# design 1

**Design 1: a small window of the routed layout**

Region (79, 42) to (104, 67) um. Cells in gray, sequential cells in the stronger gray; small squares are vias.
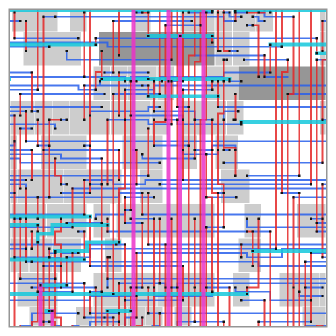

<file path="config.mk">
export PLATFORM = sky130hd
export DESIGN_NAME = execute_pipe
export DESIGN_NICKNAME = d
export VERILOG_FILES = /design/src/rtl/execute_pipe_pkg.sv /design/src/rtl/execute_pipe_alu.sv /design/src/rtl/execute_pipe.sv
export SDC_FILE = /design/constraint.sdc
export NUM_CORES = 1
export LEC_CHECK = 0
export CAP_MARGIN = 20
export CORE_MARGIN = 2
export CORE_UTILIZATION = 50
export DETAILED_ROUTE_END_ITERATION = 10
export GPL_TIMING_DRIVEN = 0
export PLACE_DENSITY = 0.9
export SLEW_MARGIN = 40
export SYNTH_ARGS = -nofsm -noshare
export SYNTH_HDL_FRONTEND = slang
export SYNTH_SLANG_ARGS = --single-unit
export TNS_END_PERCENT = 100
</file>
<file path="constraint.sdc">
create_clock -name clk -period 13.7 [get_ports clk]
set_clock_uncertainty 0.2 [all_clocks]
set_input_delay 2.74 -clock clk [delete_from_list [all_inputs] [get_ports clk]]
set_output_delay 2.74 -clock clk [all_outputs]
set_load 0.05 [all_outputs]
</file>
<file path="src/rtl/execute_pipe_pkg.sv">
// rtl/execute_pipe_pkg.sv - shared icode, ALU function, status and register constants for the execute stage
package execute_pipe_pkg;

  localparam logic [3:0] NOP    = 4'h1;
  localparam logic [3:0] RRMOVQ = 4'h2;
  localparam logic [3:0] IRMOVQ = 4'h3;
  localparam logic [3:0] RMMOVQ = 4'h4;
  localparam logic [3:0] MRMOVQ = 4'h5;
  localparam logic [3:0] OPQ    = 4'h6;
  localparam logic [3:0] JXX    = 4'h7;
  localparam logic [3:0] CALL   = 4'h8;
  localparam logic [3:0] RET    = 4'h9;
  localparam logic [3:0] PUSHQ  = 4'hA;
  localparam logic [3:0] POPQ   = 4'hB;

  localparam logic [3:0] ALU_ADD = 4'h0;
  localparam logic [3:0] ALU_SUB = 4'h1;
  localparam logic [3:0] ALU_AND = 4'h2;
  localparam logic [3:0] ALU_XOR = 4'h3;

  localparam logic [3:0] AOK = 4'h1;
  localparam logic [3:0] HLT = 4'h2;
  localparam logic [3:0] ADR = 4'h3;
  localparam logic [3:0] INS = 4'h4;

  localparam logic [3:0] RNONE = 4'hF;

endpackage

</file>
<file path="src/rtl/execute_pipe_alu.sv">
// rtl/execute_pipe_alu.sv - combinational ALU producing the result and the ZF/SF/OF flags
module alu_core
  import execute_pipe_pkg::*;
#(
  parameter int DATA_W = 64
) (
  input  logic [3:0]        alu_fn,
  input  logic [DATA_W-1:0] alu_a,
  input  logic [DATA_W-1:0] alu_b,
  output logic [DATA_W-1:0] result,
  output logic              zf,
  output logic              sf,
  output logic              of
);

  logic sign_a;
  logic sign_b;
  logic sign_r;

  always_comb begin
    sign_a = alu_a[DATA_W-1];
    sign_b = alu_b[DATA_W-1];
    case (alu_fn)
      ALU_SUB: result = alu_b - alu_a;
      ALU_AND: result = alu_b & alu_a;
      ALU_XOR: result = alu_b ^ alu_a;
      default: result = alu_b + alu_a;
    endcase
    sign_r = result[DATA_W-1];
    // Subtraction overflows relative to B because the result is B - A.
    case (alu_fn)
      ALU_SUB: of = (sign_a != sign_b) && (sign_r != sign_b);
      ALU_AND: of = 1'b0;
      ALU_XOR: of = 1'b0;
      default: of = (sign_a == sign_b) && (sign_r != sign_a);
    endcase
    zf = (result == '0);
    sf = sign_r;
  end

endmodule

</file>
<file path="src/rtl/execute_pipe.sv">
// rtl/execute_pipe.sv - execute stage: operand select, ALU, condition codes, condition eval and E/M register
module execute_pipe
  import execute_pipe_pkg::*;
#(
  parameter int DATA_W = 64,
  parameter int STAT_W = 4
) (
  input  logic              clk,
  input  logic              rst,
  input  logic [3:0]        E_icode,
  input  logic [3:0]        E_ifun,
  input  logic [DATA_W-1:0] E_valA,
  input  logic [DATA_W-1:0] E_valB,
  input  logic [DATA_W-1:0] E_valC,
  input  logic [3:0]        E_dstE,
  input  logic [3:0]        E_dstM,
  input  logic [STAT_W-1:0] E_stat,
  input  logic [STAT_W-1:0] m_stat,
  input  logic [STAT_W-1:0] W_stat,
  input  logic              M_stall,
  input  logic              M_bubble,
  output logic [DATA_W-1:0] e_valE,
  output logic [3:0]        e_dstE,
  output logic              e_cnd,
  output logic [3:0]        M_icode,
  output logic [3:0]        M_ifun,
  output logic [STAT_W-1:0] M_stat,
  output logic [DATA_W-1:0] M_valE,
  output logic [DATA_W-1:0] M_valA,
  output logic [3:0]        M_dstE,
  output logic [3:0]        M_dstM,
  output logic              M_cnd,
  output logic [2:0]        cc
);

  localparam logic [DATA_W-1:0] WORD_BYTES = DATA_W'(DATA_W / 8);
  localparam logic [STAT_W-1:0] STAT_AOK   = STAT_W'(AOK);

  logic [DATA_W-1:0] alu_a;
  logic [DATA_W-1:0] alu_b;
  logic [3:0]        alu_fn;
  logic              new_zf;
  logic              new_sf;
  logic              new_of;
  logic              cnd_raw;
  logic              cc_zf;
  logic              cc_sf;
  logic              cc_of;

  logic [2:0]        cc_d,      cc_q;
  logic [3:0]        m_icode_d, m_icode_q;
  logic [3:0]        m_ifun_d,  m_ifun_q;
  logic [STAT_W-1:0] m_stat_d,  m_stat_q;
  logic [DATA_W-1:0] m_vale_d,  m_vale_q;
  logic [DATA_W-1:0] m_vala_d,  m_vala_q;
  logic [3:0]        m_dste_d,  m_dste_q;
  logic [3:0]        m_dstm_d,  m_dstm_q;
  logic              m_cnd_d,   m_cnd_q;

  always_comb begin
    alu_a = '0;
    alu_b = '0;
    case (E_icode)
      OPQ:    begin alu_a = E_valA;      alu_b = E_valB; end
      RRMOVQ: begin alu_a = E_valA;      alu_b = '0;     end
      IRMOVQ: begin alu_a = E_valC;      alu_b = '0;     end
      RMMOVQ,
      MRMOVQ: begin alu_a = E_valC;      alu_b = E_valB; end
      CALL,
      PUSHQ:  begin alu_a = -WORD_BYTES; alu_b = E_valB; end
      RET,
      POPQ:   begin alu_a = WORD_BYTES;  alu_b = E_valB; end
      default: ;
    endcase
    alu_fn = (E_icode == OPQ) ? E_ifun : ALU_ADD;
  end

  alu_core #(.DATA_W(DATA_W)) u_alu (
    .alu_fn (alu_fn),
    .alu_a  (alu_a),
    .alu_b  (alu_b),
    .result (e_valE),
    .zf     (new_zf),
    .sf     (new_sf),
    .of     (new_of)
  );

  // Conditions look at the flags already latched, not the ones this ALU op produces.
  always_comb begin
    {cc_zf, cc_sf, cc_of} = cc_q;
    case (E_ifun)
      4'd0:    cnd_raw = 1'b1;
      4'd1:    cnd_raw = (cc_sf ^ cc_of) | cc_zf;
      4'd2:    cnd_raw = cc_sf ^ cc_of;
      4'd3:    cnd_raw = cc_zf;
      4'd4:    cnd_raw = ~cc_zf;
      4'd5:    cnd_raw = ~(cc_sf ^ cc_of);
      4'd6:    cnd_raw = ~(cc_sf ^ cc_of) & ~cc_zf;
      default: cnd_raw = 1'b0;
    endcase
    e_cnd  = ((E_icode == RRMOVQ) || (E_icode == JXX)) ? cnd_raw : 1'b0;
    e_dstE = ((E_icode == RRMOVQ) && !e_cnd) ? RNONE : E_dstE;
  end

  always_comb begin
    cc_d = cc_q;
    if ((E_icode == OPQ) && (E_ifun <= ALU_XOR) && (m_stat == STAT_AOK) && (W_stat == STAT_AOK))
      cc_d = {new_zf, new_sf, new_of};
  end

  always_comb begin
    m_icode_d = m_icode_q;
    m_ifun_d  = m_ifun_q;
    m_stat_d  = m_stat_q;
    m_vale_d  = m_vale_q;
    m_vala_d  = m_vala_q;
    m_dste_d  = m_dste_q;
    m_dstm_d  = m_dstm_q;
    m_cnd_d   = m_cnd_q;
    if (!M_stall) begin
      if (M_bubble) begin
        m_icode_d = NOP;
        m_ifun_d  = 4'h0;
        m_stat_d  = STAT_AOK;
        m_vale_d  = '0;
        m_vala_d  = '0;
        m_dste_d  = RNONE;
        m_dstm_d  = RNONE;
        m_cnd_d   = 1'b0;
      end else begin
        m_icode_d = E_icode;
        m_ifun_d  = E_ifun;
        m_stat_d  = E_stat;
        m_vale_d  = e_valE;
        m_vala_d  = E_valA;
        m_dste_d  = e_dstE;
        m_dstm_d  = E_dstM;
        m_cnd_d   = e_cnd;
      end
    end
  end

  always_ff @(posedge clk or posedge rst) begin
    if (rst) begin
      cc_q      <= 3'b100;
      m_icode_q <= NOP;
      m_ifun_q  <= 4'h0;
      m_stat_q  <= STAT_AOK;
      m_vale_q  <= '0;
      m_vala_q  <= '0;
      m_dste_q  <= RNONE;
      m_dstm_q  <= RNONE;
      m_cnd_q   <= 1'b0;
    end else begin
      cc_q      <= cc_d;
      m_icode_q <= m_icode_d;
      m_ifun_q  <= m_ifun_d;
      m_stat_q  <= m_stat_d;
      m_vale_q  <= m_vale_d;
      m_vala_q  <= m_vala_d;
      m_dste_q  <= m_dste_d;
      m_dstm_q  <= m_dstm_d;
      m_cnd_q   <= m_cnd_d;
    end
  end

  assign cc      = cc_q;
  assign M_icode = m_icode_q;
  assign M_ifun  = m_ifun_q;
  assign M_stat  = m_stat_q;
  assign M_valE  = m_vale_q;
  assign M_valA  = m_vala_q;
  assign M_dstE  = m_dste_q;
  assign M_dstM  = m_dstm_q;
  assign M_cnd   = m_cnd_q;

endmodule

</file>
# design 2

## config.mk

```make
export PLATFORM = sky130hd
export DESIGN_NAME = fwrisc_program_loader
export DESIGN_NICKNAME = d
export VERILOG_FILES = /design/src/rtl/fwrisc_loader_pkg.sv /design/src/rtl/fwrisc_loader_timeout.sv /design/src/rtl/fwrisc_program_loader.sv
export SDC_FILE = /design/constraint.sdc
export NUM_CORES = 1
export LEC_CHECK = 0
export ABC_AREA = 1
export CAP_MARGIN = 20
export CORE_MARGIN = 2
export CORE_UTILIZATION = 49
export CTS_BUF_LIST = sky130_fd_sc_hd__clkbuf_16
export CTS_CLUSTER_DIAMETER = 40
export CTS_CLUSTER_SIZE = 28
export DETAILED_ROUTE_END_ITERATION = 8
export PLACE_DENSITY = 0.81
export SYNTH_ARGS = -nofsm -noshare
export SYNTH_HDL_FRONTEND = slang
export SYNTH_SLANG_ARGS = --single-unit
```

## constraint.sdc

```tcl
create_clock -name clock -period 6.3 [get_ports clock]
set_clock_uncertainty 0.2 [all_clocks]
set_input_delay 1.89 -clock clock [delete_from_list [all_inputs] [get_ports clock]]
set_output_delay 1.89 -clock clock [all_outputs]
set_load 0.05 [all_outputs]
```

## src/rtl/fwrisc_loader_pkg.sv

```systemverilog
// Shared types and constants for the fwrisc UART program loader.
// The checksum feature is selected by the FWRISC_LOADER_CSUM_EN macro in the top.
package fwrisc_loader_pkg;

  typedef enum logic [2:0] {
    ST_IDLE = 3'd0,
    ST_LEN  = 3'd1,
    ST_DATA = 3'd2,
    ST_CSUM = 3'd3,
    ST_DONE = 3'd4,
    ST_OVF  = 3'd5,
    ST_ERR  = 3'd6
  } state_e;

  localparam int unsigned HDR_BYTES  = 4;
  localparam int unsigned WORD_BYTES = 4;

  function automatic logic [7:0] csum_add(input logic [7:0] acc, input logic [7:0] b);
    return acc + b;
  endfunction

endpackage

```

## src/rtl/fwrisc_loader_timeout.sv

```systemverilog
// Idle-gap watchdog for the loader: counts clocks without a received byte while enabled
// and raises expire on the clock that would complete TIMEOUT_CYCLES idle clocks.
module fwrisc_loader_timeout #(
  parameter int unsigned TIMEOUT_CYCLES = 1000000
) (
  input  logic clock,
  input  logic reset,
  input  logic enable,
  input  logic clear,
  output logic expire
);

  localparam int unsigned CNT_W = (TIMEOUT_CYCLES > 1) ? $clog2(TIMEOUT_CYCLES) : 1;
  localparam int unsigned LIMIT = (TIMEOUT_CYCLES > 0) ? TIMEOUT_CYCLES - 1 : 0;
  localparam logic [CNT_W-1:0] CNT_ONE = CNT_W'(1);

  logic [CNT_W-1:0] cnt;

  // A byte on the expiry clock wins: clear masks expire so the caller never aborts then.
  assign expire = (TIMEOUT_CYCLES != 0) && enable && !clear && (cnt == CNT_W'(LIMIT));

  always_ff @(posedge clock or negedge reset) begin
    if (!reset) begin
      cnt <= '0;
    end else if (!enable || clear || expire) begin
      cnt <= '0;
    end else begin
      cnt <= cnt + CNT_ONE;
    end
  end

endmodule

```

## src/rtl/fwrisc_program_loader.sv

```systemverilog
// UART boot loader: parses a little-endian length-prefixed image into instruction memory,
// then releases the core. Define FWRISC_LOADER_CSUM_EN to require a trailing checksum byte.
module fwrisc_program_loader
  import fwrisc_loader_pkg::*;
#(
  parameter int unsigned MEM_WORDS      = 4096,
  parameter int unsigned ADDR_W         = $clog2(MEM_WORDS),
  parameter int unsigned TIMEOUT_CYCLES = 1000000
) (
  input  logic              clock,
  input  logic              reset,
  input  logic              rx_valid,
  input  logic [7:0]        rx_data,
  output logic              mem_we,
  output logic [ADDR_W-1:0] mem_addr,
  output logic [31:0]       mem_wdata,
  output logic              core_reset_n,
  output logic              program_receiving,
  output logic              program_ov,
  output logic              program_done,
  output logic              program_err,
  output state_e            dbg_state
);

  // Handshake: rx_valid is a one-cycle strobe with no ready; each byte is either consumed
  // on that clock or deliberately dropped (DONE/OVF/ERR). mem_we is a one-cycle write strobe
  // with no acknowledge; mem_addr/mem_wdata are valid only while mem_we is high.

  localparam logic [ADDR_W:0] WIDX_ONE = (ADDR_W+1)'(1);

  state_e            state;
  state_e            state_nxt;
  logic [31:0]       len;
  logic [1:0]        byte_idx;
  logic [ADDR_W:0]   word_idx;
  logic [23:0]       asm_word;
  logic [31:0]       n_full;
  logic              all_written;
  logic              expire;
  logic              to_enable;

  // Length shifts in LSB first; on the last header byte the full count is rx_data on top.
  assign n_full      = {rx_data, len[31:8]};
  assign all_written = (32'(word_idx) == len);
  assign to_enable   = (state == ST_LEN) || ((state == ST_DATA) && !all_written);

  fwrisc_loader_timeout #(
    .TIMEOUT_CYCLES(TIMEOUT_CYCLES)
  ) u_timeout (
    .clock (clock),
    .reset (reset),
    .enable(to_enable),
    .clear (rx_valid),
    .expire(expire)
  );

`ifdef FWRISC_LOADER_CSUM_EN
  localparam state_e EMPTY_NEXT = ST_CSUM;

  logic [7:0] csum;
  logic       csum_ok;

  assign csum_ok     = (rx_data == csum);
  assign program_err = (state == ST_ERR);

  always_ff @(posedge clock or negedge reset) begin
    if (!reset) begin
      csum <= '0;
    end else if (expire) begin
      csum <= '0;
    end else if (rx_valid && (state == ST_DATA) && !all_written) begin
      csum <= csum_add(csum, rx_data);
    end
  end
`else
  localparam state_e EMPTY_NEXT = ST_DONE;

  assign program_err = 1'b0;
`endif

  always_ff @(posedge clock or negedge reset) begin
    if (!reset) begin
      state <= ST_IDLE;
    end else begin
      state <= state_nxt;
    end
  end

  always_comb begin
    state_nxt = state;
    case (state)
      ST_IDLE: begin
        if (rx_valid) state_nxt = ST_LEN;
      end
      ST_LEN: begin
        if (rx_valid && (byte_idx == 2'(HDR_BYTES - 1))) begin
          if (n_full == 32'd0) begin
            state_nxt = EMPTY_NEXT;
          end else if (n_full > 32'(MEM_WORDS)) begin
            state_nxt = ST_OVF;
          end else begin
            state_nxt = ST_DATA;
          end
        end else if (expire) begin
          state_nxt = ST_IDLE;
        end
      end
      ST_DATA: begin
        // all_written is first seen during the final mem_we pulse, so the exit lands after it.
        if (all_written) begin
`ifdef FWRISC_LOADER_CSUM_EN
          if (rx_valid) begin
            state_nxt = csum_ok ? ST_DONE : ST_ERR;
          end else begin
            state_nxt = ST_CSUM;
          end
`else
          state_nxt = ST_DONE;
`endif
        end else if (expire) begin
          state_nxt = ST_IDLE;
        end
      end
`ifdef FWRISC_LOADER_CSUM_EN
      ST_CSUM: begin
        if (rx_valid) state_nxt = csum_ok ? ST_DONE : ST_ERR;
      end
`endif
      default: state_nxt = state;
    endcase
  end

  always_ff @(posedge clock or negedge reset) begin
    if (!reset) begin
      len       <= '0;
      byte_idx  <= '0;
      word_idx  <= '0;
      asm_word  <= '0;
      mem_we    <= 1'b0;
      mem_addr  <= '0;
      mem_wdata <= '0;
    end else begin
      mem_we <= 1'b0;
      if (expire) begin
        len      <= '0;
        byte_idx <= '0;
        word_idx <= '0;
        asm_word <= '0;
      end else if (rx_valid) begin
        case (state)
          ST_IDLE, ST_LEN: begin
            len      <= n_full;
            byte_idx <= byte_idx + 2'd1;
          end
          ST_DATA: begin
            if (!all_written) begin
              byte_idx <= byte_idx + 2'd1;
              if (byte_idx == 2'(WORD_BYTES - 1)) begin
                mem_we    <= 1'b1;
                mem_addr  <= word_idx[ADDR_W-1:0];
                mem_wdata <= {rx_data, asm_word};
                word_idx  <= word_idx + WIDX_ONE;
              end else begin
                asm_word <= {rx_data, asm_word[23:8]};
              end
            end
          end
          default: ;
        endcase
      end
    end
  end

  assign program_receiving = (state == ST_LEN) || (state == ST_DATA);
  assign program_ov        = (state == ST_OVF);
  assign program_done      = (state == ST_DONE);
  assign core_reset_n      = (state == ST_DONE);
  assign dbg_state         = state;

endmodule

```

**Design 1: ports around the boundary**

Scale: 2 px per um. Pins as bars across the die edge, other pins in gray.
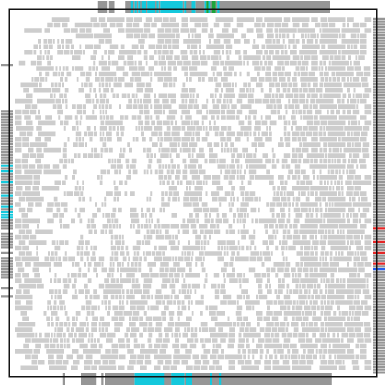
`M_icode` -> red  # pins 4, direction output, edge east
`M_bubble` -> blue  # pins 1, direction input, edge east
`cc` -> green  # pins 3, direction output, edge north
`E_valB` -> cyan  # pins 64, direction input, edge 28 south, 28 north, 8 west

## Picture notes: 'a small window of the routed layout' of design 1
metal 2 -> red
metal 3 -> cyan
metal 4 -> magenta
metal 1 -> blue
sequential cells in the window = 2
cells with their middle in the window = 55
netlist names of flops here include = `M_valE` (2)
most frequent = nand2_1 (8), xnor2_1 (7), inv_1 (7)

==> results.txt, design 1 <==
Longest individual stage delay on the worst path: 0.66 ns
Run status: complete, no violations
Clock buffer cells: 19
Most common reg cell: dfrtp_1
Global routing usage on met3: 9.71%
Sum of routed wire length over all layers: 75,200 um
Worst Setup Slack post-DPL: -1.56 ns
Clock buf/inv share: 2.63%
Maximum number of pins on one net before global-route repair: 63
Post-place instance area: 0.0210 sq mm
Hold Path Origin: M_dstE[2]$_DFFE_PP1N_
Cells after Synth: 2,040
Critical Path End Type: output pin
Minimum setup slack in the final design: 0.172 ns
Met3 Routed Length: 9210 um
Seq cells post-synth: 152
Top-level port count: 445
Remaining routing DRC violations: 0
Count of standard-cell rows: 65
Max-area cell class: combinational gates
Hold depth: 2
FILL cells: 2,590
Netlist Area Pre-Place: 0.0160 sq mm
Sum of overflow across all layers after global routing: 0
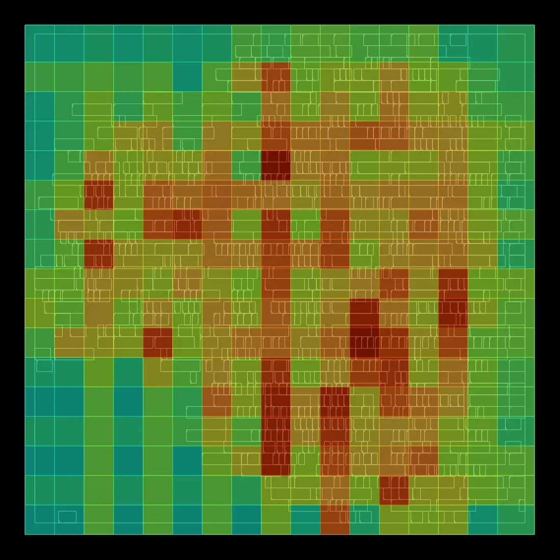
**Above:** design 2 (routing congestion map).
global routing usage on met3: 5.41%
Post-Route Utilization: 59.6%
total global routing track utilization: 21.5%

==> results.txt, design 2 <==
Power in the clock group: 1.09 mW
Diodes inserted: 0
Top Registers: len: 32 flops, mem_wdata: 32 flops, asm_word: 24 flops
Most common library cell in the layout ignoring fill and taps: nand2_1
Worst EP required: 4.21 ns
Post-DP HPWL: 9520 um
Die Span Y: 119 um
Flops: 139
Non-clock buffer area fraction after layout: 8.17%
Power density relative to cell area: 262 mW/mm^2
Clock buffer cells: 17
Largest voltage drop on the vdd net: 141 uV
Met2 track demand over resource in global routing: 33.3%
Seq/total area: 44.6%
Synthesis-to-finish area growth: 20.1%
Tmin final: 4.38 ns
Run status: complete, no violations

# design 3

**Design 3: gate-type map**

Scale: 3 px per um.
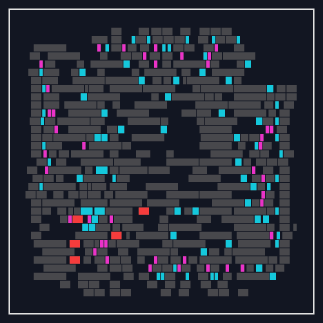

`src/rtl/rf_write_arbiter.sv`:
```
// rf_write_arbiter: write-back/MDU register-file port arbiter; define RF_ARB_STARVE_GUARD_EN to build the starvation stall guard
module rf_write_arbiter #(
    parameter int FIFO_DEPTH = 2,
    parameter int MAX_WAIT   = 4
) (
    input  logic                              clk,
    input  logic                              reset,
    input  logic                              wb_we,
    input  logic [4:0]                        wb_rd,
    input  logic [31:0]                       wb_data,
    input  logic                              mdu_valid,
    input  logic [4:0]                        mdu_rd,
    input  logic [31:0]                       mdu_data,
    output logic                              mdu_ready,
    output logic                              rf_we,
    output logic [4:0]                        rf_waddr,
    output logic [31:0]                       rf_wdata,
    output logic                              rf_src,
    output logic                              stall_req,
    output logic [$clog2(FIFO_DEPTH+1)-1:0]   pend_cnt
);
    localparam int AW = $clog2(FIFO_DEPTH);
    localparam int CW = $clog2(FIFO_DEPTH+1);
    typedef struct packed {
        logic [4:0]  rd;
        logic [31:0] data;
    } entry_t;
    if (FIFO_DEPTH < 2 || (FIFO_DEPTH & (FIFO_DEPTH - 1)) != 0 || MAX_WAIT < 1 || MAX_WAIT > 15) begin : g_bad_cfg
        $error("rf_write_arbiter: illegal FIFO_DEPTH/MAX_WAIT");
    end
    entry_t          mem [FIFO_DEPTH];
    entry_t          head;
    logic [AW-1:0]   rd_ptr, wr_ptr;
    logic [CW-1:0]   cnt;
    logic            empty, full, wb_eff, acc_nz, bypass, use_fifo, push, pop, stall_grant;
`ifdef RF_ARB_STARVE_GUARD_EN
    typedef enum logic {IDLE, STALL} state_t;
    state_t      state, state_nxt;
    logic [3:0]  wait_cnt, wait_nxt;
    always_ff @(posedge clk or negedge reset) begin
        if (!reset) begin
            state    <= IDLE;
            wait_cnt <= '0;
        end else begin
            state    <= state_nxt;
            wait_cnt <= wait_nxt;
        end
    end
    always_comb begin
        wait_nxt  = (state == STALL || empty || pop) ? 4'd0 : wait_cnt + 4'd1;
        state_nxt = (state == IDLE && wait_nxt == 4'(MAX_WAIT)) ? STALL : IDLE;
    end
    always_comb begin
        stall_req   = state == STALL;
        stall_grant = stall_req && !empty;
    end
`else
    always_comb begin
        stall_req   = 1'b0;
        stall_grant = 1'b0;
    end
`endif
    always_comb begin
        empty     = cnt == '0;
        full      = cnt == CW'(FIFO_DEPTH);
        head      = mem[rd_ptr];
        mdu_ready = reset && !full;
        wb_eff    = wb_we && wb_rd != 5'd0;
        acc_nz    = mdu_valid && mdu_ready && mdu_rd != 5'd0;
        use_fifo  = stall_grant || (!wb_eff && !empty);
        bypass    = !wb_eff && empty && acc_nz;
        pop       = use_fifo;
        push      = acc_nz && !bypass;
        pend_cnt  = cnt;
        rf_we     = reset && (use_fifo || wb_eff || bypass);
        rf_src    = reset && (use_fifo || bypass);
        rf_waddr  = !reset ? 5'd0  : use_fifo ? head.rd   : wb_eff ? wb_rd   : bypass ? mdu_rd   : 5'd0;
        rf_wdata  = !reset ? 32'd0 : use_fifo ? head.data : wb_eff ? wb_data : bypass ? mdu_data : 32'd0;
    end
    always_ff @(posedge clk or negedge reset) begin
        if (!reset) begin
            rd_ptr <= '0;
            wr_ptr <= '0;
            cnt    <= '0;
        end else begin
            if (push) wr_ptr <= wr_ptr + AW'(1);
            if (pop) rd_ptr <= rd_ptr + AW'(1);
            cnt <= cnt + CW'(push) - CW'(pop);
        end
    end
    always_ff @(posedge clk) begin
        if (push) mem[wr_ptr] <= '{rd: mdu_rd, data: mdu_data};
    end
endmodule

```
`config.mk`:
```
export PLATFORM = sky130hd
export DESIGN_NAME = rf_write_arbiter
export DESIGN_NICKNAME = d
export VERILOG_FILES = /design/src/rtl/rf_write_arbiter.sv
export SDC_FILE = /design/constraint.sdc
export NUM_CORES = 1
export LEC_CHECK = 0
export ABC_CLOCK_PERIOD_IN_PS = 7100
export CAP_MARGIN = 20
export CORE_MARGIN = 5
export CORE_UTILIZATION = 47
export CTS_BUF_LIST = sky130_fd_sc_hd__clkbuf_4 sky130_fd_sc_hd__clkbuf_8
export CTS_CLUSTER_DIAMETER = 50
export DETAILED_ROUTE_END_ITERATION = 7
export PLACE_DENSITY = 0.81
export SETUP_SLACK_MARGIN = 0.1
export SYNTH_ARGS = -nofsm -noshare
export SYNTH_HDL_FRONTEND = slang
export SYNTH_SLANG_ARGS = --single-unit
```
`constraint.sdc`:
```
create_clock -name clk -period 7.1 [get_ports clk]
set_input_delay 0.71 -clock clk [delete_from_list [all_inputs] [get_ports clk]]
set_output_delay 0.71 -clock clk [all_outputs]
set_load 0.01 [all_outputs]
```
# design 4

--- config.mk ---
export PLATFORM = sky130hd
export DESIGN_NAME = imm_extend_pipe
export DESIGN_NICKNAME = d
export VERILOG_FILES = /design/src/rtl/imm_extend_pipe.sv
export SDC_FILE = /design/constraint.sdc
export NUM_CORES = 1
export LEC_CHECK = 0
export CORE_AREA = 2 2 101 103
export DETAILED_ROUTE_END_ITERATION = 6
export DIE_AREA = 0 0 103 105
export GPL_TIMING_DRIVEN = 0
export PLACE_DENSITY = 0.58
export SYNTH_ARGS = -nofsm -noshare
export SYNTH_HDL_FRONTEND = slang
export SYNTH_SLANG_ARGS = --single-unit
--- constraint.sdc ---
create_clock -name clk -period 3.17 [get_ports clk]
set_input_delay 0.951 -clock clk [delete_from_list [all_inputs] [get_ports clk]]
set_output_delay 0.951 -clock clk [all_outputs]
set_load 0.1 [all_outputs]
--- src/rtl/imm_extend_pipe.sv ---
// Registered immediate-extension stage with a 2-entry skid buffer (valid/ready on both sides).
// Optional macro IMM_EXT_BRANCH_EN: mode 11 yields a branch offset; otherwise it is sign-extended and flagged.
module imm_extend_pipe #(
    parameter int IN_W  = 16,
    parameter int OUT_W = 32
) (
    input  logic             clk,
    input  logic             rst,
    input  logic             in_valid,
    output logic             in_ready,
    input  logic [IN_W-1:0]  num,
    input  logic [1:0]       mode,
    output logic             out_valid,
    input  logic             out_ready,
    output logic [OUT_W-1:0] res,
    output logic             mode_err
);
    // Handshake: a beat moves when valid && ready on that side; valid never waits on ready,
    // and res/mode_err hold while out_valid && !out_ready.

    // Encoding chosen so out_valid = state[0] and in_ready = !state[1] come straight from flops.
    typedef enum logic [1:0] {
        EMPTY = 2'b00,
        ONE   = 2'b01,
        FULL  = 2'b11
    } buf_state_t;

    buf_state_t buf_state, buf_state_nxt;

    logic             accept;
    logic             load_out_new;
    logic             load_out_skid;
    logic             load_skid;
    logic [OUT_W-1:0] ext_val;
    logic             ext_err;
    logic [OUT_W-1:0] zx_val;
    logic [OUT_W-1:0] sx_val;
    logic [OUT_W-1:0] up_val;
    logic [OUT_W-1:0] skid_res;
    logic             skid_err;

    assign out_valid = buf_state[0];
    assign in_ready  = ~buf_state[1];
    assign accept    = in_valid & in_ready;

    assign zx_val = {{(OUT_W-IN_W){1'b0}}, num};
    assign sx_val = {{(OUT_W-IN_W){num[IN_W-1]}}, num};
    assign up_val = zx_val << IN_W;

`ifdef IMM_EXT_BRANCH_EN
    logic [OUT_W-1:0] br_val;
    assign br_val = sx_val << 2;
`endif

    always_comb begin
        ext_val = zx_val;
        ext_err = 1'b0;
        case (mode)
            2'b00: ext_val = zx_val;
            2'b01: ext_val = sx_val;
            2'b10: ext_val = up_val;
            default: begin
`ifdef IMM_EXT_BRANCH_EN
                ext_val = br_val;
`else
                ext_val = sx_val;
                ext_err = 1'b1;
`endif
            end
        endcase
    end

    always_ff @(posedge clk or posedge rst) begin
        if (rst) buf_state <= EMPTY;
        else     buf_state <= buf_state_nxt;
    end

    always_comb begin
        buf_state_nxt = buf_state;
        load_out_new  = 1'b0;
        load_out_skid = 1'b0;
        load_skid     = 1'b0;
        case (buf_state)
            EMPTY: begin
                if (accept) begin
                    buf_state_nxt = ONE;
                    load_out_new  = 1'b1;
                end
            end
            ONE: begin
                if (accept && out_ready) begin
                    load_out_new = 1'b1;
                end else if (accept) begin
                    buf_state_nxt = FULL;
                    load_skid     = 1'b1;
                end else if (out_ready) begin
                    buf_state_nxt = EMPTY;
                end
            end
            FULL: begin
                if (out_ready) begin
                    buf_state_nxt = ONE;
                    load_out_skid = 1'b1;
                end
            end
            default: buf_state_nxt = EMPTY;
        endcase
    end

    always_ff @(posedge clk or posedge rst) begin
        if (rst) begin
            res      <= '0;
            mode_err <= 1'b0;
            skid_res <= '0;
            skid_err <= 1'b0;
        end else begin
            if (load_out_new) begin
                res      <= ext_val;
                mode_err <= ext_err;
            end else if (load_out_skid) begin
                res      <= skid_res;
                mode_err <= skid_err;
            end
            if (load_skid) begin
                skid_res <= ext_val;
                skid_err <= ext_err;
            end
        end
    end

endmodule

# design 5

<file path="config.mk">
export PLATFORM = sky130hd
export DESIGN_NAME = phase_spike_encoder_4n
export DESIGN_NICKNAME = d
export VERILOG_FILES = /design/src/rtl/phase_spike_encoder_4n_pkg.sv /design/src/rtl/phase_spike_encoder_4n_phase_cmp_chan.sv /design/src/rtl/phase_spike_encoder_4n.sv
export SDC_FILE = /design/constraint.sdc
export NUM_CORES = 1
export LEC_CHECK = 0
export CORE_MARGIN = 4
export CORE_UTILIZATION = 54
export DETAILED_ROUTE_END_ITERATION = 6
export GPL_TIMING_DRIVEN = 0
export PLACE_DENSITY = 0.79
export SYNTH_ARGS = -nofsm -noshare
export SYNTH_HDL_FRONTEND = slang
export SYNTH_SLANG_ARGS = --single-unit
</file>
<file path="constraint.sdc">
create_clock -name clk -period 5 [get_ports clk]
set_input_delay 1.25 -clock clk [delete_from_list [all_inputs] [get_ports clk]]
set_output_delay 1.25 -clock clk [all_outputs]
set_load 0.01 [all_outputs]
</file>
<file path="src/rtl/phase_spike_encoder_4n_pkg.sv">
// rtl/phase_spike_encoder_4n_pkg.sv - shared widths, state encoding and phase-code types
// Also used by phase_neuron and coincidence_detector.
package phase_spike_encoder_4n_pkg;

  localparam int PHASE_W = 8;
  localparam int NUM_CH  = 4;

  localparam logic [0:0] ST_IDLE = 1'b0;
  localparam logic [0:0] ST_EMIT = 1'b1;

  typedef enum logic [0:0] {
    IDLE = ST_IDLE,
    EMIT = ST_EMIT
  } pse_state_e;

  typedef logic [PHASE_W-1:0] phase_t;
  typedef phase_t [NUM_CH-1:0] phase_set_t;

endpackage

</file>
<file path="src/rtl/phase_spike_encoder_4n_phase_cmp_chan.sv">
// rtl/phase_spike_encoder_4n_phase_cmp_chan.sv - one channel: phase match, mask gate, fired hold
// fired_o shows the spike in its own clock and is cleared at the start of each gamma cycle.
module phase_cmp_chan
  import phase_spike_encoder_4n_pkg::*;
(
  input  logic   clk,
  input  logic   rst_n,
  input  phase_t gphase_i,
  input  phase_t code_i,
  input  logic   mask_i,
  input  logic   emit_i,
  input  logic   cycle_start_i,
  output logic   spike_o,
  output logic   fired_o
);

  logic fired_q, fired_d;

  assign spike_o = emit_i && mask_i && (gphase_i == code_i);
  assign fired_o = spike_o || (fired_q && !cycle_start_i);
  assign fired_d = fired_o;

  always_ff @(posedge clk or negedge rst_n) begin
    if (!rst_n) begin
      fired_q <= 1'b0;
    end else begin
      fired_q <= fired_d;
    end
  end

endmodule

</file>
<file path="src/rtl/phase_spike_encoder_4n.sv">
// rtl/phase_spike_encoder_4n.sv - four-channel gamma-phase spike encoder with one pending slot
// Optional PSE_REPEAT_EN: re-emit the active set every cycle until a new set promotes.
module phase_spike_encoder_4n
  import phase_spike_encoder_4n_pkg::*;
#(
  parameter logic [8:0] CYCLE_LEN = 9'd256
) (
  input  logic               clk,
  input  logic               rst_n,
  input  logic               in_valid,
  output logic               in_ready,
  input  logic [PHASE_W-1:0] in_phase_a,
  input  logic [PHASE_W-1:0] in_phase_b,
  input  logic [PHASE_W-1:0] in_phase_c,
  input  logic [PHASE_W-1:0] in_phase_d,
  input  logic [NUM_CH-1:0]  in_mask,
  output logic [PHASE_W-1:0] gphase,
  output logic               cycle_start,
  output logic               spike_a,
  output logic               spike_b,
  output logic               spike_c,
  output logic               spike_d,
  output logic [NUM_CH-1:0]  fired,
  output logic               busy,
  output logic               cycle_done
);

  localparam phase_t LAST = phase_t'(CYCLE_LEN - 9'd1);

  phase_t            gphase_q, gphase_d;
  pse_state_e        state_q, state_d, state_eff, end_state;
  logic              pend_valid_q, pend_valid_d;
  phase_set_t        pend_code_q, pend_code_d, act_code_q, act_code_d, code_eff;
  logic [NUM_CH-1:0] pend_mask_q, pend_mask_d, act_mask_q, act_mask_d, mask_eff;
  logic [NUM_CH-1:0] spike_vec;
  logic              promote, emit, at_last;

`ifdef PSE_REPEAT_EN
  assign end_state = EMIT;
`else
  assign end_state = IDLE;
`endif

  // Promotion is visible in the gphase==0 clock itself so a code of 0 can fire there.
  assign cycle_start = (gphase_q == '0);
  assign at_last     = (gphase_q == LAST);
  assign promote     = cycle_start && pend_valid_q;
  assign state_eff   = promote ? EMIT : state_q;
  assign code_eff    = promote ? pend_code_q : act_code_q;
  assign mask_eff    = promote ? pend_mask_q : act_mask_q;
  assign emit        = (state_eff == EMIT);

  assign in_ready   = !pend_valid_q;
  assign gphase     = gphase_q;
  assign busy       = emit;
  assign cycle_done = emit && at_last;
  assign {spike_d, spike_c, spike_b, spike_a} = spike_vec;

  always_comb begin
    gphase_d     = at_last ? '0 : gphase_q + phase_t'(1);
    state_d      = state_q;
    pend_valid_d = pend_valid_q;
    pend_code_d  = pend_code_q;
    pend_mask_d  = pend_mask_q;
    act_code_d   = act_code_q;
    act_mask_d   = act_mask_q;

    if (in_valid && in_ready) begin
      pend_valid_d = 1'b1;
      pend_code_d  = {in_phase_d, in_phase_c, in_phase_b, in_phase_a};
      pend_mask_d  = in_mask;
    end

    // A new set always beats the end-of-cycle decision for the old one.
    if (promote) begin
      act_code_d   = pend_code_q;
      act_mask_d   = pend_mask_q;
      pend_valid_d = 1'b0;
      state_d      = EMIT;
    end else if (cycle_done) begin
      state_d = end_state;
    end
  end

  always_ff @(posedge clk or negedge rst_n) begin
    if (!rst_n) begin
      gphase_q     <= '0;
      state_q      <= IDLE;
      pend_valid_q <= 1'b0;
      pend_code_q  <= '0;
      pend_mask_q  <= '0;
      act_code_q   <= '0;
      act_mask_q   <= '0;
    end else begin
      gphase_q     <= gphase_d;
      state_q      <= state_d;
      pend_valid_q <= pend_valid_d;
      pend_code_q  <= pend_code_d;
      pend_mask_q  <= pend_mask_d;
      act_code_q   <= act_code_d;
      act_mask_q   <= act_mask_d;
    end
  end

  for (genvar i = 0; i < NUM_CH; i++) begin : g_chan
    phase_cmp_chan u_chan (
      .clk           (clk),
      .rst_n         (rst_n),
      .gphase_i      (gphase_q),
      .code_i        (code_eff[i]),
      .mask_i        (mask_eff[i]),
      .emit_i        (emit),
      .cycle_start_i (cycle_start),
      .spike_o       (spike_vec[i]),
      .fired_o       (fired[i])
    );
  end

endmodule
</file>
# design 6

### src/rtl/ddr2_ctrl_cmd_stage_pkg.sv
// Shared DDR2 command-stage constants: idle/reset encodings of the pad-side
// command fields and the 2T phase state type.
package ddr2_ctrl_cmd_stage_pkg;

  // {ras_l, cas_l, we_l} for a NOP / deselect.
  localparam logic [2:0] DDR2_NOP_CMD = 3'b111;
  // Per-bit idle levels for rank select, clock enable and on-die termination.
  localparam logic DDR2_CS_IDLE  = 1'b1;
  localparam logic DDR2_CKE_IDLE = 1'b0;
  localparam logic DDR2_ODT_IDLE = 1'b0;

  // Output register depth limits.
  localparam int DDR2_MIN_STAGES = 1;
  localparam int DDR2_MAX_STAGES = 3;

  // Phase of a 2T command: IDLE accepts, PHASE_B re-drives with cs_l asserted.
  typedef enum logic {
    ST_IDLE    = 1'b0,
    ST_PHASE_B = 1'b1
  } ddr2_phase_e;

  // Clamp a requested stage count into the supported range.
  function automatic int ddr2_clamp_stages(input int req);
    if (req < DDR2_MIN_STAGES) return DDR2_MIN_STAGES;
    if (req > DDR2_MAX_STAGES) return DDR2_MAX_STAGES;
    return req;
  endfunction

endpackage

### src/rtl/ddr2_ctrl_pipe_reg.sv
// One output register stage of the DDR2 command path, with a synchronous
// load of a caller-supplied reset value.
module ddr2_ctrl_pipe_reg #(
  parameter int DATA_W = 8
) (
  input  logic              clk,
  input  logic              rst,
  input  logic [DATA_W-1:0] rst_val,
  input  logic [DATA_W-1:0] d,
  output logic [DATA_W-1:0] q
);

  logic [DATA_W-1:0] data_d;
  logic [DATA_W-1:0] data_q;

  // Next value is simply the upstream stage.
  always_comb begin
    data_d = d;
  end

  // Stage register; reset forces the idle encoding.
  always_ff @(posedge clk) begin
    if (rst) begin
      data_q <= rst_val;
    end else begin
      data_q <= data_d;
    end
  end

  assign q = data_q;

endmodule

### src/rtl/ddr2_ctrl_cmd_stage.sv
// DDR2 controller command output stage. Accepts one command per handshake,
// drives NOPs on idle cycles while holding address/bank to limit toggling, and
// pushes the command plus the unhandshaked CKE/ODT levels through OUT_STAGES
// registers so the pads are driven straight from flops.
// Optional feature: define DDR2_2T_TIMING_EN for 2T command timing, where each
// command is held two cycles with chip select asserted only in the second.
module ddr2_ctrl_cmd_stage
  import ddr2_ctrl_cmd_stage_pkg::*;
#(
  parameter int ROW_ADDRESS  = 14,
  parameter int BANK_ADDRESS = 3,
  parameter int CS_WIDTH     = 1,
  parameter int CKE_WIDTH    = 1,
  parameter int ODT_WIDTH    = 1,
  parameter int OUT_STAGES   = 1
) (
  input  logic                    clk0,
  input  logic                    rst0,
  input  logic                    ctrl_cmd_valid,
  output logic                    ctrl_cmd_ready,
  input  logic [ROW_ADDRESS-1:0]  ctrl_ddr2_address,
  input  logic [BANK_ADDRESS-1:0] ctrl_ddr2_ba,
  input  logic                    ctrl_ddr2_ras_l,
  input  logic                    ctrl_ddr2_cas_l,
  input  logic                    ctrl_ddr2_we_l,
  input  logic [CS_WIDTH-1:0]     ctrl_ddr2_cs_l,
  input  logic [CKE_WIDTH-1:0]    ctrl_ddr2_cke,
  input  logic [ODT_WIDTH-1:0]    ctrl_ddr2_odt,
  output logic [ROW_ADDRESS-1:0]  ddr_address,
  output logic [BANK_ADDRESS-1:0] ddr_ba,
  output logic                    ddr_ras_l,
  output logic                    ddr_cas_l,
  output logic                    ddr_we_l,
  output logic [CS_WIDTH-1:0]     ddr_cs_l,
  output logic [CKE_WIDTH-1:0]    ddr_cke,
  output logic [ODT_WIDTH-1:0]    ddr_odt
);

  localparam int NSTG  = ddr2_clamp_stages(OUT_STAGES);
  // Stage bus layout, MSB first: address, ba, ras_l, cas_l, we_l, cs_l, cke, odt.
  localparam int BUS_W = ROW_ADDRESS + BANK_ADDRESS + 3 + CS_WIDTH + CKE_WIDTH + ODT_WIDTH;

  logic [BUS_W-1:0] rst_val;
  logic [BUS_W-1:0] s0_d;
  logic [BUS_W-1:0] stg_q [NSTG];

  // Stage-0 fields as computed for the next edge.
  logic [ROW_ADDRESS-1:0]  s0_addr_d;
  logic [BANK_ADDRESS-1:0] s0_ba_d;
  logic [2:0]              s0_cmd_d;
  logic [CS_WIDTH-1:0]     s0_cs_d;

  // Stage-0 address/bank currently held, used to repeat them on NOP cycles.
  logic [ROW_ADDRESS-1:0]  s0_addr_q;
  logic [BANK_ADDRESS-1:0] s0_ba_q;

  logic accept;

  assign rst_val = {{ROW_ADDRESS{1'b0}}, {BANK_ADDRESS{1'b0}}, DDR2_NOP_CMD,
                    {CS_WIDTH{DDR2_CS_IDLE}}, {CKE_WIDTH{DDR2_CKE_IDLE}},
                    {ODT_WIDTH{DDR2_ODT_IDLE}}};

  assign s0_addr_q = stg_q[0][BUS_W-1 -: ROW_ADDRESS];
  assign s0_ba_q   = stg_q[0][BUS_W-ROW_ADDRESS-1 -: BANK_ADDRESS];

  assign accept = ctrl_cmd_valid & ctrl_cmd_ready;

`ifdef DDR2_2T_TIMING_EN

  ddr2_phase_e             state_d, state_q;
  logic [ROW_ADDRESS-1:0]  cap_addr_d, cap_addr_q;
  logic [BANK_ADDRESS-1:0] cap_ba_d, cap_ba_q;
  logic [2:0]              cap_cmd_d, cap_cmd_q;
  logic [CS_WIDTH-1:0]     cap_cs_d, cap_cs_q;

  // Phase state register; reset drops any half-issued command.
  always_ff @(posedge clk0) begin
    if (rst0) begin
      state_q <= ST_IDLE;
    end else begin
      state_q <= state_d;
    end
  end

  // Capture register holds the command for its second cycle; it is only read
  // in PHASE_B, which reset leaves, so it needs no reset of its own.
  always_ff @(posedge clk0) begin
    cap_addr_q <= cap_addr_d;
    cap_ba_q   <= cap_ba_d;
    cap_cmd_q  <= cap_cmd_d;
    cap_cs_q   <= cap_cs_d;
  end

  // Next-state: every accept is followed by exactly one PHASE_B cycle.
  always_comb begin
    state_d = state_q;
    case (state_q)
      ST_IDLE:    if (accept) state_d = ST_PHASE_B;
      ST_PHASE_B: state_d = ST_IDLE;
      default:    state_d = ST_IDLE;
    endcase
  end

  // Outputs: ready only in IDLE, capture on accept, stage-0 field selection.
  always_comb begin
    ctrl_cmd_ready = ~rst0 & (state_q == ST_IDLE);
    cap_addr_d = cap_addr_q;
    cap_ba_d   = cap_ba_q;
    cap_cmd_d  = cap_cmd_q;
    cap_cs_d   = cap_cs_q;
    s0_addr_d  = s0_addr_q;
    s0_ba_d    = s0_ba_q;
    s0_cmd_d   = DDR2_NOP_CMD;
    s0_cs_d    = {CS_WIDTH{DDR2_CS_IDLE}};
    if (accept) begin
      cap_addr_d = ctrl_ddr2_address;
      cap_ba_d   = ctrl_ddr2_ba;
      cap_cmd_d  = {ctrl_ddr2_ras_l, ctrl_ddr2_cas_l, ctrl_ddr2_we_l};
      cap_cs_d   = ctrl_ddr2_cs_l;
      // First cycle: fields settle on the bus with the rank deselected.
      s0_addr_d  = ctrl_ddr2_address;
      s0_ba_d    = ctrl_ddr2_ba;
      s0_cmd_d   = {ctrl_ddr2_ras_l, ctrl_ddr2_cas_l, ctrl_ddr2_we_l};
    end else if (state_q == ST_PHASE_B) begin
      s0_addr_d  = cap_addr_q;
      s0_ba_d    = cap_ba_q;
      s0_cmd_d   = cap_cmd_q;
      s0_cs_d    = cap_cs_q;
    end
  end

`else

  // 1T: always ready out of reset; accepted commands pass unchanged.
  always_comb begin
    ctrl_cmd_ready = ~rst0;
    s0_addr_d      = s0_addr_q;
    s0_ba_d        = s0_ba_q;
    s0_cmd_d       = DDR2_NOP_CMD;
    s0_cs_d        = {CS_WIDTH{DDR2_CS_IDLE}};
    if (accept) begin
      s0_addr_d = ctrl_ddr2_address;
      s0_ba_d   = ctrl_ddr2_ba;
      s0_cmd_d  = {ctrl_ddr2_ras_l, ctrl_ddr2_cas_l, ctrl_ddr2_we_l};
      s0_cs_d   = ctrl_ddr2_cs_l;
    end
  end

`endif

  // CKE/ODT are sampled every cycle and ride alongside the command fields.
  always_comb begin
    s0_d = {s0_addr_d, s0_ba_d, s0_cmd_d, s0_cs_d, ctrl_ddr2_cke, ctrl_ddr2_odt};
  end

  for (genvar i = 0; i < NSTG; i++) begin : g_stage
    logic [BUS_W-1:0] stg_d;
    if (i == 0) begin : g_first
      assign stg_d = s0_d;
    end else begin : g_next
      assign stg_d = stg_q[i-1];
    end
    ddr2_ctrl_pipe_reg #(
      .DATA_W (BUS_W)
    ) u_reg (
      .clk     (clk0),
      .rst     (rst0),
      .rst_val (rst_val),
      .d       (stg_d),
      .q       (stg_q[i])
    );
  end

  assign {ddr_address, ddr_ba, ddr_ras_l, ddr_cas_l, ddr_we_l,
          ddr_cs_l, ddr_cke, ddr_odt} = stg_q[NSTG-1];

endmodule

### config.mk
export PLATFORM = sky130hd
export DESIGN_NAME = ddr2_ctrl_cmd_stage
export DESIGN_NICKNAME = d
export VERILOG_FILES = /design/src/rtl/ddr2_ctrl_cmd_stage_pkg.sv /design/src/rtl/ddr2_ctrl_pipe_reg.sv /design/src/rtl/ddr2_ctrl_cmd_stage.sv
export SDC_FILE = /design/constraint.sdc
export NUM_CORES = 1
export LEC_CHECK = 0
export ABC_AREA = 1
export CORE_AREA = 2 2 50 52
export CTS_CLUSTER_DIAMETER = 50
export DETAILED_ROUTE_END_ITERATION = 16
export DIE_AREA = 0 0 52 54
export DONT_BUFFER_PORTS = 1
export PLACE_DENSITY = 0.54
export SYNTH_ARGS = -nofsm -noshare
export SYNTH_HDL_FRONTEND = slang
export SYNTH_SLANG_ARGS = --single-unit
### constraint.sdc
create_clock -name clk0 -period 0.8 [get_ports clk0]
set_input_delay 0.12 -clock clk0 [delete_from_list [all_inputs] [get_ports clk0]]
set_output_delay 0.12 -clock clk0 [all_outputs]
set_load 0.01 [all_outputs]

==> layout pictures side by side <==
Gate-type map.
shot_01.png
Scale: 4 px per um.
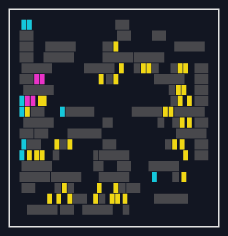
shot_02.png
Scale: 3 px per um.
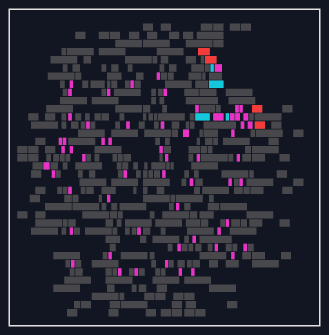
shot_03.png
Scale: 3 px per um.
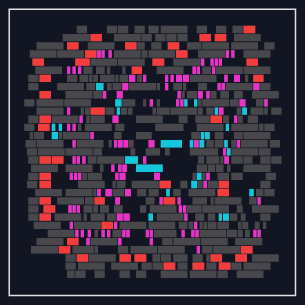
design 5: shot_03.png
design 6: shot_01.png
design 4: shot_02.png

**Design 6: routing congestion map**

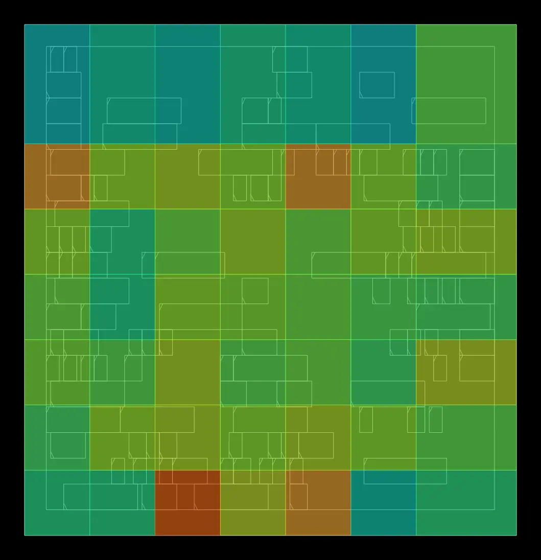
global routing usage on met3: 4.72%
WL per Instance: 12.7 um

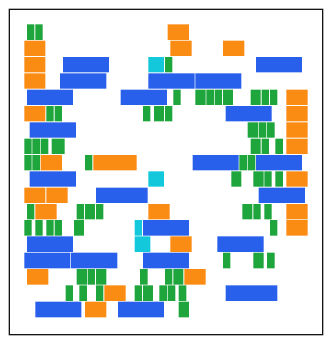
**Above:** design 6 (cell classes on the final placement).
Scale: 6 px per um.
sequential cells -> blue  # cells 23
remaining buffers and delay cells -> orange  # cells 25
combinational and other logic -> green  # cells 66
clock drivers and dummy loads -> cyan  # cells 4

==> results.txt, design 6 <==
Post-synthesis cell count from yosys: 92
Worst Reg-to-Reg Cells: 2
Number of antenna violations at the first check in global routing: 0
Die outline width: 52 um
Final hold violation count: 17
Minimum setup slack in the final design: -0.00556 ns
Critical Path End Type: output pin
Maximum number of pins on one net before global-route repair: 19
Via count of the first global-routing pass: 681
Hold depth: 2
Fmax: 1.24 GHz
Final setup violation count: 8
Violated checks: negative hold slack, negative setup slack
Flops: 23
Share of Yosys cell area claimed by the top area cell type: 61.1%
Netlist Area Pre-Place: 753 sq um
Run status: complete, but fails checks
Synthesis-to-finish area growth: 44.7%
Setup repair after global routing missed its margin: yes
Hold_ws: -0.0362 ns
Non-clock buffer area fraction after layout: 23.9%
Clock Sink Count: 23
Layer with the highest usage: met2
Largest register FFs: 23
Leading cell type by number of instances after synthesis: nor2_1
H-tree depth reported by CTS: 1
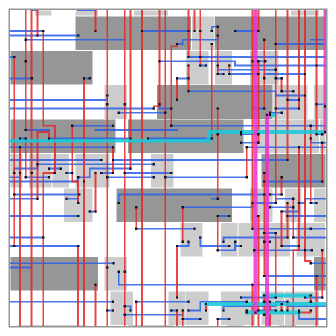
**Above:** design 4 (a small window of the routed layout).
Region (39, 19) to (64, 44) um. Cells in gray, sequential cells in the stronger gray; small squares are vias.
metal 2 -> red
metal 3 -> cyan
metal 1 -> blue
metal 4 -> magenta
most frequent = dfrtp_1 (9), a21oi_1 (8), nand2_1 (5)
cells with their middle in the window = 36
sequential cells in the window = 9
netlist names of flops here include = `skid_res` (5), `res` (2)

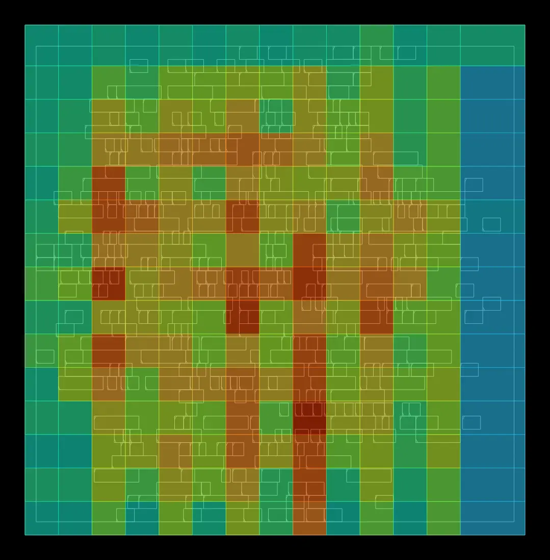
**Above:** design 4 (routing congestion map).
layer with the highest usage: met2
grt met1 use: 24.6%

==> results.txt, design 4 <==
Run status: complete, no violations
Minimum setup slack in the final design: 0.132 ns
Clock Sink Count: 68
Seq/total area: 41.3%
Post-DR vias/cell: 5.02
Worst slew margin relative to its limit: 34.4%
Synthesis-to-finish area growth: 30.1%
Number of clock buffers inserted by TritonCTS: 9
Count of non-CTS buffers in the layout: 83
Clock buffer cells: 11
Area share of and/or/nand/nor cells after synthesis: 15.3%
CP bufs+invs: 2
Cell with the largest stage delay on the worst path: clkdlybuf4s50_1
Post-CTS Repair Setup Buffers: 0
Share of Yosys cell area claimed by the top area cell type: 53.8%
Post-synth mux share: 1.34%
Final Instance Area: 0.00412 sq mm
RePlAce Congestion: 0.757
Count of final max-slew check failures: 0
Floorplan-stage core utilization: 32.8%
CTS root buffer: clkbuf_8
H-tree depth reported by CTS: 3
Worst reg2reg startpoint: buf_state[1]$_DFFE_PP0P_
Starting DRT DRC Count: 137
Logic depth of the worst path, buffers included: 2
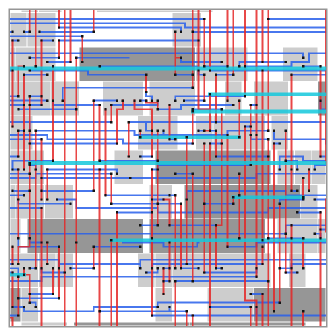
**Above:** design 5 (a small window of the routed layout).
Region (35, 16) to (60, 41) um. Cells in gray, sequential cells in the stronger gray; small squares are vias.
metal 1 -> blue
metal 2 -> red
metal 3 -> cyan
cells with their middle in the window = 43
netlist names of flops here include = `act_code_q` (5), `g_chan.u_chan.fired_q` (1)
most frequent = nand2_1 (14), dfrtp_1 (6), nand2b_1 (4)
sequential cells in the window = 6

==> results.txt, design 5 <==
Post-CTS Repair Setup Buffers: 1
Count of standard-cell rows: 31
Met3 Routed Length: 582 um
Largest delay contributor family on the critical path: buffers and inverters
CP cell instances: inv_2 -> ha_1 -> or4bb_4 -> nor2_8 -> mux2_1 -> a221o_1 -> o31ai_4 -> buf_4 -> clkdlybuf4s50_1
Fraction of layout instances using a drive strength above 1: 16.8%
Post-Route Utilization: 69.1%
Run status: complete, no violations
WL per Instance: 18.5 um
Number of clock buffers inserted by TritonCTS: 9
Metal2 WL: 5090 um
Clk pin slew, worst setup/hold paths: 0.08 ns
Flop2flop setup slack: 2.34 ns
Chip area: 0.00901 sq mm
Post-place instance area: 0.00480 sq mm
Area share of and/or/nand/nor cells after synthesis: 15.8%
Count of final max-slew check failures: 0
Synthesized area per cell: 10.6 sq um
Critical Path End Type: output pin
Most common reg cell: dfrtp_1
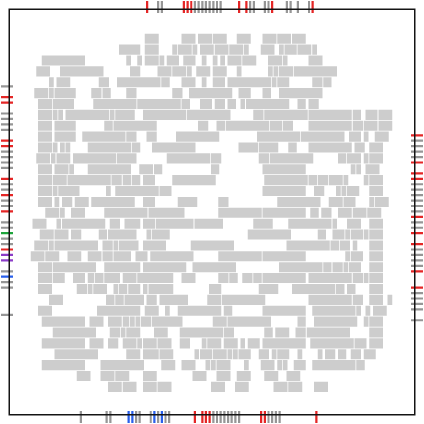
**Above:** design 3 (ports around the boundary).
Scale: 4 px per um. Pins as bars across the die edge, other pins in gray.
`rf_waddr` -> blue  # pins 5, direction output, edge 4 south, 1 west
`pend_cnt` -> purple  # pins 2, direction output, edge west
`mdu_data` -> red  # pins 32, direction input, edge 9 east, 8 west, 8 north, 7 south
`rf_src` -> green  # pins 1, direction output, edge west
all pins by edge = 33 west, 32 south, 30 east, 26 north

About 'gate-type map' of design 3:
mux cells -> red  # cells 5, most used mux2i_1, where south-west
nor cells -> cyan  # cells 71, most used nor2b_1, where widely spread
nand cells -> magenta  # cells 40, most used nand2_1, where widely spread

==> results.txt, design 3 <==
Multi-input combinational area share: 26.6%
Seq/total area: 43.7%
Synthesis-to-finish area growth: 36.4%
WL per Instance: 17.2 um
Highest routing layer actually used: met4
Leading cell type by number of instances after synthesis: edfxtp_1
Count of standard-cell rows: 33
Critical Path End Type: output pin
Worst Setup Slack post-DPL: 2.49 ns
Dominant non-sequential cell family after synthesis: AND-OR/OR-AND gates
Area share of and/or/nand/nor cells after synthesis: 13.7%
Hold Path Origin: wr_ptr$_DFFE_PN0P_
Remaining number of nets flagged by the antenna check after routing: 0
Tmin final: 4.59 ns
Total number of vias: 2,968
Metal2 WL: 4700 um
Worst setup path startpoint: reset
Late-Pin Clk Latency: 0.33 ns
Run status: complete, no violations
Top register by number of flip-flops: mem

# design 7

**Design 7: where the registers sit**

Scale: 2 px per um. Other sequential cells in the stronger gray, the rest of the logic in the fainter gray.
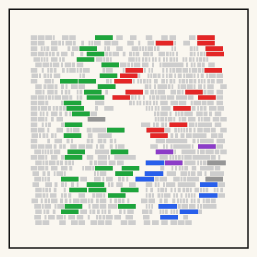

$ cat src/rtl/ej32_pkg.sv
// eJ32 shared types, widths and opcode phase table.
// Phase count 0 marks an opcode the sequencer cannot run.
package ej32_pkg;
  localparam int DSZ = 32;
  localparam int ASZ = 17;

  typedef logic [7:0] opcode_t;
  typedef logic [2:0] u3_t;
  typedef enum logic [1:0] {FETCH, EXEC, HALT} seq_state_t;

  localparam opcode_t NOP_OP        = 8'h00;
  localparam opcode_t IFEQ_OP       = 8'h99;
  localparam opcode_t GOTO_OP       = 8'hA7;
  localparam opcode_t JSR_OP        = 8'hA8;
  localparam opcode_t INVOKEVIRT_OP = 8'hB6;
  localparam opcode_t IFNULL_OP     = 8'hC6;
  localparam opcode_t IFNONNULL_OP  = 8'hC7;
  localparam opcode_t JVM_LAST_OP   = 8'hC9;
  localparam opcode_t DONEXT_OP     = 8'hCA;

  // 0x99..0xA7 covers every if*/if_icmp*/if_acmp* branch plus goto
  function automatic u3_t op_phases(opcode_t op);
    u3_t n;
    n = 3'd1;
    if (op > JVM_LAST_OP && op != DONEXT_OP)
      n = 3'd0;
    else if (op == JSR_OP)
      n = 3'd3;
    else if ((op >= IFEQ_OP && op <= GOTO_OP)
             || op == INVOKEVIRT_OP
             || op == IFNULL_OP
             || op == IFNONNULL_OP
             || op == DONEXT_OP)
      n = 3'd2;
    return n;
  endfunction
endpackage

$ cat src/rtl/ej32_seq_if.sv
// Sequencer bus: memory byte stream, unit TOS requests,
// branch target and the sequencer's control outputs.
interface ej32_seq_if;
  import ej32_pkg::*;

  logic [7:0]     data;
  logic           mem_rdy;
  logic [ASZ-1:0] br_p;
  logic           br_psel;
  logic [DSZ-1:0] br_t;
  logic           br_t_x;
  logic [DSZ-1:0] au_t;
  logic           au_t_x;
  logic [DSZ-1:0] ls_t;
  logic           ls_t_x;
  logic [7:0]     code;
  logic [2:0]     phase;
  logic [ASZ-1:0] p;
  logic           br_en;
  logic           au_en;
  logic           ls_en;
  logic [DSZ-1:0] t;
  logic           t_clash;
  logic           halt;

  modport master (
    input  data, mem_rdy, br_p, br_psel,
    input  br_t, br_t_x, au_t, au_t_x,
    input  ls_t, ls_t_x,
    output code, phase, p,
    output br_en, au_en, ls_en,
    output t, t_clash, halt
  );

  modport slave (
    output data, mem_rdy, br_p, br_psel,
    output br_t, br_t_x, au_t, au_t_x,
    output ls_t, ls_t_x,
    input  code, phase, p,
    input  br_en, au_en, ls_en,
    input  t, t_clash, halt
  );
endinterface

$ cat src/rtl/ej32_tarb.sv
// TOS write-back arbiter: fixed priority br > au > ls,
// registered TOS and a sticky multi-request flag.
module ej32_tarb
  import ej32_pkg::*;
(
  input  logic           clk,
  input  logic           rst_n,
  input  logic           en_i,
  input  logic           br_x_i,
  input  logic           au_x_i,
  input  logic           ls_x_i,
  input  logic [DSZ-1:0] br_t_i,
  input  logic [DSZ-1:0] au_t_i,
  input  logic [DSZ-1:0] ls_t_i,
  output logic [DSZ-1:0] t_o,
  output logic           clash_o
);
  logic [DSZ-1:0] t_q, t_d;
  logic           clash_q, clash_d;
  logic           multi;

  assign multi = (br_x_i & au_x_i)
               | (br_x_i & ls_x_i)
               | (au_x_i & ls_x_i);

  always_comb begin
    t_d     = t_q;
    clash_d = clash_q;
    if (en_i) begin
      priority case (1'b1)
        br_x_i:  t_d = br_t_i;
        au_x_i:  t_d = au_t_i;
        ls_x_i:  t_d = ls_t_i;
        default: t_d = t_q;
      endcase
      if (multi)
        clash_d = 1'b1;
    end
  end

  always_ff @(posedge clk or negedge rst_n) begin
    if (!rst_n) begin
      t_q     <= '0;
      clash_q <= 1'b0;
    end else begin
      t_q     <= t_d;
      clash_q <= clash_d;
    end
  end

  assign t_o     = t_q;
  assign clash_o = clash_q;
endmodule

$ cat src/rtl/ej32_seq.sv
// eJ32 instruction sequencer: opcode fetch, phase stepping,
// instruction pointer and unit enables.
module ej32_seq
  import ej32_pkg::*;
(
  input  logic       clk,
  input  logic       rst,
  ej32_seq_if.master bus
);
  seq_state_t     state_q, state_d;
  opcode_t        code_q, code_d;
  u3_t            phase_q, phase_d;
  logic [ASZ-1:0] p_q, p_d;
  logic [ASZ-1:0] fa;
  logic           en;

  // branch target only steers the fetch, never an operand read
  assign fa = bus.br_psel ? bus.br_p : p_q;
  assign en = (state_q == EXEC) && bus.mem_rdy;

  always_comb begin
    state_d = state_q;
    code_d  = code_q;
    phase_d = phase_q;
    p_d     = p_q;
    unique case (state_q)
      FETCH: begin
        if (bus.mem_rdy) begin
          code_d  = bus.data;
          phase_d = 3'd0;
          p_d     = fa + ASZ'(1);
          state_d = (op_phases(bus.data) == 3'd0)
                  ? HALT : EXEC;
        end
      end
      EXEC: begin
        if (en) begin
          if (phase_q < op_phases(code_q) - 3'd1) begin
            phase_d = phase_q + 3'd1;
            p_d     = p_q + ASZ'(1);
          end else begin
            state_d = FETCH;
          end
        end
      end
      HALT:    state_d = HALT;
      default: state_d = FETCH;
    endcase
  end

  always_ff @(posedge clk or negedge rst) begin
    if (!rst) begin
      state_q <= FETCH;
      code_q  <= NOP_OP;
      phase_q <= 3'd0;
      p_q     <= '0;
    end else begin
      state_q <= state_d;
      code_q  <= code_d;
      phase_q <= phase_d;
      p_q     <= p_d;
    end
  end

  ej32_tarb u_tarb (
    .clk     (clk),
    .rst_n   (rst),
    .en_i    (en),
    .br_x_i  (bus.br_t_x),
    .au_x_i  (bus.au_t_x),
    .ls_x_i  (bus.ls_t_x),
    .br_t_i  (bus.br_t),
    .au_t_i  (bus.au_t),
    .ls_t_i  (bus.ls_t),
    .t_o     (bus.t),
    .clash_o (bus.t_clash)
  );

  assign bus.code  = code_q;
  assign bus.phase = phase_q;
  assign bus.p     = p_q;
  assign bus.br_en = en;
  assign bus.au_en = en;
  assign bus.ls_en = en;
  assign bus.halt  = (state_q == HALT);
endmodule
$ cat src/flat_wrapper.sv
// flat-port wrapper written by rule: the top's interface ports become plain ports
module ej32_seq_flat import ej32_pkg::*;
  (clk, rst, bus_data, bus_mem_rdy, bus_br_p, bus_br_psel, bus_br_t, bus_br_t_x, bus_au_t, bus_au_t_x, bus_ls_t, bus_ls_t_x, bus_code, bus_phase, bus_p, bus_br_en, bus_au_en, bus_ls_en, bus_t, bus_t_clash, bus_halt);
  ej32_seq_if bus_i ();
  input  logic clk;
  input  logic rst;
  input wire logic [$bits(bus_i.data)-1:0] bus_data;
  input wire logic [$bits(bus_i.mem_rdy)-1:0] bus_mem_rdy;
  input wire logic [$bits(bus_i.br_p)-1:0] bus_br_p;
  input wire logic [$bits(bus_i.br_psel)-1:0] bus_br_psel;
  input wire logic [$bits(bus_i.br_t)-1:0] bus_br_t;
  input wire logic [$bits(bus_i.br_t_x)-1:0] bus_br_t_x;
  input wire logic [$bits(bus_i.au_t)-1:0] bus_au_t;
  input wire logic [$bits(bus_i.au_t_x)-1:0] bus_au_t_x;
  input wire logic [$bits(bus_i.ls_t)-1:0] bus_ls_t;
  input wire logic [$bits(bus_i.ls_t_x)-1:0] bus_ls_t_x;
  output wire logic [$bits(bus_i.code)-1:0] bus_code;
  output wire logic [$bits(bus_i.phase)-1:0] bus_phase;
  output wire logic [$bits(bus_i.p)-1:0] bus_p;
  output wire logic [$bits(bus_i.br_en)-1:0] bus_br_en;
  output wire logic [$bits(bus_i.au_en)-1:0] bus_au_en;
  output wire logic [$bits(bus_i.ls_en)-1:0] bus_ls_en;
  output wire logic [$bits(bus_i.t)-1:0] bus_t;
  output wire logic [$bits(bus_i.t_clash)-1:0] bus_t_clash;
  output wire logic [$bits(bus_i.halt)-1:0] bus_halt;
  assign bus_i.data = bus_data;
  assign bus_i.mem_rdy = bus_mem_rdy;
  assign bus_i.br_p = bus_br_p;
  assign bus_i.br_psel = bus_br_psel;
  assign bus_i.br_t = bus_br_t;
  assign bus_i.br_t_x = bus_br_t_x;
  assign bus_i.au_t = bus_au_t;
  assign bus_i.au_t_x = bus_au_t_x;
  assign bus_i.ls_t = bus_ls_t;
  assign bus_i.ls_t_x = bus_ls_t_x;
  assign bus_code = bus_i.code;
  assign bus_phase = bus_i.phase;
  assign bus_p = bus_i.p;
  assign bus_br_en = bus_i.br_en;
  assign bus_au_en = bus_i.au_en;
  assign bus_ls_en = bus_i.ls_en;
  assign bus_t = bus_i.t;
  assign bus_t_clash = bus_i.t_clash;
  assign bus_halt = bus_i.halt;
  ej32_seq u_core (.clk(clk), .rst(rst), .bus(bus_i));
endmodule
$ cat config.mk
export PLATFORM = sky130hd
export DESIGN_NAME = ej32_seq_flat
export DESIGN_NICKNAME = d
export VERILOG_FILES = /design/src/rtl/ej32_pkg.sv /design/src/rtl/ej32_seq_if.sv /design/src/rtl/ej32_tarb.sv /design/src/rtl/ej32_seq.sv /design/src/flat_wrapper.sv
export SDC_FILE = /design/constraint.sdc
export NUM_CORES = 1
export LEC_CHECK = 0
export ABC_AREA = 1
export CAP_MARGIN = 25
export CORE_MARGIN = 10
export CORE_UTILIZATION = 42
export DETAILED_ROUTE_END_ITERATION = 12
export PLACE_DENSITY = 0.8
export SETUP_SLACK_MARGIN = 0.5
export SLEW_MARGIN = 20
export SYNTH_ARGS = -nofsm -noshare
export SYNTH_HDL_FRONTEND = slang
export SYNTH_SLANG_ARGS = --single-unit
$ cat constraint.sdc
create_clock -name clk -period 2.47 [get_ports clk]
set_input_delay 0.494 -clock clk [delete_from_list [all_inputs] [get_ports clk]]
set_output_delay 0.494 -clock clk [all_outputs]
set_load 0.02 [all_outputs]
# design 8

==> src/rtl/robo_limpa_tubos_pkg.sv <==
// -----------------------------------------------------------------------------
// robo_limpa_tubos_pkg
// Shared types and default constants for the pipe-cleaning robot controller.
//   state_e           : controller state encoding (3 bits)
//   REMOVE_STEPS_D    : default number of remove act steps to clear one trash cell
//   TURNS_PER_RIGHT_D : default number of left-turn pulses forming a right turn
//   cmd_t             : packed action command {front, turn, remove}
// -----------------------------------------------------------------------------
package robo_limpa_tubos_pkg;

  typedef enum logic [2:0] {
    SEARCH   = 3'd0,  // no wall acquired yet, walk straight
    FOLLOW   = 3'd1,  // wall on the left, keep it there
    FWD_LEFT = 3'd2,  // just turned into a left opening, step into it
    ROT      = 3'd3,  // finishing a right turn made of left pulses
    REMOVE   = 3'd4,  // clearing trash in the cell ahead
    DONE     = 3'd5   // standing on the exit, halted until reset
  } state_e;

  localparam int REMOVE_STEPS_D    = 3;
  localparam int TURNS_PER_RIGHT_D = 3;

  // Action command as one vector, ordered {front, turn, remove}.
  typedef logic [2:0] cmd_t;

  localparam cmd_t CMD_NONE   = 3'b000;
  localparam cmd_t CMD_FRONT  = 3'b100;
  localparam cmd_t CMD_TURN   = 3'b010;
  localparam cmd_t CMD_REMOVE = 3'b001;

endpackage

==> src/rtl/robo_limpa_tubos_if.sv <==
// -----------------------------------------------------------------------------
// robo_limpa_tubos_if
// Sensor / action bundle between the world model and the robot controller.
//   head, left, under, barrier : cell sensors driven by the world
//   front, turn, remove        : one-bit action commands driven by the controller
// Modports:
//   master : controller side (reads sensors, drives actions)
//   slave  : world side (drives sensors, reads actions)
// -----------------------------------------------------------------------------
interface robo_limpa_tubos_if;

  logic head;     // wall or map edge directly ahead
  logic left;     // wall or map edge on the robot's left
  logic under;    // robot stands on the exit cell
  logic barrier;  // trash in the cell ahead
  logic front;    // advance one cell
  logic turn;     // rotate 90 degrees counter-clockwise
  logic remove;   // work on the trash ahead

  modport master (
    input  head,
    input  left,
    input  under,
    input  barrier,
    output front,
    output turn,
    output remove
  );

  modport slave (
    output head,
    output left,
    output under,
    output barrier,
    input  front,
    input  turn,
    input  remove
  );

endinterface

==> src/rtl/robo_limpa_tubos_ctrl.sv <==
// -----------------------------------------------------------------------------
// robo_limpa_tubos_ctrl
// Left-wall-following controller for the pipe-cleaning robot. Runs a two-phase
// step: phase 0 is the world's sample cycle (no actions), phase 1 is the act
// cycle where one action is issued as a Mealy function of state and sensors.
// The state register only advances at the edge that closes an act cycle.
//
// Ports:
//   clock     : system clock, rising edge
//   reset     : synchronous, active-low reset
//   bus       : robo_limpa_tubos_if.master (sensors in, actions out)
//   dbg_state : current state encoding   (only with ROBO_LIMPA_TUBOS_STATE_OUT_EN)
//   dbg_phase : current step phase       (only with ROBO_LIMPA_TUBOS_STATE_OUT_EN)
//
// Build option: define ROBO_LIMPA_TUBOS_STATE_OUT_EN to expose the debug ports.
// -----------------------------------------------------------------------------
module robo_limpa_tubos_ctrl
  import robo_limpa_tubos_pkg::*;
#(
  parameter int REMOVE_STEPS    = REMOVE_STEPS_D,
  parameter int TURNS_PER_RIGHT = TURNS_PER_RIGHT_D
) (
  input  logic                 clock,
  input  logic                 reset,
  robo_limpa_tubos_if.master   bus
`ifdef ROBO_LIMPA_TUBOS_STATE_OUT_EN
  ,
  output logic [2:0]           dbg_state,
  output logic                 dbg_phase
`endif
);

  // Counters are 2 bits wide; targets are truncated to that width.
  localparam logic [1:0] REMOVE_TARGET = REMOVE_STEPS[1:0];
  localparam logic [1:0] TURN_TARGET   = TURNS_PER_RIGHT[1:0];

  state_e     state_q, state_d;
  state_e     ret_q, ret_d;       // walking state to resume after clearing trash
  logic       phase_q, phase_d;
  logic [1:0] tcnt_q, tcnt_d;     // left pulses issued in the current right turn
  logic [1:0] rcnt_q, rcnt_d;     // remove steps issued on the current trash cell
  logic [1:0] tcnt_inc, rcnt_inc;
  logic       act;
  logic       start_right;
  logic       start_remove;
  cmd_t       cmd;

  assign tcnt_inc = tcnt_q + 2'd1;
  assign rcnt_inc = rcnt_q + 2'd1;

  // Actions are only legal in the act phase and never while reset is held.
  assign act = phase_q & reset;

  // ---------------------------------------------------------------------------
  // State register
  // ---------------------------------------------------------------------------
  always_ff @(posedge clock) begin
    if (!reset) begin
      phase_q <= 1'b0;
      state_q <= SEARCH;
      ret_q   <= SEARCH;
      tcnt_q  <= 2'd0;
      rcnt_q  <= 2'd0;
    end else begin
      phase_q <= phase_d;
      state_q <= state_d;
      ret_q   <= ret_d;
      tcnt_q  <= tcnt_d;
      rcnt_q  <= rcnt_d;
    end
  end

  // ---------------------------------------------------------------------------
  // Next state and Mealy outputs
  // ---------------------------------------------------------------------------
  always_comb begin
    phase_d      = ~phase_q;
    state_d      = state_q;
    ret_d        = ret_q;
    tcnt_d       = tcnt_q;
    rcnt_d       = rcnt_q;
    cmd          = CMD_NONE;
    start_right  = 1'b0;
    start_remove = 1'b0;

    if (act) begin
      unique case (state_q)
        SEARCH, FOLLOW, FWD_LEFT: begin
          // Exit beats trash, trash beats navigation.
          if (bus.under) begin
            state_d = DONE;
          end else if (bus.barrier) begin
            start_remove = 1'b1;
          end else begin
            unique case (state_q)
              SEARCH: begin
                if (!bus.head) cmd = CMD_FRONT;
                else           start_right = 1'b1;
              end
              FOLLOW: begin
                if (!bus.left) begin
                  // Opening on the left: pivot into it, step next act.
                  cmd     = CMD_TURN;
                  state_d = FWD_LEFT;
                end else if (!bus.head) begin
                  cmd = CMD_FRONT;
                end else begin
                  start_right = 1'b1;
                end
              end
              default: begin  // FWD_LEFT
                if (!bus.head) begin
                  cmd     = CMD_FRONT;
                  state_d = FOLLOW;
                end else begin
                  start_right = 1'b1;
                end
              end
            endcase
          end
        end

        ROT: begin
          cmd = CMD_TURN;
          if (tcnt_inc == TURN_TARGET) begin
            tcnt_d  = 2'd0;
            state_d = FOLLOW;
          end else begin
            tcnt_d = tcnt_inc;
          end
        end

        REMOVE: begin
          cmd = CMD_REMOVE;
          if (rcnt_inc == REMOVE_TARGET) begin
            rcnt_d  = 2'd0;
            state_d = ret_q;
          end else begin
            rcnt_d = rcnt_inc;
          end
        end

        DONE: begin
          state_d = DONE;
        end

        default: begin
          state_d = SEARCH;
        end
      endcase

      // First pulse of a right turn; the remaining pulses come from ROT.
      // A one-pulse target completes immediately.
      if (start_right) begin
        cmd = CMD_TURN;
        if (TURN_TARGET == 2'd1) begin
          tcnt_d  = 2'd0;
          state_d = FOLLOW;
        end else begin
          tcnt_d  = 2'd1;
          state_d = ROT;
        end
      end

      // First remove step; remember where to resume once the cell is clear.
      if (start_remove) begin
        cmd = CMD_REMOVE;
        if (REMOVE_TARGET == 2'd1) begin
          rcnt_d  = 2'd0;
          state_d = state_q;
        end else begin
          rcnt_d  = 2'd1;
          ret_d   = state_q;
          state_d = REMOVE;
        end
      end
    end
  end

  assign bus.front  = cmd[2];
  assign bus.turn   = cmd[1];
  assign bus.remove = cmd[0];

`ifdef ROBO_LIMPA_TUBOS_STATE_OUT_EN
  assign dbg_state = state_q;
  assign dbg_phase = phase_q;
`endif

endmodule

==> src/flat_wrapper.sv <==
// flat-port wrapper written by rule: the top's interface ports become plain ports
module robo_limpa_tubos_ctrl_flat import robo_limpa_tubos_pkg::*;
#(
  parameter int REMOVE_STEPS    = REMOVE_STEPS_D,
  parameter int TURNS_PER_RIGHT = TURNS_PER_RIGHT_D
)
  (clock, reset, bus_head, bus_left, bus_under, bus_barrier, bus_front, bus_turn, bus_remove);
  robo_limpa_tubos_if bus_i ();
  input  logic clock;
  input  logic reset;
  input wire logic [$bits(bus_i.head)-1:0] bus_head;
  input wire logic [$bits(bus_i.left)-1:0] bus_left;
  input wire logic [$bits(bus_i.under)-1:0] bus_under;
  input wire logic [$bits(bus_i.barrier)-1:0] bus_barrier;
  output wire logic [$bits(bus_i.front)-1:0] bus_front;
  output wire logic [$bits(bus_i.turn)-1:0] bus_turn;
  output wire logic [$bits(bus_i.remove)-1:0] bus_remove;
  assign bus_i.head = bus_head;
  assign bus_i.left = bus_left;
  assign bus_i.under = bus_under;
  assign bus_i.barrier = bus_barrier;
  assign bus_front = bus_i.front;
  assign bus_turn = bus_i.turn;
  assign bus_remove = bus_i.remove;
  robo_limpa_tubos_ctrl #(.REMOVE_STEPS(REMOVE_STEPS), .TURNS_PER_RIGHT(TURNS_PER_RIGHT)) u_core (.clock(clock), .reset(reset), .bus(bus_i));
endmodule
==> config.mk <==
export PLATFORM = sky130hd
export DESIGN_NAME = robo_limpa_tubos_ctrl_flat
export DESIGN_NICKNAME = d
export VERILOG_FILES = /design/src/rtl/robo_limpa_tubos_pkg.sv /design/src/rtl/robo_limpa_tubos_if.sv /design/src/rtl/robo_limpa_tubos_ctrl.sv /design/src/flat_wrapper.sv
export SDC_FILE = /design/constraint.sdc
export NUM_CORES = 1
export LEC_CHECK = 0
export ABC_AREA = 1
export ABC_CLOCK_PERIOD_IN_PS = 3400
export CAP_MARGIN = 20
export CORE_UTILIZATION = 57
export DETAILED_ROUTE_END_ITERATION = 7
export GPL_TIMING_DRIVEN = 0
export PLACE_DENSITY = 0.81
export SKIP_CTS_REPAIR_TIMING = 1
export SLEW_MARGIN = 15
export SYNTH_ARGS = -nofsm -noshare
export SYNTH_HDL_FRONTEND = slang
export SYNTH_SLANG_ARGS = --single-unit
==> constraint.sdc <==
create_clock -name clock -period 3.4 [get_ports clock]
set_input_delay 0.85 -clock clock [delete_from_list [all_inputs] [get_ports clock]]
set_output_delay 0.85 -clock clock [all_outputs]
set_load 0.005 [all_outputs]
# design 9

<file path="src/rtl/lib_cycle_timer_pkg.sv">
// Shared op encodings and skid-buffer depth for the cycle timer.
package lib_cycle_timer_pkg;

    typedef enum logic [1:0] {
        OP_READ    = 2'd0,
        OP_MARK    = 2'd1,
        OP_ELAPSED = 2'd2,
        OP_LAP     = 2'd3
    } op_e;

    localparam int unsigned SKID_DEPTH = 2;

endpackage

</file>
<file path="src/rtl/lib_cycle_timer_skid.sv">
// Two-entry in-order output buffer; head entry is always presented on o_data.
module lib_cycle_timer_skid
    import lib_cycle_timer_pkg::*;
#(
    parameter int unsigned WIDTH = 64
) (
    input  logic             i_clock,
    input  logic             i_resetn,
    input  logic             i_push,
    input  logic [WIDTH-1:0] i_data,
    input  logic             i_pop,
    output logic             o_valid,
    output logic             o_full,
    output logic [WIDTH-1:0] o_data
);

    logic [1:0]       r_count;
    logic [WIDTH-1:0] r_head;
    logic [WIDTH-1:0] r_tail;
    logic             w_push;
    logic             w_pop;

    assign w_push = i_push && (r_count != 2'(SKID_DEPTH));
    assign w_pop  = i_pop && (r_count != 2'd0);

    always_ff @(posedge i_clock or negedge i_resetn) begin
        if (!i_resetn) begin
            r_count <= 2'd0;
            r_head  <= '0;
            r_tail  <= '0;
        end else begin
            case ({w_push, w_pop})
                2'b10: begin
                    if (r_count == 2'd0) r_head <= i_data;
                    else                 r_tail <= i_data;
                    r_count <= r_count + 2'd1;
                end
                2'b01: begin
                    r_head  <= r_tail;
                    r_count <= r_count - 2'd1;
                end
                // Push and pop together only happens at count 1: new entry becomes head.
                2'b11: r_head <= i_data;
                default: ;
            endcase
        end
    end

    assign o_valid = (r_count != 2'd0);
    assign o_full  = (r_count == 2'(SKID_DEPTH));
    assign o_data  = r_head;

endmodule

</file>
<file path="src/rtl/lib_cycle_timer.sv">
// Free-running cycle timer with per-channel marks behind a valid/ready handshake.
// Define LIB_CYCLE_TIMER_SAT_EN to make the counter saturate instead of wrapping.
module lib_cycle_timer
    import lib_cycle_timer_pkg::*;
#(
    parameter int unsigned      WIDTH   = 64,
    parameter int unsigned      NCH     = 4,
    parameter logic [WIDTH-1:0] RST_VAL = WIDTH'(1)
) (
    input  logic             clock,
    input  logic             resetn,
    input  logic             ivalid,
    input  logic             iready,
    output logic             ovalid,
    output logic             oready,
    input  logic [31:0]      op,
    input  logic [31:0]      chan,
    output logic [WIDTH-1:0] result
);

    logic [WIDTH-1:0] r_cnt;
    logic [WIDTH-1:0] r_mark [NCH];

    op_e              w_op;
    logic             w_in_range;
    logic             w_accept;
    logic             w_mark_wr;
    logic             w_full;
    logic [WIDTH-1:0] w_mark;
    logic [WIDTH-1:0] w_res;
    logic             w_op_unused;

    assign w_op        = op_e'(op[1:0]);
    assign w_op_unused = ^op[31:2];
    assign w_in_range  = (chan < NCH);
    // resetn gates oready so it is low during reset and high right after release.
    assign oready      = resetn && !w_full;
    assign w_accept    = ivalid && oready;
    assign w_mark_wr   = ((w_op == OP_MARK) || (w_op == OP_LAP)) && w_in_range;

    always_ff @(posedge clock or negedge resetn) begin
        if (!resetn) begin
            r_cnt <= RST_VAL;
        end else begin
`ifdef LIB_CYCLE_TIMER_SAT_EN
            if (r_cnt != '1) r_cnt <= r_cnt + WIDTH'(1);
`else
            r_cnt <= r_cnt + WIDTH'(1);
`endif
        end
    end

    always_ff @(posedge clock or negedge resetn) begin
        if (!resetn) begin
            for (int unsigned i = 0; i < NCH; i++) r_mark[i] <= '0;
        end else begin
            for (int unsigned i = 0; i < NCH; i++) begin
                if (w_accept && w_mark_wr && (chan == i)) r_mark[i] <= r_cnt;
            end
        end
    end

    always_comb begin
        w_mark = '0;
        for (int unsigned i = 0; i < NCH; i++) begin
            if (chan == i) w_mark = r_mark[i];
        end
    end

    always_comb begin
        w_res = '0;
        unique case (w_op)
            OP_READ:            w_res = r_cnt;
            OP_MARK:            w_res = w_in_range ? r_cnt : '0;
            OP_ELAPSED, OP_LAP: w_res = w_in_range ? (r_cnt - w_mark) : '0;
            default:            w_res = '0;
        endcase
    end

    lib_cycle_timer_skid #(
        .WIDTH (WIDTH)
    ) u_skid (
        .i_clock  (clock),
        .i_resetn (resetn),
        .i_push   (w_accept),
        .i_data   (w_res),
        .i_pop    (iready),
        .o_valid  (ovalid),
        .o_full   (w_full),
        .o_data   (result)
    );

endmodule

</file>
<file path="config.mk">
export PLATFORM = sky130hd
export DESIGN_NAME = lib_cycle_timer
export DESIGN_NICKNAME = d
export VERILOG_FILES = /design/src/rtl/lib_cycle_timer_pkg.sv /design/src/rtl/lib_cycle_timer_skid.sv /design/src/rtl/lib_cycle_timer.sv
export SDC_FILE = /design/constraint.sdc
export NUM_CORES = 1
export LEC_CHECK = 0
export CORE_ASPECT_RATIO = 0.75
export CORE_UTILIZATION = 60
export DETAILED_ROUTE_END_ITERATION = 8
export PLACE_DENSITY = 0.89
export SLEW_MARGIN = 30
export SYNTH_ARGS = -nofsm -noshare
export SYNTH_HDL_FRONTEND = slang
export SYNTH_SLANG_ARGS = --single-unit
export TNS_END_PERCENT = 50
</file>
<file path="constraint.sdc">
create_clock -name clock -period 7 [get_ports clock]
set_input_delay 1.05 -clock clock [delete_from_list [all_inputs] [get_ports clock]]
set_output_delay 1.05 -clock clock [all_outputs]
set_load 0.1 [all_outputs]
</file>
# design 10

===== src/rtl/ser8_seq_pkg.sv =====
// Shared types and constants for the 8-bit parallel-to-serial sequencer.
package ser8_seq_pkg;

  localparam int unsigned SEL_W  = 3;
  localparam int unsigned WORD_W = 8;

  typedef enum logic [0:0] {
    StIdle  = 1'b0,
    StShift = 1'b1
  } state_e;

  // Index of the first bit sent for a word.
  function automatic logic [SEL_W-1:0] start_idx(input bit lsb_first);
    return lsb_first ? 3'd0 : 3'd7;
  endfunction

  // Index of the final bit sent for a word.
  function automatic logic [SEL_W-1:0] end_idx(input bit lsb_first);
    return lsb_first ? 3'd7 : 3'd0;
  endfunction

endpackage


===== src/rtl/ser8_sel_ctr.sv =====
// Bit-index counter: restarts at the start index, steps towards the end index.
module ser8_sel_ctr
  import ser8_seq_pkg::*;
#(
  parameter bit LSB_FIRST = 1'b1
) (
  input  logic             clk,
  input  logic             rst,
  input  logic             load,
  input  logic             step,
  output logic [SEL_W-1:0] sel,
  output logic             at_end
);

  logic [SEL_W-1:0] sel_q, sel_d;

  // Next index: restart wins over step; never steps past the end index.
  always_comb begin
    sel_d = sel_q;
    if (load) begin
      sel_d = start_idx(LSB_FIRST);
    end else if (step && !at_end) begin
      sel_d = LSB_FIRST ? (sel_q + 3'd1) : (sel_q - 3'd1);
    end
  end

  // Index register with synchronous reset to the start index.
  always_ff @(posedge clk) begin
    if (rst) begin
      sel_q <= start_idx(LSB_FIRST);
    end else begin
      sel_q <= sel_d;
    end
  end

  assign sel    = sel_q;
  assign at_end = (sel_q == end_idx(LSB_FIRST));

endmodule


===== src/rtl/ser8_seq.sv =====
// Holds a parallel word and walks a downstream 8:1 mux select across it,
// one bit per accepted handshake, with zero-bubble back-to-back loading.
module ser8_seq
  import ser8_seq_pkg::*;
#(
  parameter bit LSB_FIRST = 1'b1
) (
  input  logic              clk,
  input  logic              rst,
  input  logic              load_valid,
  output logic              load_ready,
  input  logic [WORD_W-1:0] load_data,
  output logic [WORD_W-1:0] d,
  output logic [SEL_W-1:0]  sel,
  output logic              bit_valid,
  output logic              bit_out,
  input  logic              bit_ready,
  output logic              last,
  output logic              done
);

  state_e            state_q;
  logic [WORD_W-1:0] d_q;
  logic              done_q;
  logic              at_end;
  logic              load_xfer;
  logic              bit_xfer;
  logic              final_xfer;
  logic              ctr_load;
  logic              ctr_step;

  // Handshake decode; a new word is accepted in idle or alongside the final bit.
  always_comb begin
    bit_valid  = (state_q == StShift);
    last       = bit_valid && at_end;
    load_ready = !rst && (!bit_valid || (last && bit_ready));
    load_xfer  = load_valid && load_ready;
    bit_xfer   = bit_valid && bit_ready;
    final_xfer = bit_xfer && last;
    // Restart the index after the final bit too, so idle shows the start index.
    ctr_load   = load_xfer || final_xfer;
    ctr_step   = bit_xfer && !last;
  end

  ser8_sel_ctr #(
    .LSB_FIRST(LSB_FIRST)
  ) u_sel_ctr (
    .clk   (clk),
    .rst   (rst),
    .load  (ctr_load),
    .step  (ctr_step),
    .sel   (sel),
    .at_end(at_end)
  );

  // Control FSM with the held word and the registered done pulse.
  always_ff @(posedge clk) begin
    if (rst) begin
      state_q <= StIdle;
      d_q     <= '0;
      done_q  <= 1'b0;
    end else begin
      done_q <= final_xfer;
      if (load_xfer) begin
        d_q     <= load_data;
        state_q <= StShift;
      end else if (final_xfer) begin
        state_q <= StIdle;
      end
    end
  end

  assign d       = d_q;
  assign done    = done_q;
  assign bit_out = d_q[sel];

endmodule


===== config.mk =====
export PLATFORM = sky130hd
export DESIGN_NAME = ser8_seq
export DESIGN_NICKNAME = d
export VERILOG_FILES = /design/src/rtl/ser8_seq_pkg.sv /design/src/rtl/ser8_sel_ctr.sv /design/src/rtl/ser8_seq.sv
export SDC_FILE = /design/constraint.sdc
export NUM_CORES = 1
export LEC_CHECK = 0
export ABC_AREA = 1
export CORE_MARGIN = 2
export CORE_UTILIZATION = 35
export DETAILED_ROUTE_END_ITERATION = 10
export PLACE_DENSITY_LB_ADDON = 0.2
export SYNTH_ARGS = -nofsm -noshare
export SYNTH_HDL_FRONTEND = slang
export SYNTH_SLANG_ARGS = --single-unit

===== constraint.sdc =====
create_clock -name clk -period 1.4 [get_ports clk]
set_input_delay 0.42 -clock clk [delete_from_list [all_inputs] [get_ports clk]]
set_output_delay 0.42 -clock clk [all_outputs]
set_load 0.01 [all_outputs]

**Design 9: where the registers sit**

Scale: 1 px per um. Other sequential cells in the stronger gray, the rest of the logic in the fainter gray.
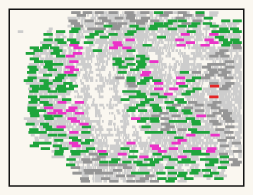
`r_mark` -> green  # sequential cells 256, where widely spread
`u_skid.r_count` -> red  # sequential cells 2
`r_cnt` -> magenta  # sequential cells 64
not colored = 128

==> results.txt, design 9 <==
Run status: complete, no violations
Post-synth mux share: 18.3%
Metal2 WL: 28,300 um
Count of synthesis-stage warnings from yosys: 0
Register cell area after layout: 0.0113 sq mm
Late-Pin Clk Latency: 0.58 ns
# hold bufs at CTS: 0
Fraction of power spent switching nets: 39.5%
Fa+ha+maj area frac: 3.57%
Number of antenna violations at the first check in global routing: 0
Logic depth of the worst path, buffers included: 20
Synthesis-to-finish area growth: 11.6%
Minimum setup slack in the final design: 1.15 ns
Dominant non-sequential cell family after synthesis: multiplexers
CTS tree: yes
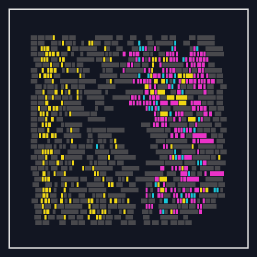
**Above:** design 7 (gate-type map).
Scale: 2 px per um.
inv cells -> cyan  # cells 42, most used inv_1
nand cells -> magenta  # cells 187, most used nand2_1
nor cells -> yellow  # cells 161, most used nor2_1
final cell count without fillers: 919
multi-input combinational area share: 34.6%
most common library cell in the layout ignoring fill and taps: clkdlybuf4s50_1

About 'where the registers sit' of design 7:
`u_core.u_tarb.t_o` -> green  # sequential cells 32
`u_core.bus.p` -> red  # sequential cells 17
`u_core.bus.code` -> blue  # sequential cells 8
`u_core.bus.phase` -> purple  # sequential cells 3
not colored = 3

==> results.txt, design 7 <==
Seq/total area: 23.8%
Count of different cell masters after synthesis: 37
Worst setup path startpoint: u_core.bus.code[3]$_DFFE_PN0P_
Flops: 63
Largest voltage drop on the vdd net: 585 uV
Global routing usage on met3: 8.66%
Setup repair after global routing missed its margin: yes
Internal power contribution: 4.45 mW
Sum of routed wire length over all layers: 15,400 um
Instance count after placement with tap cells included: 892
Fmax: 0.432 GHz
Run status: complete, no violations
Chip area estimate from yosys synthesis: 0.00408 sq mm
Met3 Routed Length: 1560 um
WL per Instance: 16.8 um
Input/output buffers: 192
Total negative setup slack: 0 ns
Largest delay contributor family on the critical path: simple AND/OR/NAND/NOR gates
Worst reg2reg startpoint: u_core.bus.code[3]$_DFFE_PN0P_
Remaining routing DRC violations: 0
Largest register FFs: 32
Seq cells post-synth: 63
FILL cells: 756
Number of clock buffers inserted by TritonCTS: 9
Power density relative to cell area: 1220 mW/mm^2
Flop2flop setup slack: 0.16 ns
Post-synth mux share: 0%
Highest-count cells in the layout ignoring fill and taps: clkdlybuf4s50_1, nand2_1, nor2_1
Stage-log warning count: 29
Grt met1 use: 23.6%
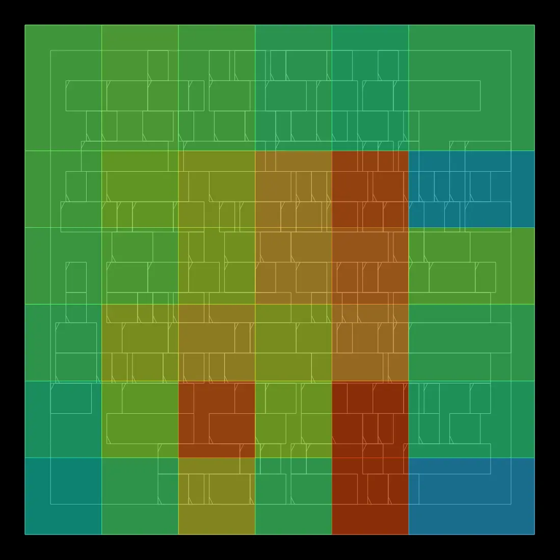
**Above:** design 10 (routing congestion map).
Post-Route Utilization: 72.1%
total global routing track utilization: 19.1%
grt met1 use: 23.3%

==> results.txt, design 10 <==
Run status: complete, but fails checks
Violated checks: negative setup slack
Final setup violation count: 3
Biggest consumer: sequential cells
Dominant non-sequential cell family after synthesis: simple AND/OR/NAND/NOR gates
Count of standard-cell rows: 15
Number of gates resized after CTS: 64
CTS root buffer: clkbuf_4
Area share of and/or/nand/nor cells after synthesis: 40.9%
Inverter count of the layout excluding clock inverters: 8
Final cell count without fillers: 164
Combinational fraction of design power: 26.0%
Power in combinational cells: 225 uW
Largest voltage drop on the vdd net: 505 uV
Max-area cell class: non-clock buffers
Top-level port count: 28
Switching power total: 245 uW
Post-synthesis cell count from yosys: 86
Most common reg cell: dfxtp_1
Chip area: 0.00210 sq mm
Minimum setup slack in the final design: -0.293 ns
Arr. time, crit path: 1.27 ns
RePlAce Congestion: 0.707
Sum of overflow across all layers after global routing: 0
Number of antenna violations at the first check in global routing: 0
Combinational cell area excluding buffers and inverters: 419 sq um
Cells after Synth: 86
Layer with the highest usage: met2
Tapcell Cnt: 17
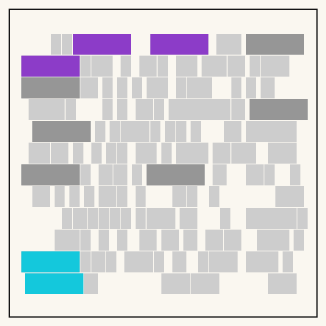
**Above:** design 8 (where the registers sit).
Scale: 8 px per um. Other sequential cells in the stronger gray, the rest of the logic in the fainter gray.
`u_core.tcnt_q` -> cyan  # sequential cells 2
`u_core.ret_q` -> purple  # sequential cells 3
not colored = 6
register cell area after layout: 220 sq um
Post-Route Utilization: 74.9%
power drawn by the sequential cells: 141 uW
Seq/total area: 25.1%

==> results.txt, design 8 <==
Run status: complete, no violations
And-or/or-and share of the synthesized area: 11.5%
Combinational fraction of design power: 21.6%
Longest individual stage delay on the worst path: 0.51 ns
Endpoint of the worst hold-timing path: u_core.ret_q[2]$_SDFFE_PN0P_
Floorplan-stage core utilization: 64.1%
Starting DRT DRC Count: 16
Critical Path End Type: output pin
CTS root buffer: clkbuf_4
Count of synthesis-stage warnings from yosys: 0
Max-area cell class: combinational gates
Clock buf/inv share: 3.00%
Flops: 11
Chip area estimate from yosys synthesis: 751 sq um
Combinational cell area excluding buffers and inverters: 467 sq um
Sum of routed wire length over all layers: 1550 um
RePlAce Congestion: 0.894
Class of the most critical hold timing path: flip-flop to flip-flop

==> gallery <==
A small window of the routed layout.
panel A
Region (104, 40) to (129, 65) um. Cells in gray, sequential cells in the stronger gray; small squares are vias.
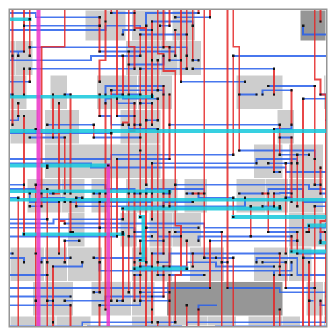
panel B
Region (7, 0) to (32, 25) um. Cells in gray, sequential cells in the stronger gray; small squares are vias.
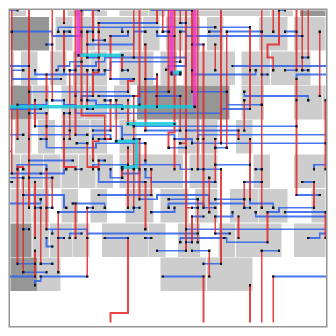
panel C
Region (10, 1) to (35, 26) um. Cells in gray, sequential cells in the stronger gray; small squares are vias.
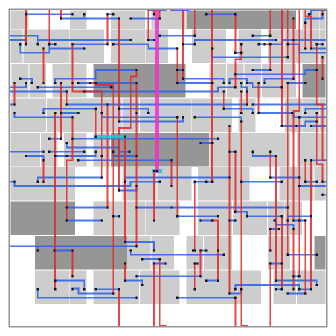
panel D
Region (47, 23) to (72, 48) um. Cells in gray, sequential cells in the stronger gray; small squares are vias.
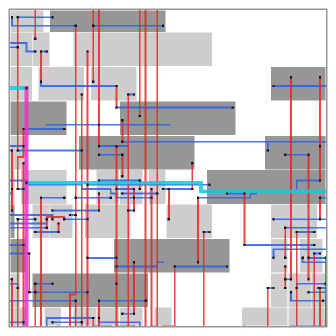
Panel D is design 7.
Panel B is design 8.
Panel A is design 9.
Panel C is design 10.

Key to panel B:
metal 2 -> red
metal 3 -> cyan
metal 1 -> blue
metal 4 -> magenta
sequential cells in the window = 1
most frequent = nand2_1 (14), nor2_1 (8)
netlist names of flops here include = `u_core.state_q` (1)
cells with their middle in the window = 63


# design 11

**Design 11: gate-type map**

Scale: 2 px per um.
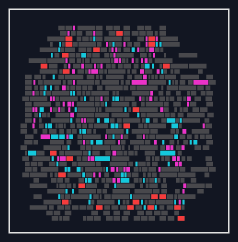

### config.mk
export PLATFORM = sky130hd
export DESIGN_NAME = musb_pc_sequencer_flat
export DESIGN_NICKNAME = d
export VERILOG_FILES = /design/src/rtl/musb_pc_sequencer_if.sv /design/src/rtl/musb_pc_sequencer.sv /design/src/flat_wrapper.sv
export SDC_FILE = /design/constraint.sdc
export NUM_CORES = 1
export LEC_CHECK = 0
export CAP_MARGIN = 30
export CORE_AREA = 5 5 104 106
export CTS_BUF_LIST = sky130_fd_sc_hd__clkbuf_16
export DETAILED_ROUTE_END_ITERATION = 12
export DIE_AREA = 0 0 109 111
export PLACE_DENSITY = 0.76
export RECOVER_POWER = 100
export SYNTH_ARGS = -nofsm -noshare
export SYNTH_HDL_FRONTEND = slang
export SYNTH_SLANG_ARGS = --single-unit
### constraint.sdc
create_clock -name clk -period 2 [get_ports clk]
set_clock_uncertainty 0.2 [all_clocks]
set_input_delay 0.3 -clock clk [delete_from_list [all_inputs] [get_ports clk]]
set_output_delay 0.3 -clock clk [all_outputs]
set_load 0.005 [all_outputs]
### src/rtl/musb_pc_sequencer_if.sv
// Fetch-side bus of the MUSB IF stage: redirect inputs, memory handshake and PC status outputs.
interface musb_pc_sequencer_if #(
  parameter int unsigned PC_WIDTH = 32
) ();
  logic                if_stall;
  logic                if_ready;
  logic                ex_redirect;
  logic [PC_WIDTH-1:0] ex_redirect_pc;
  logic                exc_valid;
  logic [PC_WIDTH-1:0] exc_vector;
  logic [PC_WIDTH-1:0] if_pc;
  logic                if_req;
  logic                if_flush;
  logic                if_misaligned;
  logic                if_pending;

  modport master (
    input  if_stall, if_ready, ex_redirect, ex_redirect_pc, exc_valid, exc_vector,
    output if_pc, if_req, if_flush, if_misaligned, if_pending
  );

  modport slave (
    output if_stall, if_ready, ex_redirect, ex_redirect_pc, exc_valid, exc_vector,
    input  if_pc, if_req, if_flush, if_misaligned, if_pending
  );
endinterface

### src/rtl/musb_pc_sequencer.sv
// MUSB fetch-address sequencer: holds the PC, steps it sequentially and applies
// exception/branch redirects, buffering one redirect while fetch cannot advance.
module musb_pc_sequencer #(
  parameter int unsigned PC_WIDTH     = 32,
  parameter logic [31:0] RESET_VECTOR = 32'h0000_0010,
  parameter int unsigned INSTR_BYTES  = 4
) (
  input  logic                  clk,
  input  logic                  rst_n,
  musb_pc_sequencer_if.master   bus
);

  localparam logic [PC_WIDTH-1:0] ResetPc   = PC_WIDTH'(RESET_VECTOR);
  localparam logic [PC_WIDTH-1:0] Incr      = PC_WIDTH'(INSTR_BYTES);
  localparam logic [PC_WIDTH-1:0] AlignMask = Incr - PC_WIDTH'(1);

  typedef enum logic [1:0] {StBoot, StRun, StPend} state_e;

  state_e              state_q, state_d;
  logic [PC_WIDTH-1:0] pc_q, pc_d;
  logic [PC_WIDTH-1:0] pend_pc_q, pend_pc_d;
  logic                pend_exc_q, pend_exc_d;
  logic                flush_q, flush_d;
  logic                misal_q, misal_d;
  logic                req;
  logic                pend_valid;
  logic                advance;

  assign req        = (state_q != StBoot);
  assign pend_valid = (state_q == StPend);
  assign advance    = req & bus.if_ready & ~bus.if_stall;

  always_ff @(posedge clk or negedge rst_n) begin
    if (!rst_n) begin
      state_q <= StBoot;
    end else begin
      state_q <= state_d;
    end
  end

  always_ff @(posedge clk or negedge rst_n) begin
    if (!rst_n) begin
      pc_q       <= ResetPc;
      pend_pc_q  <= '0;
      pend_exc_q <= 1'b0;
      flush_q    <= 1'b0;
      misal_q    <= 1'b0;
    end else begin
      pc_q       <= pc_d;
      pend_pc_q  <= pend_pc_d;
      pend_exc_q <= pend_exc_d;
      flush_q    <= flush_d;
      misal_q    <= misal_d;
    end
  end

  always_comb begin
    state_d    = state_q;
    pc_d       = pc_q;
    pend_pc_d  = pend_pc_q;
    pend_exc_d = pend_exc_q;
    flush_d    = 1'b0;
    if (advance) begin
      // Any applied redirect also discards whatever was buffered.
      state_d    = StRun;
      pend_exc_d = 1'b0;
      if (bus.exc_valid) begin
        pc_d    = bus.exc_vector;
        flush_d = 1'b1;
      end else if (bus.ex_redirect) begin
        pc_d    = bus.ex_redirect_pc;
        flush_d = 1'b1;
      end else if (pend_valid) begin
        pc_d    = pend_pc_q;
        flush_d = 1'b1;
      end else begin
        pc_d = pc_q + Incr;
      end
    end else begin
      if (state_q == StBoot) begin
        state_d = StRun;
      end
      // Exceptions always win the buffer; a branch never displaces a held exception.
      if (bus.exc_valid) begin
        pend_pc_d  = bus.exc_vector;
        pend_exc_d = 1'b1;
        state_d    = StPend;
      end else if (bus.ex_redirect && !(pend_valid && pend_exc_q)) begin
        pend_pc_d  = bus.ex_redirect_pc;
        pend_exc_d = 1'b0;
        state_d    = StPend;
      end
    end
    misal_d = |(pc_d & AlignMask);
  end

  always_comb begin
    bus.if_pc         = pc_q;
    bus.if_req        = req;
    bus.if_flush      = flush_q;
    bus.if_misaligned = misal_q;
    bus.if_pending    = pend_valid;
  end

endmodule

### src/flat_wrapper.sv
// flat-port wrapper written by rule: the top's interface ports become plain ports
module musb_pc_sequencer_flat 
#(
  parameter int unsigned PC_WIDTH     = 32,
  parameter logic [31:0] RESET_VECTOR = 32'h0000_0010,
  parameter int unsigned INSTR_BYTES  = 4
)
  (clk, rst_n, bus_if_stall, bus_if_ready, bus_ex_redirect, bus_ex_redirect_pc, bus_exc_valid, bus_exc_vector, bus_if_pc, bus_if_req, bus_if_flush, bus_if_misaligned, bus_if_pending);
  musb_pc_sequencer_if #(.PC_WIDTH(PC_WIDTH)) bus_i ();
  input  logic clk;
  input  logic rst_n;
  input wire logic [$bits(bus_i.if_stall)-1:0] bus_if_stall;
  input wire logic [$bits(bus_i.if_ready)-1:0] bus_if_ready;
  input wire logic [$bits(bus_i.ex_redirect)-1:0] bus_ex_redirect;
  input wire logic [$bits(bus_i.ex_redirect_pc)-1:0] bus_ex_redirect_pc;
  input wire logic [$bits(bus_i.exc_valid)-1:0] bus_exc_valid;
  input wire logic [$bits(bus_i.exc_vector)-1:0] bus_exc_vector;
  output wire logic [$bits(bus_i.if_pc)-1:0] bus_if_pc;
  output wire logic [$bits(bus_i.if_req)-1:0] bus_if_req;
  output wire logic [$bits(bus_i.if_flush)-1:0] bus_if_flush;
  output wire logic [$bits(bus_i.if_misaligned)-1:0] bus_if_misaligned;
  output wire logic [$bits(bus_i.if_pending)-1:0] bus_if_pending;
  assign bus_i.if_stall = bus_if_stall;
  assign bus_i.if_ready = bus_if_ready;
  assign bus_i.ex_redirect = bus_ex_redirect;
  assign bus_i.ex_redirect_pc = bus_ex_redirect_pc;
  assign bus_i.exc_valid = bus_exc_valid;
  assign bus_i.exc_vector = bus_exc_vector;
  assign bus_if_pc = bus_i.if_pc;
  assign bus_if_req = bus_i.if_req;
  assign bus_if_flush = bus_i.if_flush;
  assign bus_if_misaligned = bus_i.if_misaligned;
  assign bus_if_pending = bus_i.if_pending;
  musb_pc_sequencer #(.PC_WIDTH(PC_WIDTH), .RESET_VECTOR(RESET_VECTOR), .INSTR_BYTES(INSTR_BYTES)) u_core (.clk(clk), .rst_n(rst_n), .bus(bus_i));
endmodule
# design 12

File: config.mk
export PLATFORM = sky130hd
export DESIGN_NAME = sport_rx_ctrl_flat
export DESIGN_NICKNAME = d
export VERILOG_FILES = /design/src/rtl/sport_rx_if.sv /design/src/rtl/sport_rx_ctrl.sv /design/src/flat_wrapper.sv
export SDC_FILE = /design/constraint.sdc
export NUM_CORES = 1
export LEC_CHECK = 0
export CORE_MARGIN = 4
export CORE_UTILIZATION = 30
export CTS_BUF_LIST = sky130_fd_sc_hd__clkbuf_16
export DETAILED_ROUTE_END_ITERATION = 8
export PLACE_DENSITY = 0.51
export SLEW_MARGIN = 20
export SYNTH_ARGS = -nofsm -noshare
export SYNTH_HDL_FRONTEND = slang
export SYNTH_SLANG_ARGS = --single-unit
File: constraint.sdc
create_clock -name sport_clk -period 11.8 [get_ports sport_clk]
set_input_delay 2.95 -clock sport_clk [delete_from_list [all_inputs] [get_ports sport_clk]]
set_output_delay 2.95 -clock sport_clk [all_outputs]
set_load 0.02 [all_outputs]
File: src/rtl/sport_rx_if.sv
// Receiver-side inputs and word read port of the SPORT receive controller.
interface sport_rx_if;
  logic        fs;
  logic        take_this;
  logic [7:0]  lane0;
  logic [7:0]  lane1;
  logic [7:0]  lane2;
  logic [7:0]  lane3;
  logic [31:0] word_data;
  logic        word_valid;
  logic        word_ready;

  modport master (
    output fs, take_this, lane0, lane1, lane2, lane3, word_ready,
    input  word_data, word_valid
  );

  modport slave (
    input  fs, take_this, lane0, lane1, lane2, lane3, word_ready,
    output word_data, word_valid
  );
endinterface

File: src/rtl/sport_rx_ctrl.sv
// Frames the 4-lane SPORT byte receiver output into 32-bit words and queues them in a FIFO.
// Optional stall detection is compiled in with SPORT_CTRL_TIMEOUT_EN.
module sport_rx_ctrl #(
  parameter int FIFO_DEPTH  = 8,
  parameter int CNT_W       = 16,
  parameter int TIMEOUT_CYC = 1024
) (
  input  logic                        sport_clk,
  input  logic                        rst_n,
  input  logic                        enable,
  sport_rx_if.slave                   rx,
  output logic [$clog2(FIFO_DEPTH):0] fifo_level,
  output logic [CNT_W-1:0]            frame_cnt,
  output logic                        short_err,
  output logic                        overrun,
  input  logic                        err_clr,
  output logic                        link_timeout
);

  localparam int PTR_W = $clog2(FIFO_DEPTH);
  localparam logic [PTR_W:0] FULL_LVL = (PTR_W+1)'(FIFO_DEPTH);

  typedef enum logic [2:0] {IDLE, ARMED, RECV, PUSH, DONE} state_t;

  state_t           state, state_nxt;
  logic             take_q;
  logic             take_edge;
  logic [7:0]       bit_cnt;
  logic             push, short_set;
  logic             pop, full, wr_en;
  logic [PTR_W-1:0] wr_ptr, rd_ptr;
  logic [PTR_W:0]   count;
  logic [31:0]      mem [FIFO_DEPTH];

  // Only the rising edge of the byte-complete level matters; it stays high until fs returns.
  assign take_edge = rx.take_this & ~take_q;

  always_ff @(posedge sport_clk or negedge rst_n) begin
    if (!rst_n) begin
      state  <= IDLE;
      take_q <= 1'b0;
    end else begin
      state  <= state_nxt;
      take_q <= rx.take_this;
    end
  end

  always_comb begin
    state_nxt = state;
    push      = 1'b0;
    short_set = 1'b0;
    if (!enable) begin
      state_nxt = IDLE;
    end else begin
      case (state)
        IDLE:  state_nxt = ARMED;
        ARMED: if (!rx.fs) state_nxt = RECV;
        RECV: begin
          if (take_edge) begin
            state_nxt = PUSH;
          end else if (rx.fs) begin
            short_set = 1'b1;
            state_nxt = ARMED;
          end
        end
        PUSH: begin
          push      = 1'b1;
          state_nxt = DONE;
        end
        DONE:  if (rx.fs) state_nxt = ARMED;
        default: state_nxt = IDLE;
      endcase
    end
  end

  always_ff @(posedge sport_clk or negedge rst_n) begin
    if (!rst_n) begin
      bit_cnt <= '0;
    end else if (state == ARMED && state_nxt == RECV) begin
      bit_cnt <= 8'd1;
    end else if (state == RECV && !rx.fs && bit_cnt != 8'hFF) begin
      bit_cnt <= bit_cnt + 8'd1;
    end else if (state == IDLE) begin
      bit_cnt <= '0;
    end
  end

  // FIFO: lanes are sampled in the PUSH cycle, one cycle after the take edge.
  assign pop   = (count != '0) & rx.word_ready;
  assign full  = (count == FULL_LVL);
  assign wr_en = push & (~full | pop);

  always_ff @(posedge sport_clk) begin
    if (wr_en) mem[wr_ptr] <= {rx.lane3, rx.lane2, rx.lane1, rx.lane0};
  end

  always_ff @(posedge sport_clk or negedge rst_n) begin
    if (!rst_n) begin
      wr_ptr    <= '0;
      rd_ptr    <= '0;
      count     <= '0;
      frame_cnt <= '0;
      overrun   <= 1'b0;
      short_err <= 1'b0;
    end else begin
      if (wr_en) wr_ptr <= wr_ptr + 1'b1;
      if (pop)   rd_ptr <= rd_ptr + 1'b1;
      case ({wr_en, pop})
        2'b10:   count <= count + 1'b1;
        2'b01:   count <= count - 1'b1;
        default: count <= count;
      endcase
      if (push) frame_cnt <= frame_cnt + 1'b1;
      // A new error event takes priority over a coincident clear.
      if (push & full & ~pop) overrun <= 1'b1;
      else if (err_clr)       overrun <= 1'b0;
      if (short_set)          short_err <= 1'b1;
      else if (err_clr)       short_err <= 1'b0;
    end
  end

  assign rx.word_valid = (count != '0);
  assign rx.word_data  = rx.word_valid ? mem[rd_ptr] : 32'h0;
  assign fifo_level    = count;

`ifdef SPORT_CTRL_TIMEOUT_EN
  localparam int TO_W = $clog2(TIMEOUT_CYC + 1);
  localparam logic [TO_W-1:0] TO_MAX  = TO_W'(TIMEOUT_CYC);
  localparam logic [TO_W-1:0] TO_LAST = TO_W'(TIMEOUT_CYC - 1);

  logic [TO_W-1:0] to_cnt;
  logic            to_run;

  assign to_run = (state == ARMED || state == DONE) && state_nxt != RECV;

  always_ff @(posedge sport_clk or negedge rst_n) begin
    if (!rst_n) begin
      to_cnt       <= '0;
      link_timeout <= 1'b0;
    end else if (state == IDLE && state_nxt == ARMED) begin
      to_cnt       <= '0;
      link_timeout <= 1'b0;
    end else begin
      if (state == ARMED && state_nxt == RECV) to_cnt <= '0;
      else if (to_run && to_cnt != TO_MAX)     to_cnt <= to_cnt + 1'b1;
      if (to_run && to_cnt == TO_LAST) link_timeout <= 1'b1;
      else if (err_clr)                link_timeout <= 1'b0;
    end
  end
`else
  assign link_timeout = 1'b0;
`endif

endmodule

File: src/flat_wrapper.sv
// flat-port wrapper written by rule: the top's interface ports become plain ports
module sport_rx_ctrl_flat 
#(
  parameter int FIFO_DEPTH  = 8,
  parameter int CNT_W       = 16,
  parameter int TIMEOUT_CYC = 1024
)
  (sport_clk, rst_n, enable, fifo_level, frame_cnt, short_err, overrun, err_clr, link_timeout, rx_fs, rx_take_this, rx_lane0, rx_lane1, rx_lane2, rx_lane3, rx_word_ready, rx_word_data, rx_word_valid);
  sport_rx_if rx_i ();
  input  logic sport_clk;
  input  logic rst_n;
  input  logic enable;
  output logic [$clog2(FIFO_DEPTH):0] fifo_level;
  output logic [CNT_W-1:0] frame_cnt;
  output logic short_err;
  output logic overrun;
  input  logic err_clr;
  output logic link_timeout;
  input wire logic [$bits(rx_i.fs)-1:0] rx_fs;
  input wire logic [$bits(rx_i.take_this)-1:0] rx_take_this;
  input wire logic [$bits(rx_i.lane0)-1:0] rx_lane0;
  input wire logic [$bits(rx_i.lane1)-1:0] rx_lane1;
  input wire logic [$bits(rx_i.lane2)-1:0] rx_lane2;
  input wire logic [$bits(rx_i.lane3)-1:0] rx_lane3;
  input wire logic [$bits(rx_i.word_ready)-1:0] rx_word_ready;
  output wire logic [$bits(rx_i.word_data)-1:0] rx_word_data;
  output wire logic [$bits(rx_i.word_valid)-1:0] rx_word_valid;
  assign rx_i.fs = rx_fs;
  assign rx_i.take_this = rx_take_this;
  assign rx_i.lane0 = rx_lane0;
  assign rx_i.lane1 = rx_lane1;
  assign rx_i.lane2 = rx_lane2;
  assign rx_i.lane3 = rx_lane3;
  assign rx_i.word_ready = rx_word_ready;
  assign rx_word_data = rx_i.word_data;
  assign rx_word_valid = rx_i.word_valid;
  sport_rx_ctrl #(.FIFO_DEPTH(FIFO_DEPTH), .CNT_W(CNT_W), .TIMEOUT_CYC(TIMEOUT_CYC)) u_core (.sport_clk(sport_clk), .rst_n(rst_n), .enable(enable), .rx(rx_i), .fifo_level(fifo_level), .frame_cnt(frame_cnt), .short_err(short_err), .overrun(overrun), .err_clr(err_clr), .link_timeout(link_timeout));
endmodule

==> layout pictures side by side <==
Where the registers sit.
picture 1
Scale: 2 px per um. Other sequential cells in the stronger gray, the rest of the logic in the fainter gray.
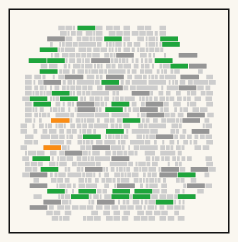
picture 2
Scale: 1.5 px per um. Other sequential cells in the stronger gray, the rest of the logic in the fainter gray.
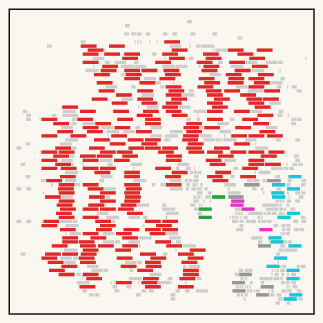
The one with the largest die is picture 2.
The one with the most sequential cells is picture 2.
- picture 2 = design 12
- picture 1 = design 11

Key to picture 1:
`u_core.pend_pc_q` -> green  # sequential cells 32
`u_core.state_q` -> orange  # sequential cells 2

**Design 12: routing congestion map**

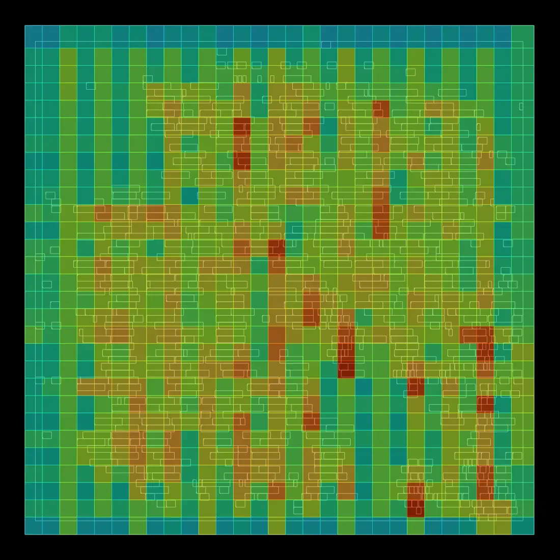
grt met1 use: 15.8%
WL per Instance: 20.7 um
met2 track demand over resource in global routing: 21.0%

==> results.txt, design 12 <==
Run status: complete, no violations
Multi-input combinational cell count: 239
Total global routing track utilization: 12.0%
Sum of routed wire length over all layers: 24,900 um
Minimum setup slack in the final design: 5.21 ns
Total Power: 3.09 mW
Post-synthesis cell count from yosys: 556
Power density relative to cell area: 222 mW/mm^2
Layer with the highest usage: met2
Worst Path Max Fanout: 34
Top cells by area, synth: edfxtp_1, mux4_2, dfrtp_1, mux2i_1, xnor2_1
Hold depth: 1
Highest routing layer actually used: met5
CTS root buffer: clkbuf_16
Diodes inserted: 0
Routed length on met1: 10,900 um
Logic depth of the worst path, buffers included: 5
Fraction of power spent switching nets: 30.3%
Most common library cell in the layout ignoring fill and taps: edfxtp_1
Final setup violation count: 0
Hold_ws: 0.475 ns
Largest register FFs: 256
Chip area: 0.0409 sq mm
Late-Pin Clk Latency: 0.55 ns
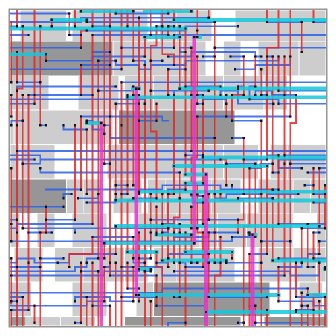
**Above:** design 11 (a small window of the routed layout).
Region (42, 21) to (67, 46) um. Cells in gray, sequential cells in the stronger gray; small squares are vias.
metal 4 -> magenta
metal 1 -> blue
metal 2 -> red
metal 3 -> cyan
cells with their middle in the window = 54
sequential cells in the window = 3
netlist names of flops here include = `u_core.bus.if_pc` (3)
most frequent = buf_4 (7), nor2_1 (5), nand2_1 (5)

Notes on 'gate-type map' of design 11 above:
nand cells -> magenta  # cells 92, most used nand2_1
mux cells -> red  # cells 25, most used mux2i_1
nor cells -> cyan  # cells 86, most used nor2_1

==> results.txt, design 11 <==
Run status: complete, no violations
Remaining routing DRC violations: 0
CP bufs+invs: 0
Number of antenna violations at the first check in global routing: 0
Seq cells post-synth: 69
Highest routing layer actually used: met4
Grt met1 use: 36.6%
Sum of routed wire length over all layers: 16,600 um
Dominant non-sequential cell family after synthesis: AND-OR/OR-AND gates
Count of different cell masters after synthesis: 63
Worst Path Max Fanout: 4
Net count of the finished layout: 775
XOR/XNOR share of the synthesized area: 0.407%
Routed length on met1: 6660 um
Critical Path End Type: flip-flop


## Gallery

Routing congestion map.
(a)
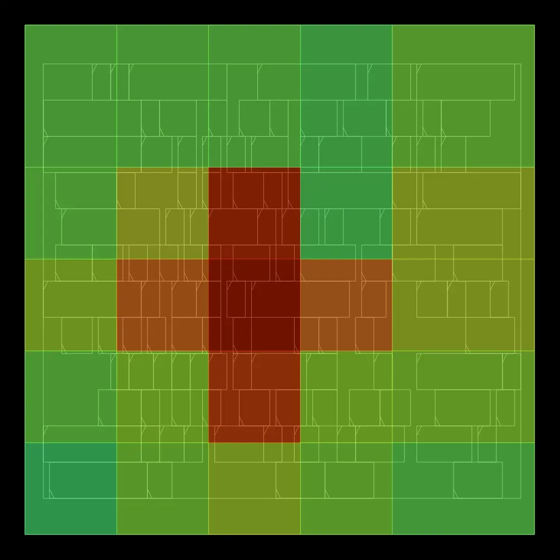
(b)
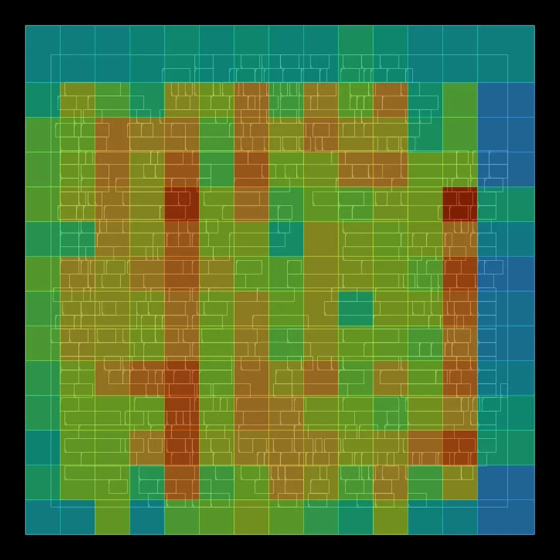
(c)
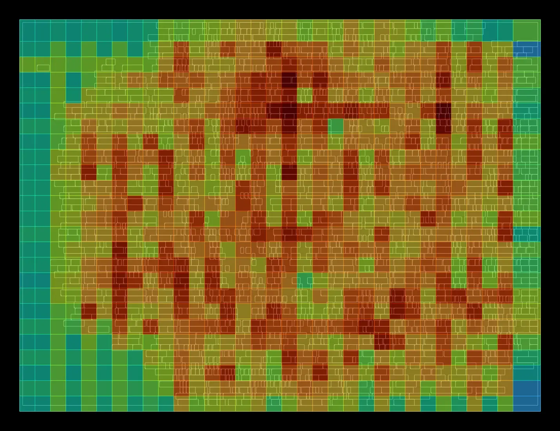
(d)
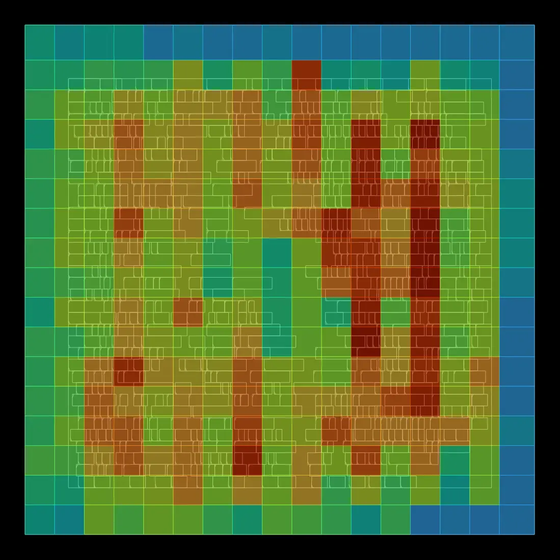
(e)
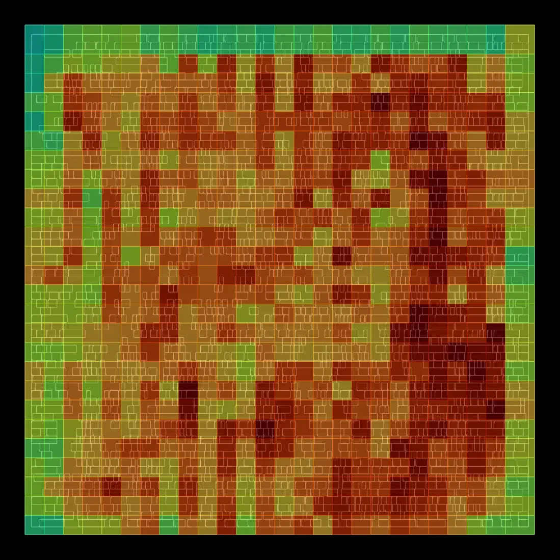
(f)
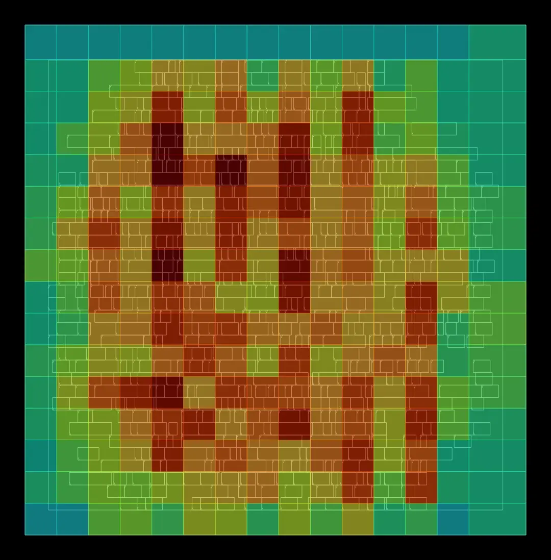
(d) is design 7.
(f) is design 11.
(e) is design 1.
(a) is design 8.
(c) is design 9.
(b) is design 3.
Of these, least wire per cell: (a)
Of these, most wire per cell: (e)


==> gallery <==
A small window of the routed layout.
Plate I
Region (47, 23) to (72, 48) um. Cells in gray, sequential cells in the stronger gray; small squares are vias.
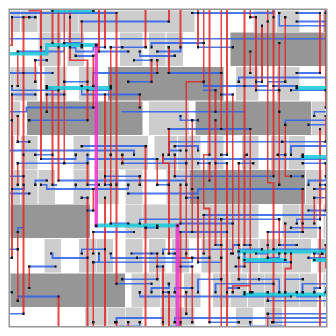
Plate II
Region (89, 48) to (114, 73) um. Cells in gray, sequential cells in the stronger gray; small squares are vias.
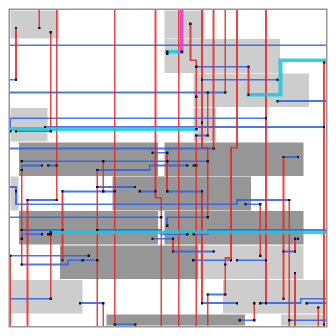
Plate III
Region (38, 18) to (63, 43) um. Cells in gray, sequential cells in the stronger gray; small squares are vias.
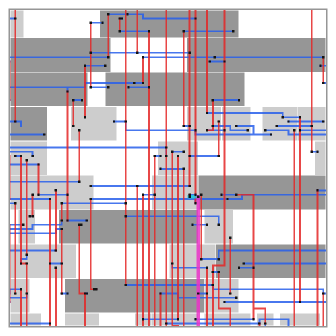
Plate IV
Region (14, 4) to (39, 29) um. Cells in gray, sequential cells in the stronger gray; small squares are vias.
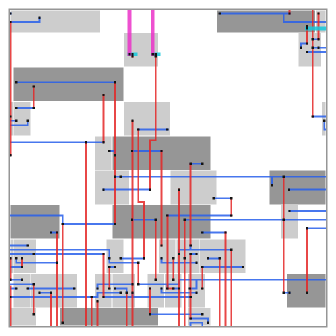
- Plate I = design 2
- Plate II = design 12
- Plate III = design 3
- Plate IV = design 6

Key to Plate II:
metal 2 -> red
metal 1 -> blue
metal 3 -> cyan
metal 4 -> magenta
cells with their middle in the window = 15
sequential cells in the window = 6
netlist names of flops here include = `u_core.mem` (6)
most frequent = edfxtp_1 (6), clkbuf_16 (3), mux4_2 (2)

Power and IR drop assume default switching activity.
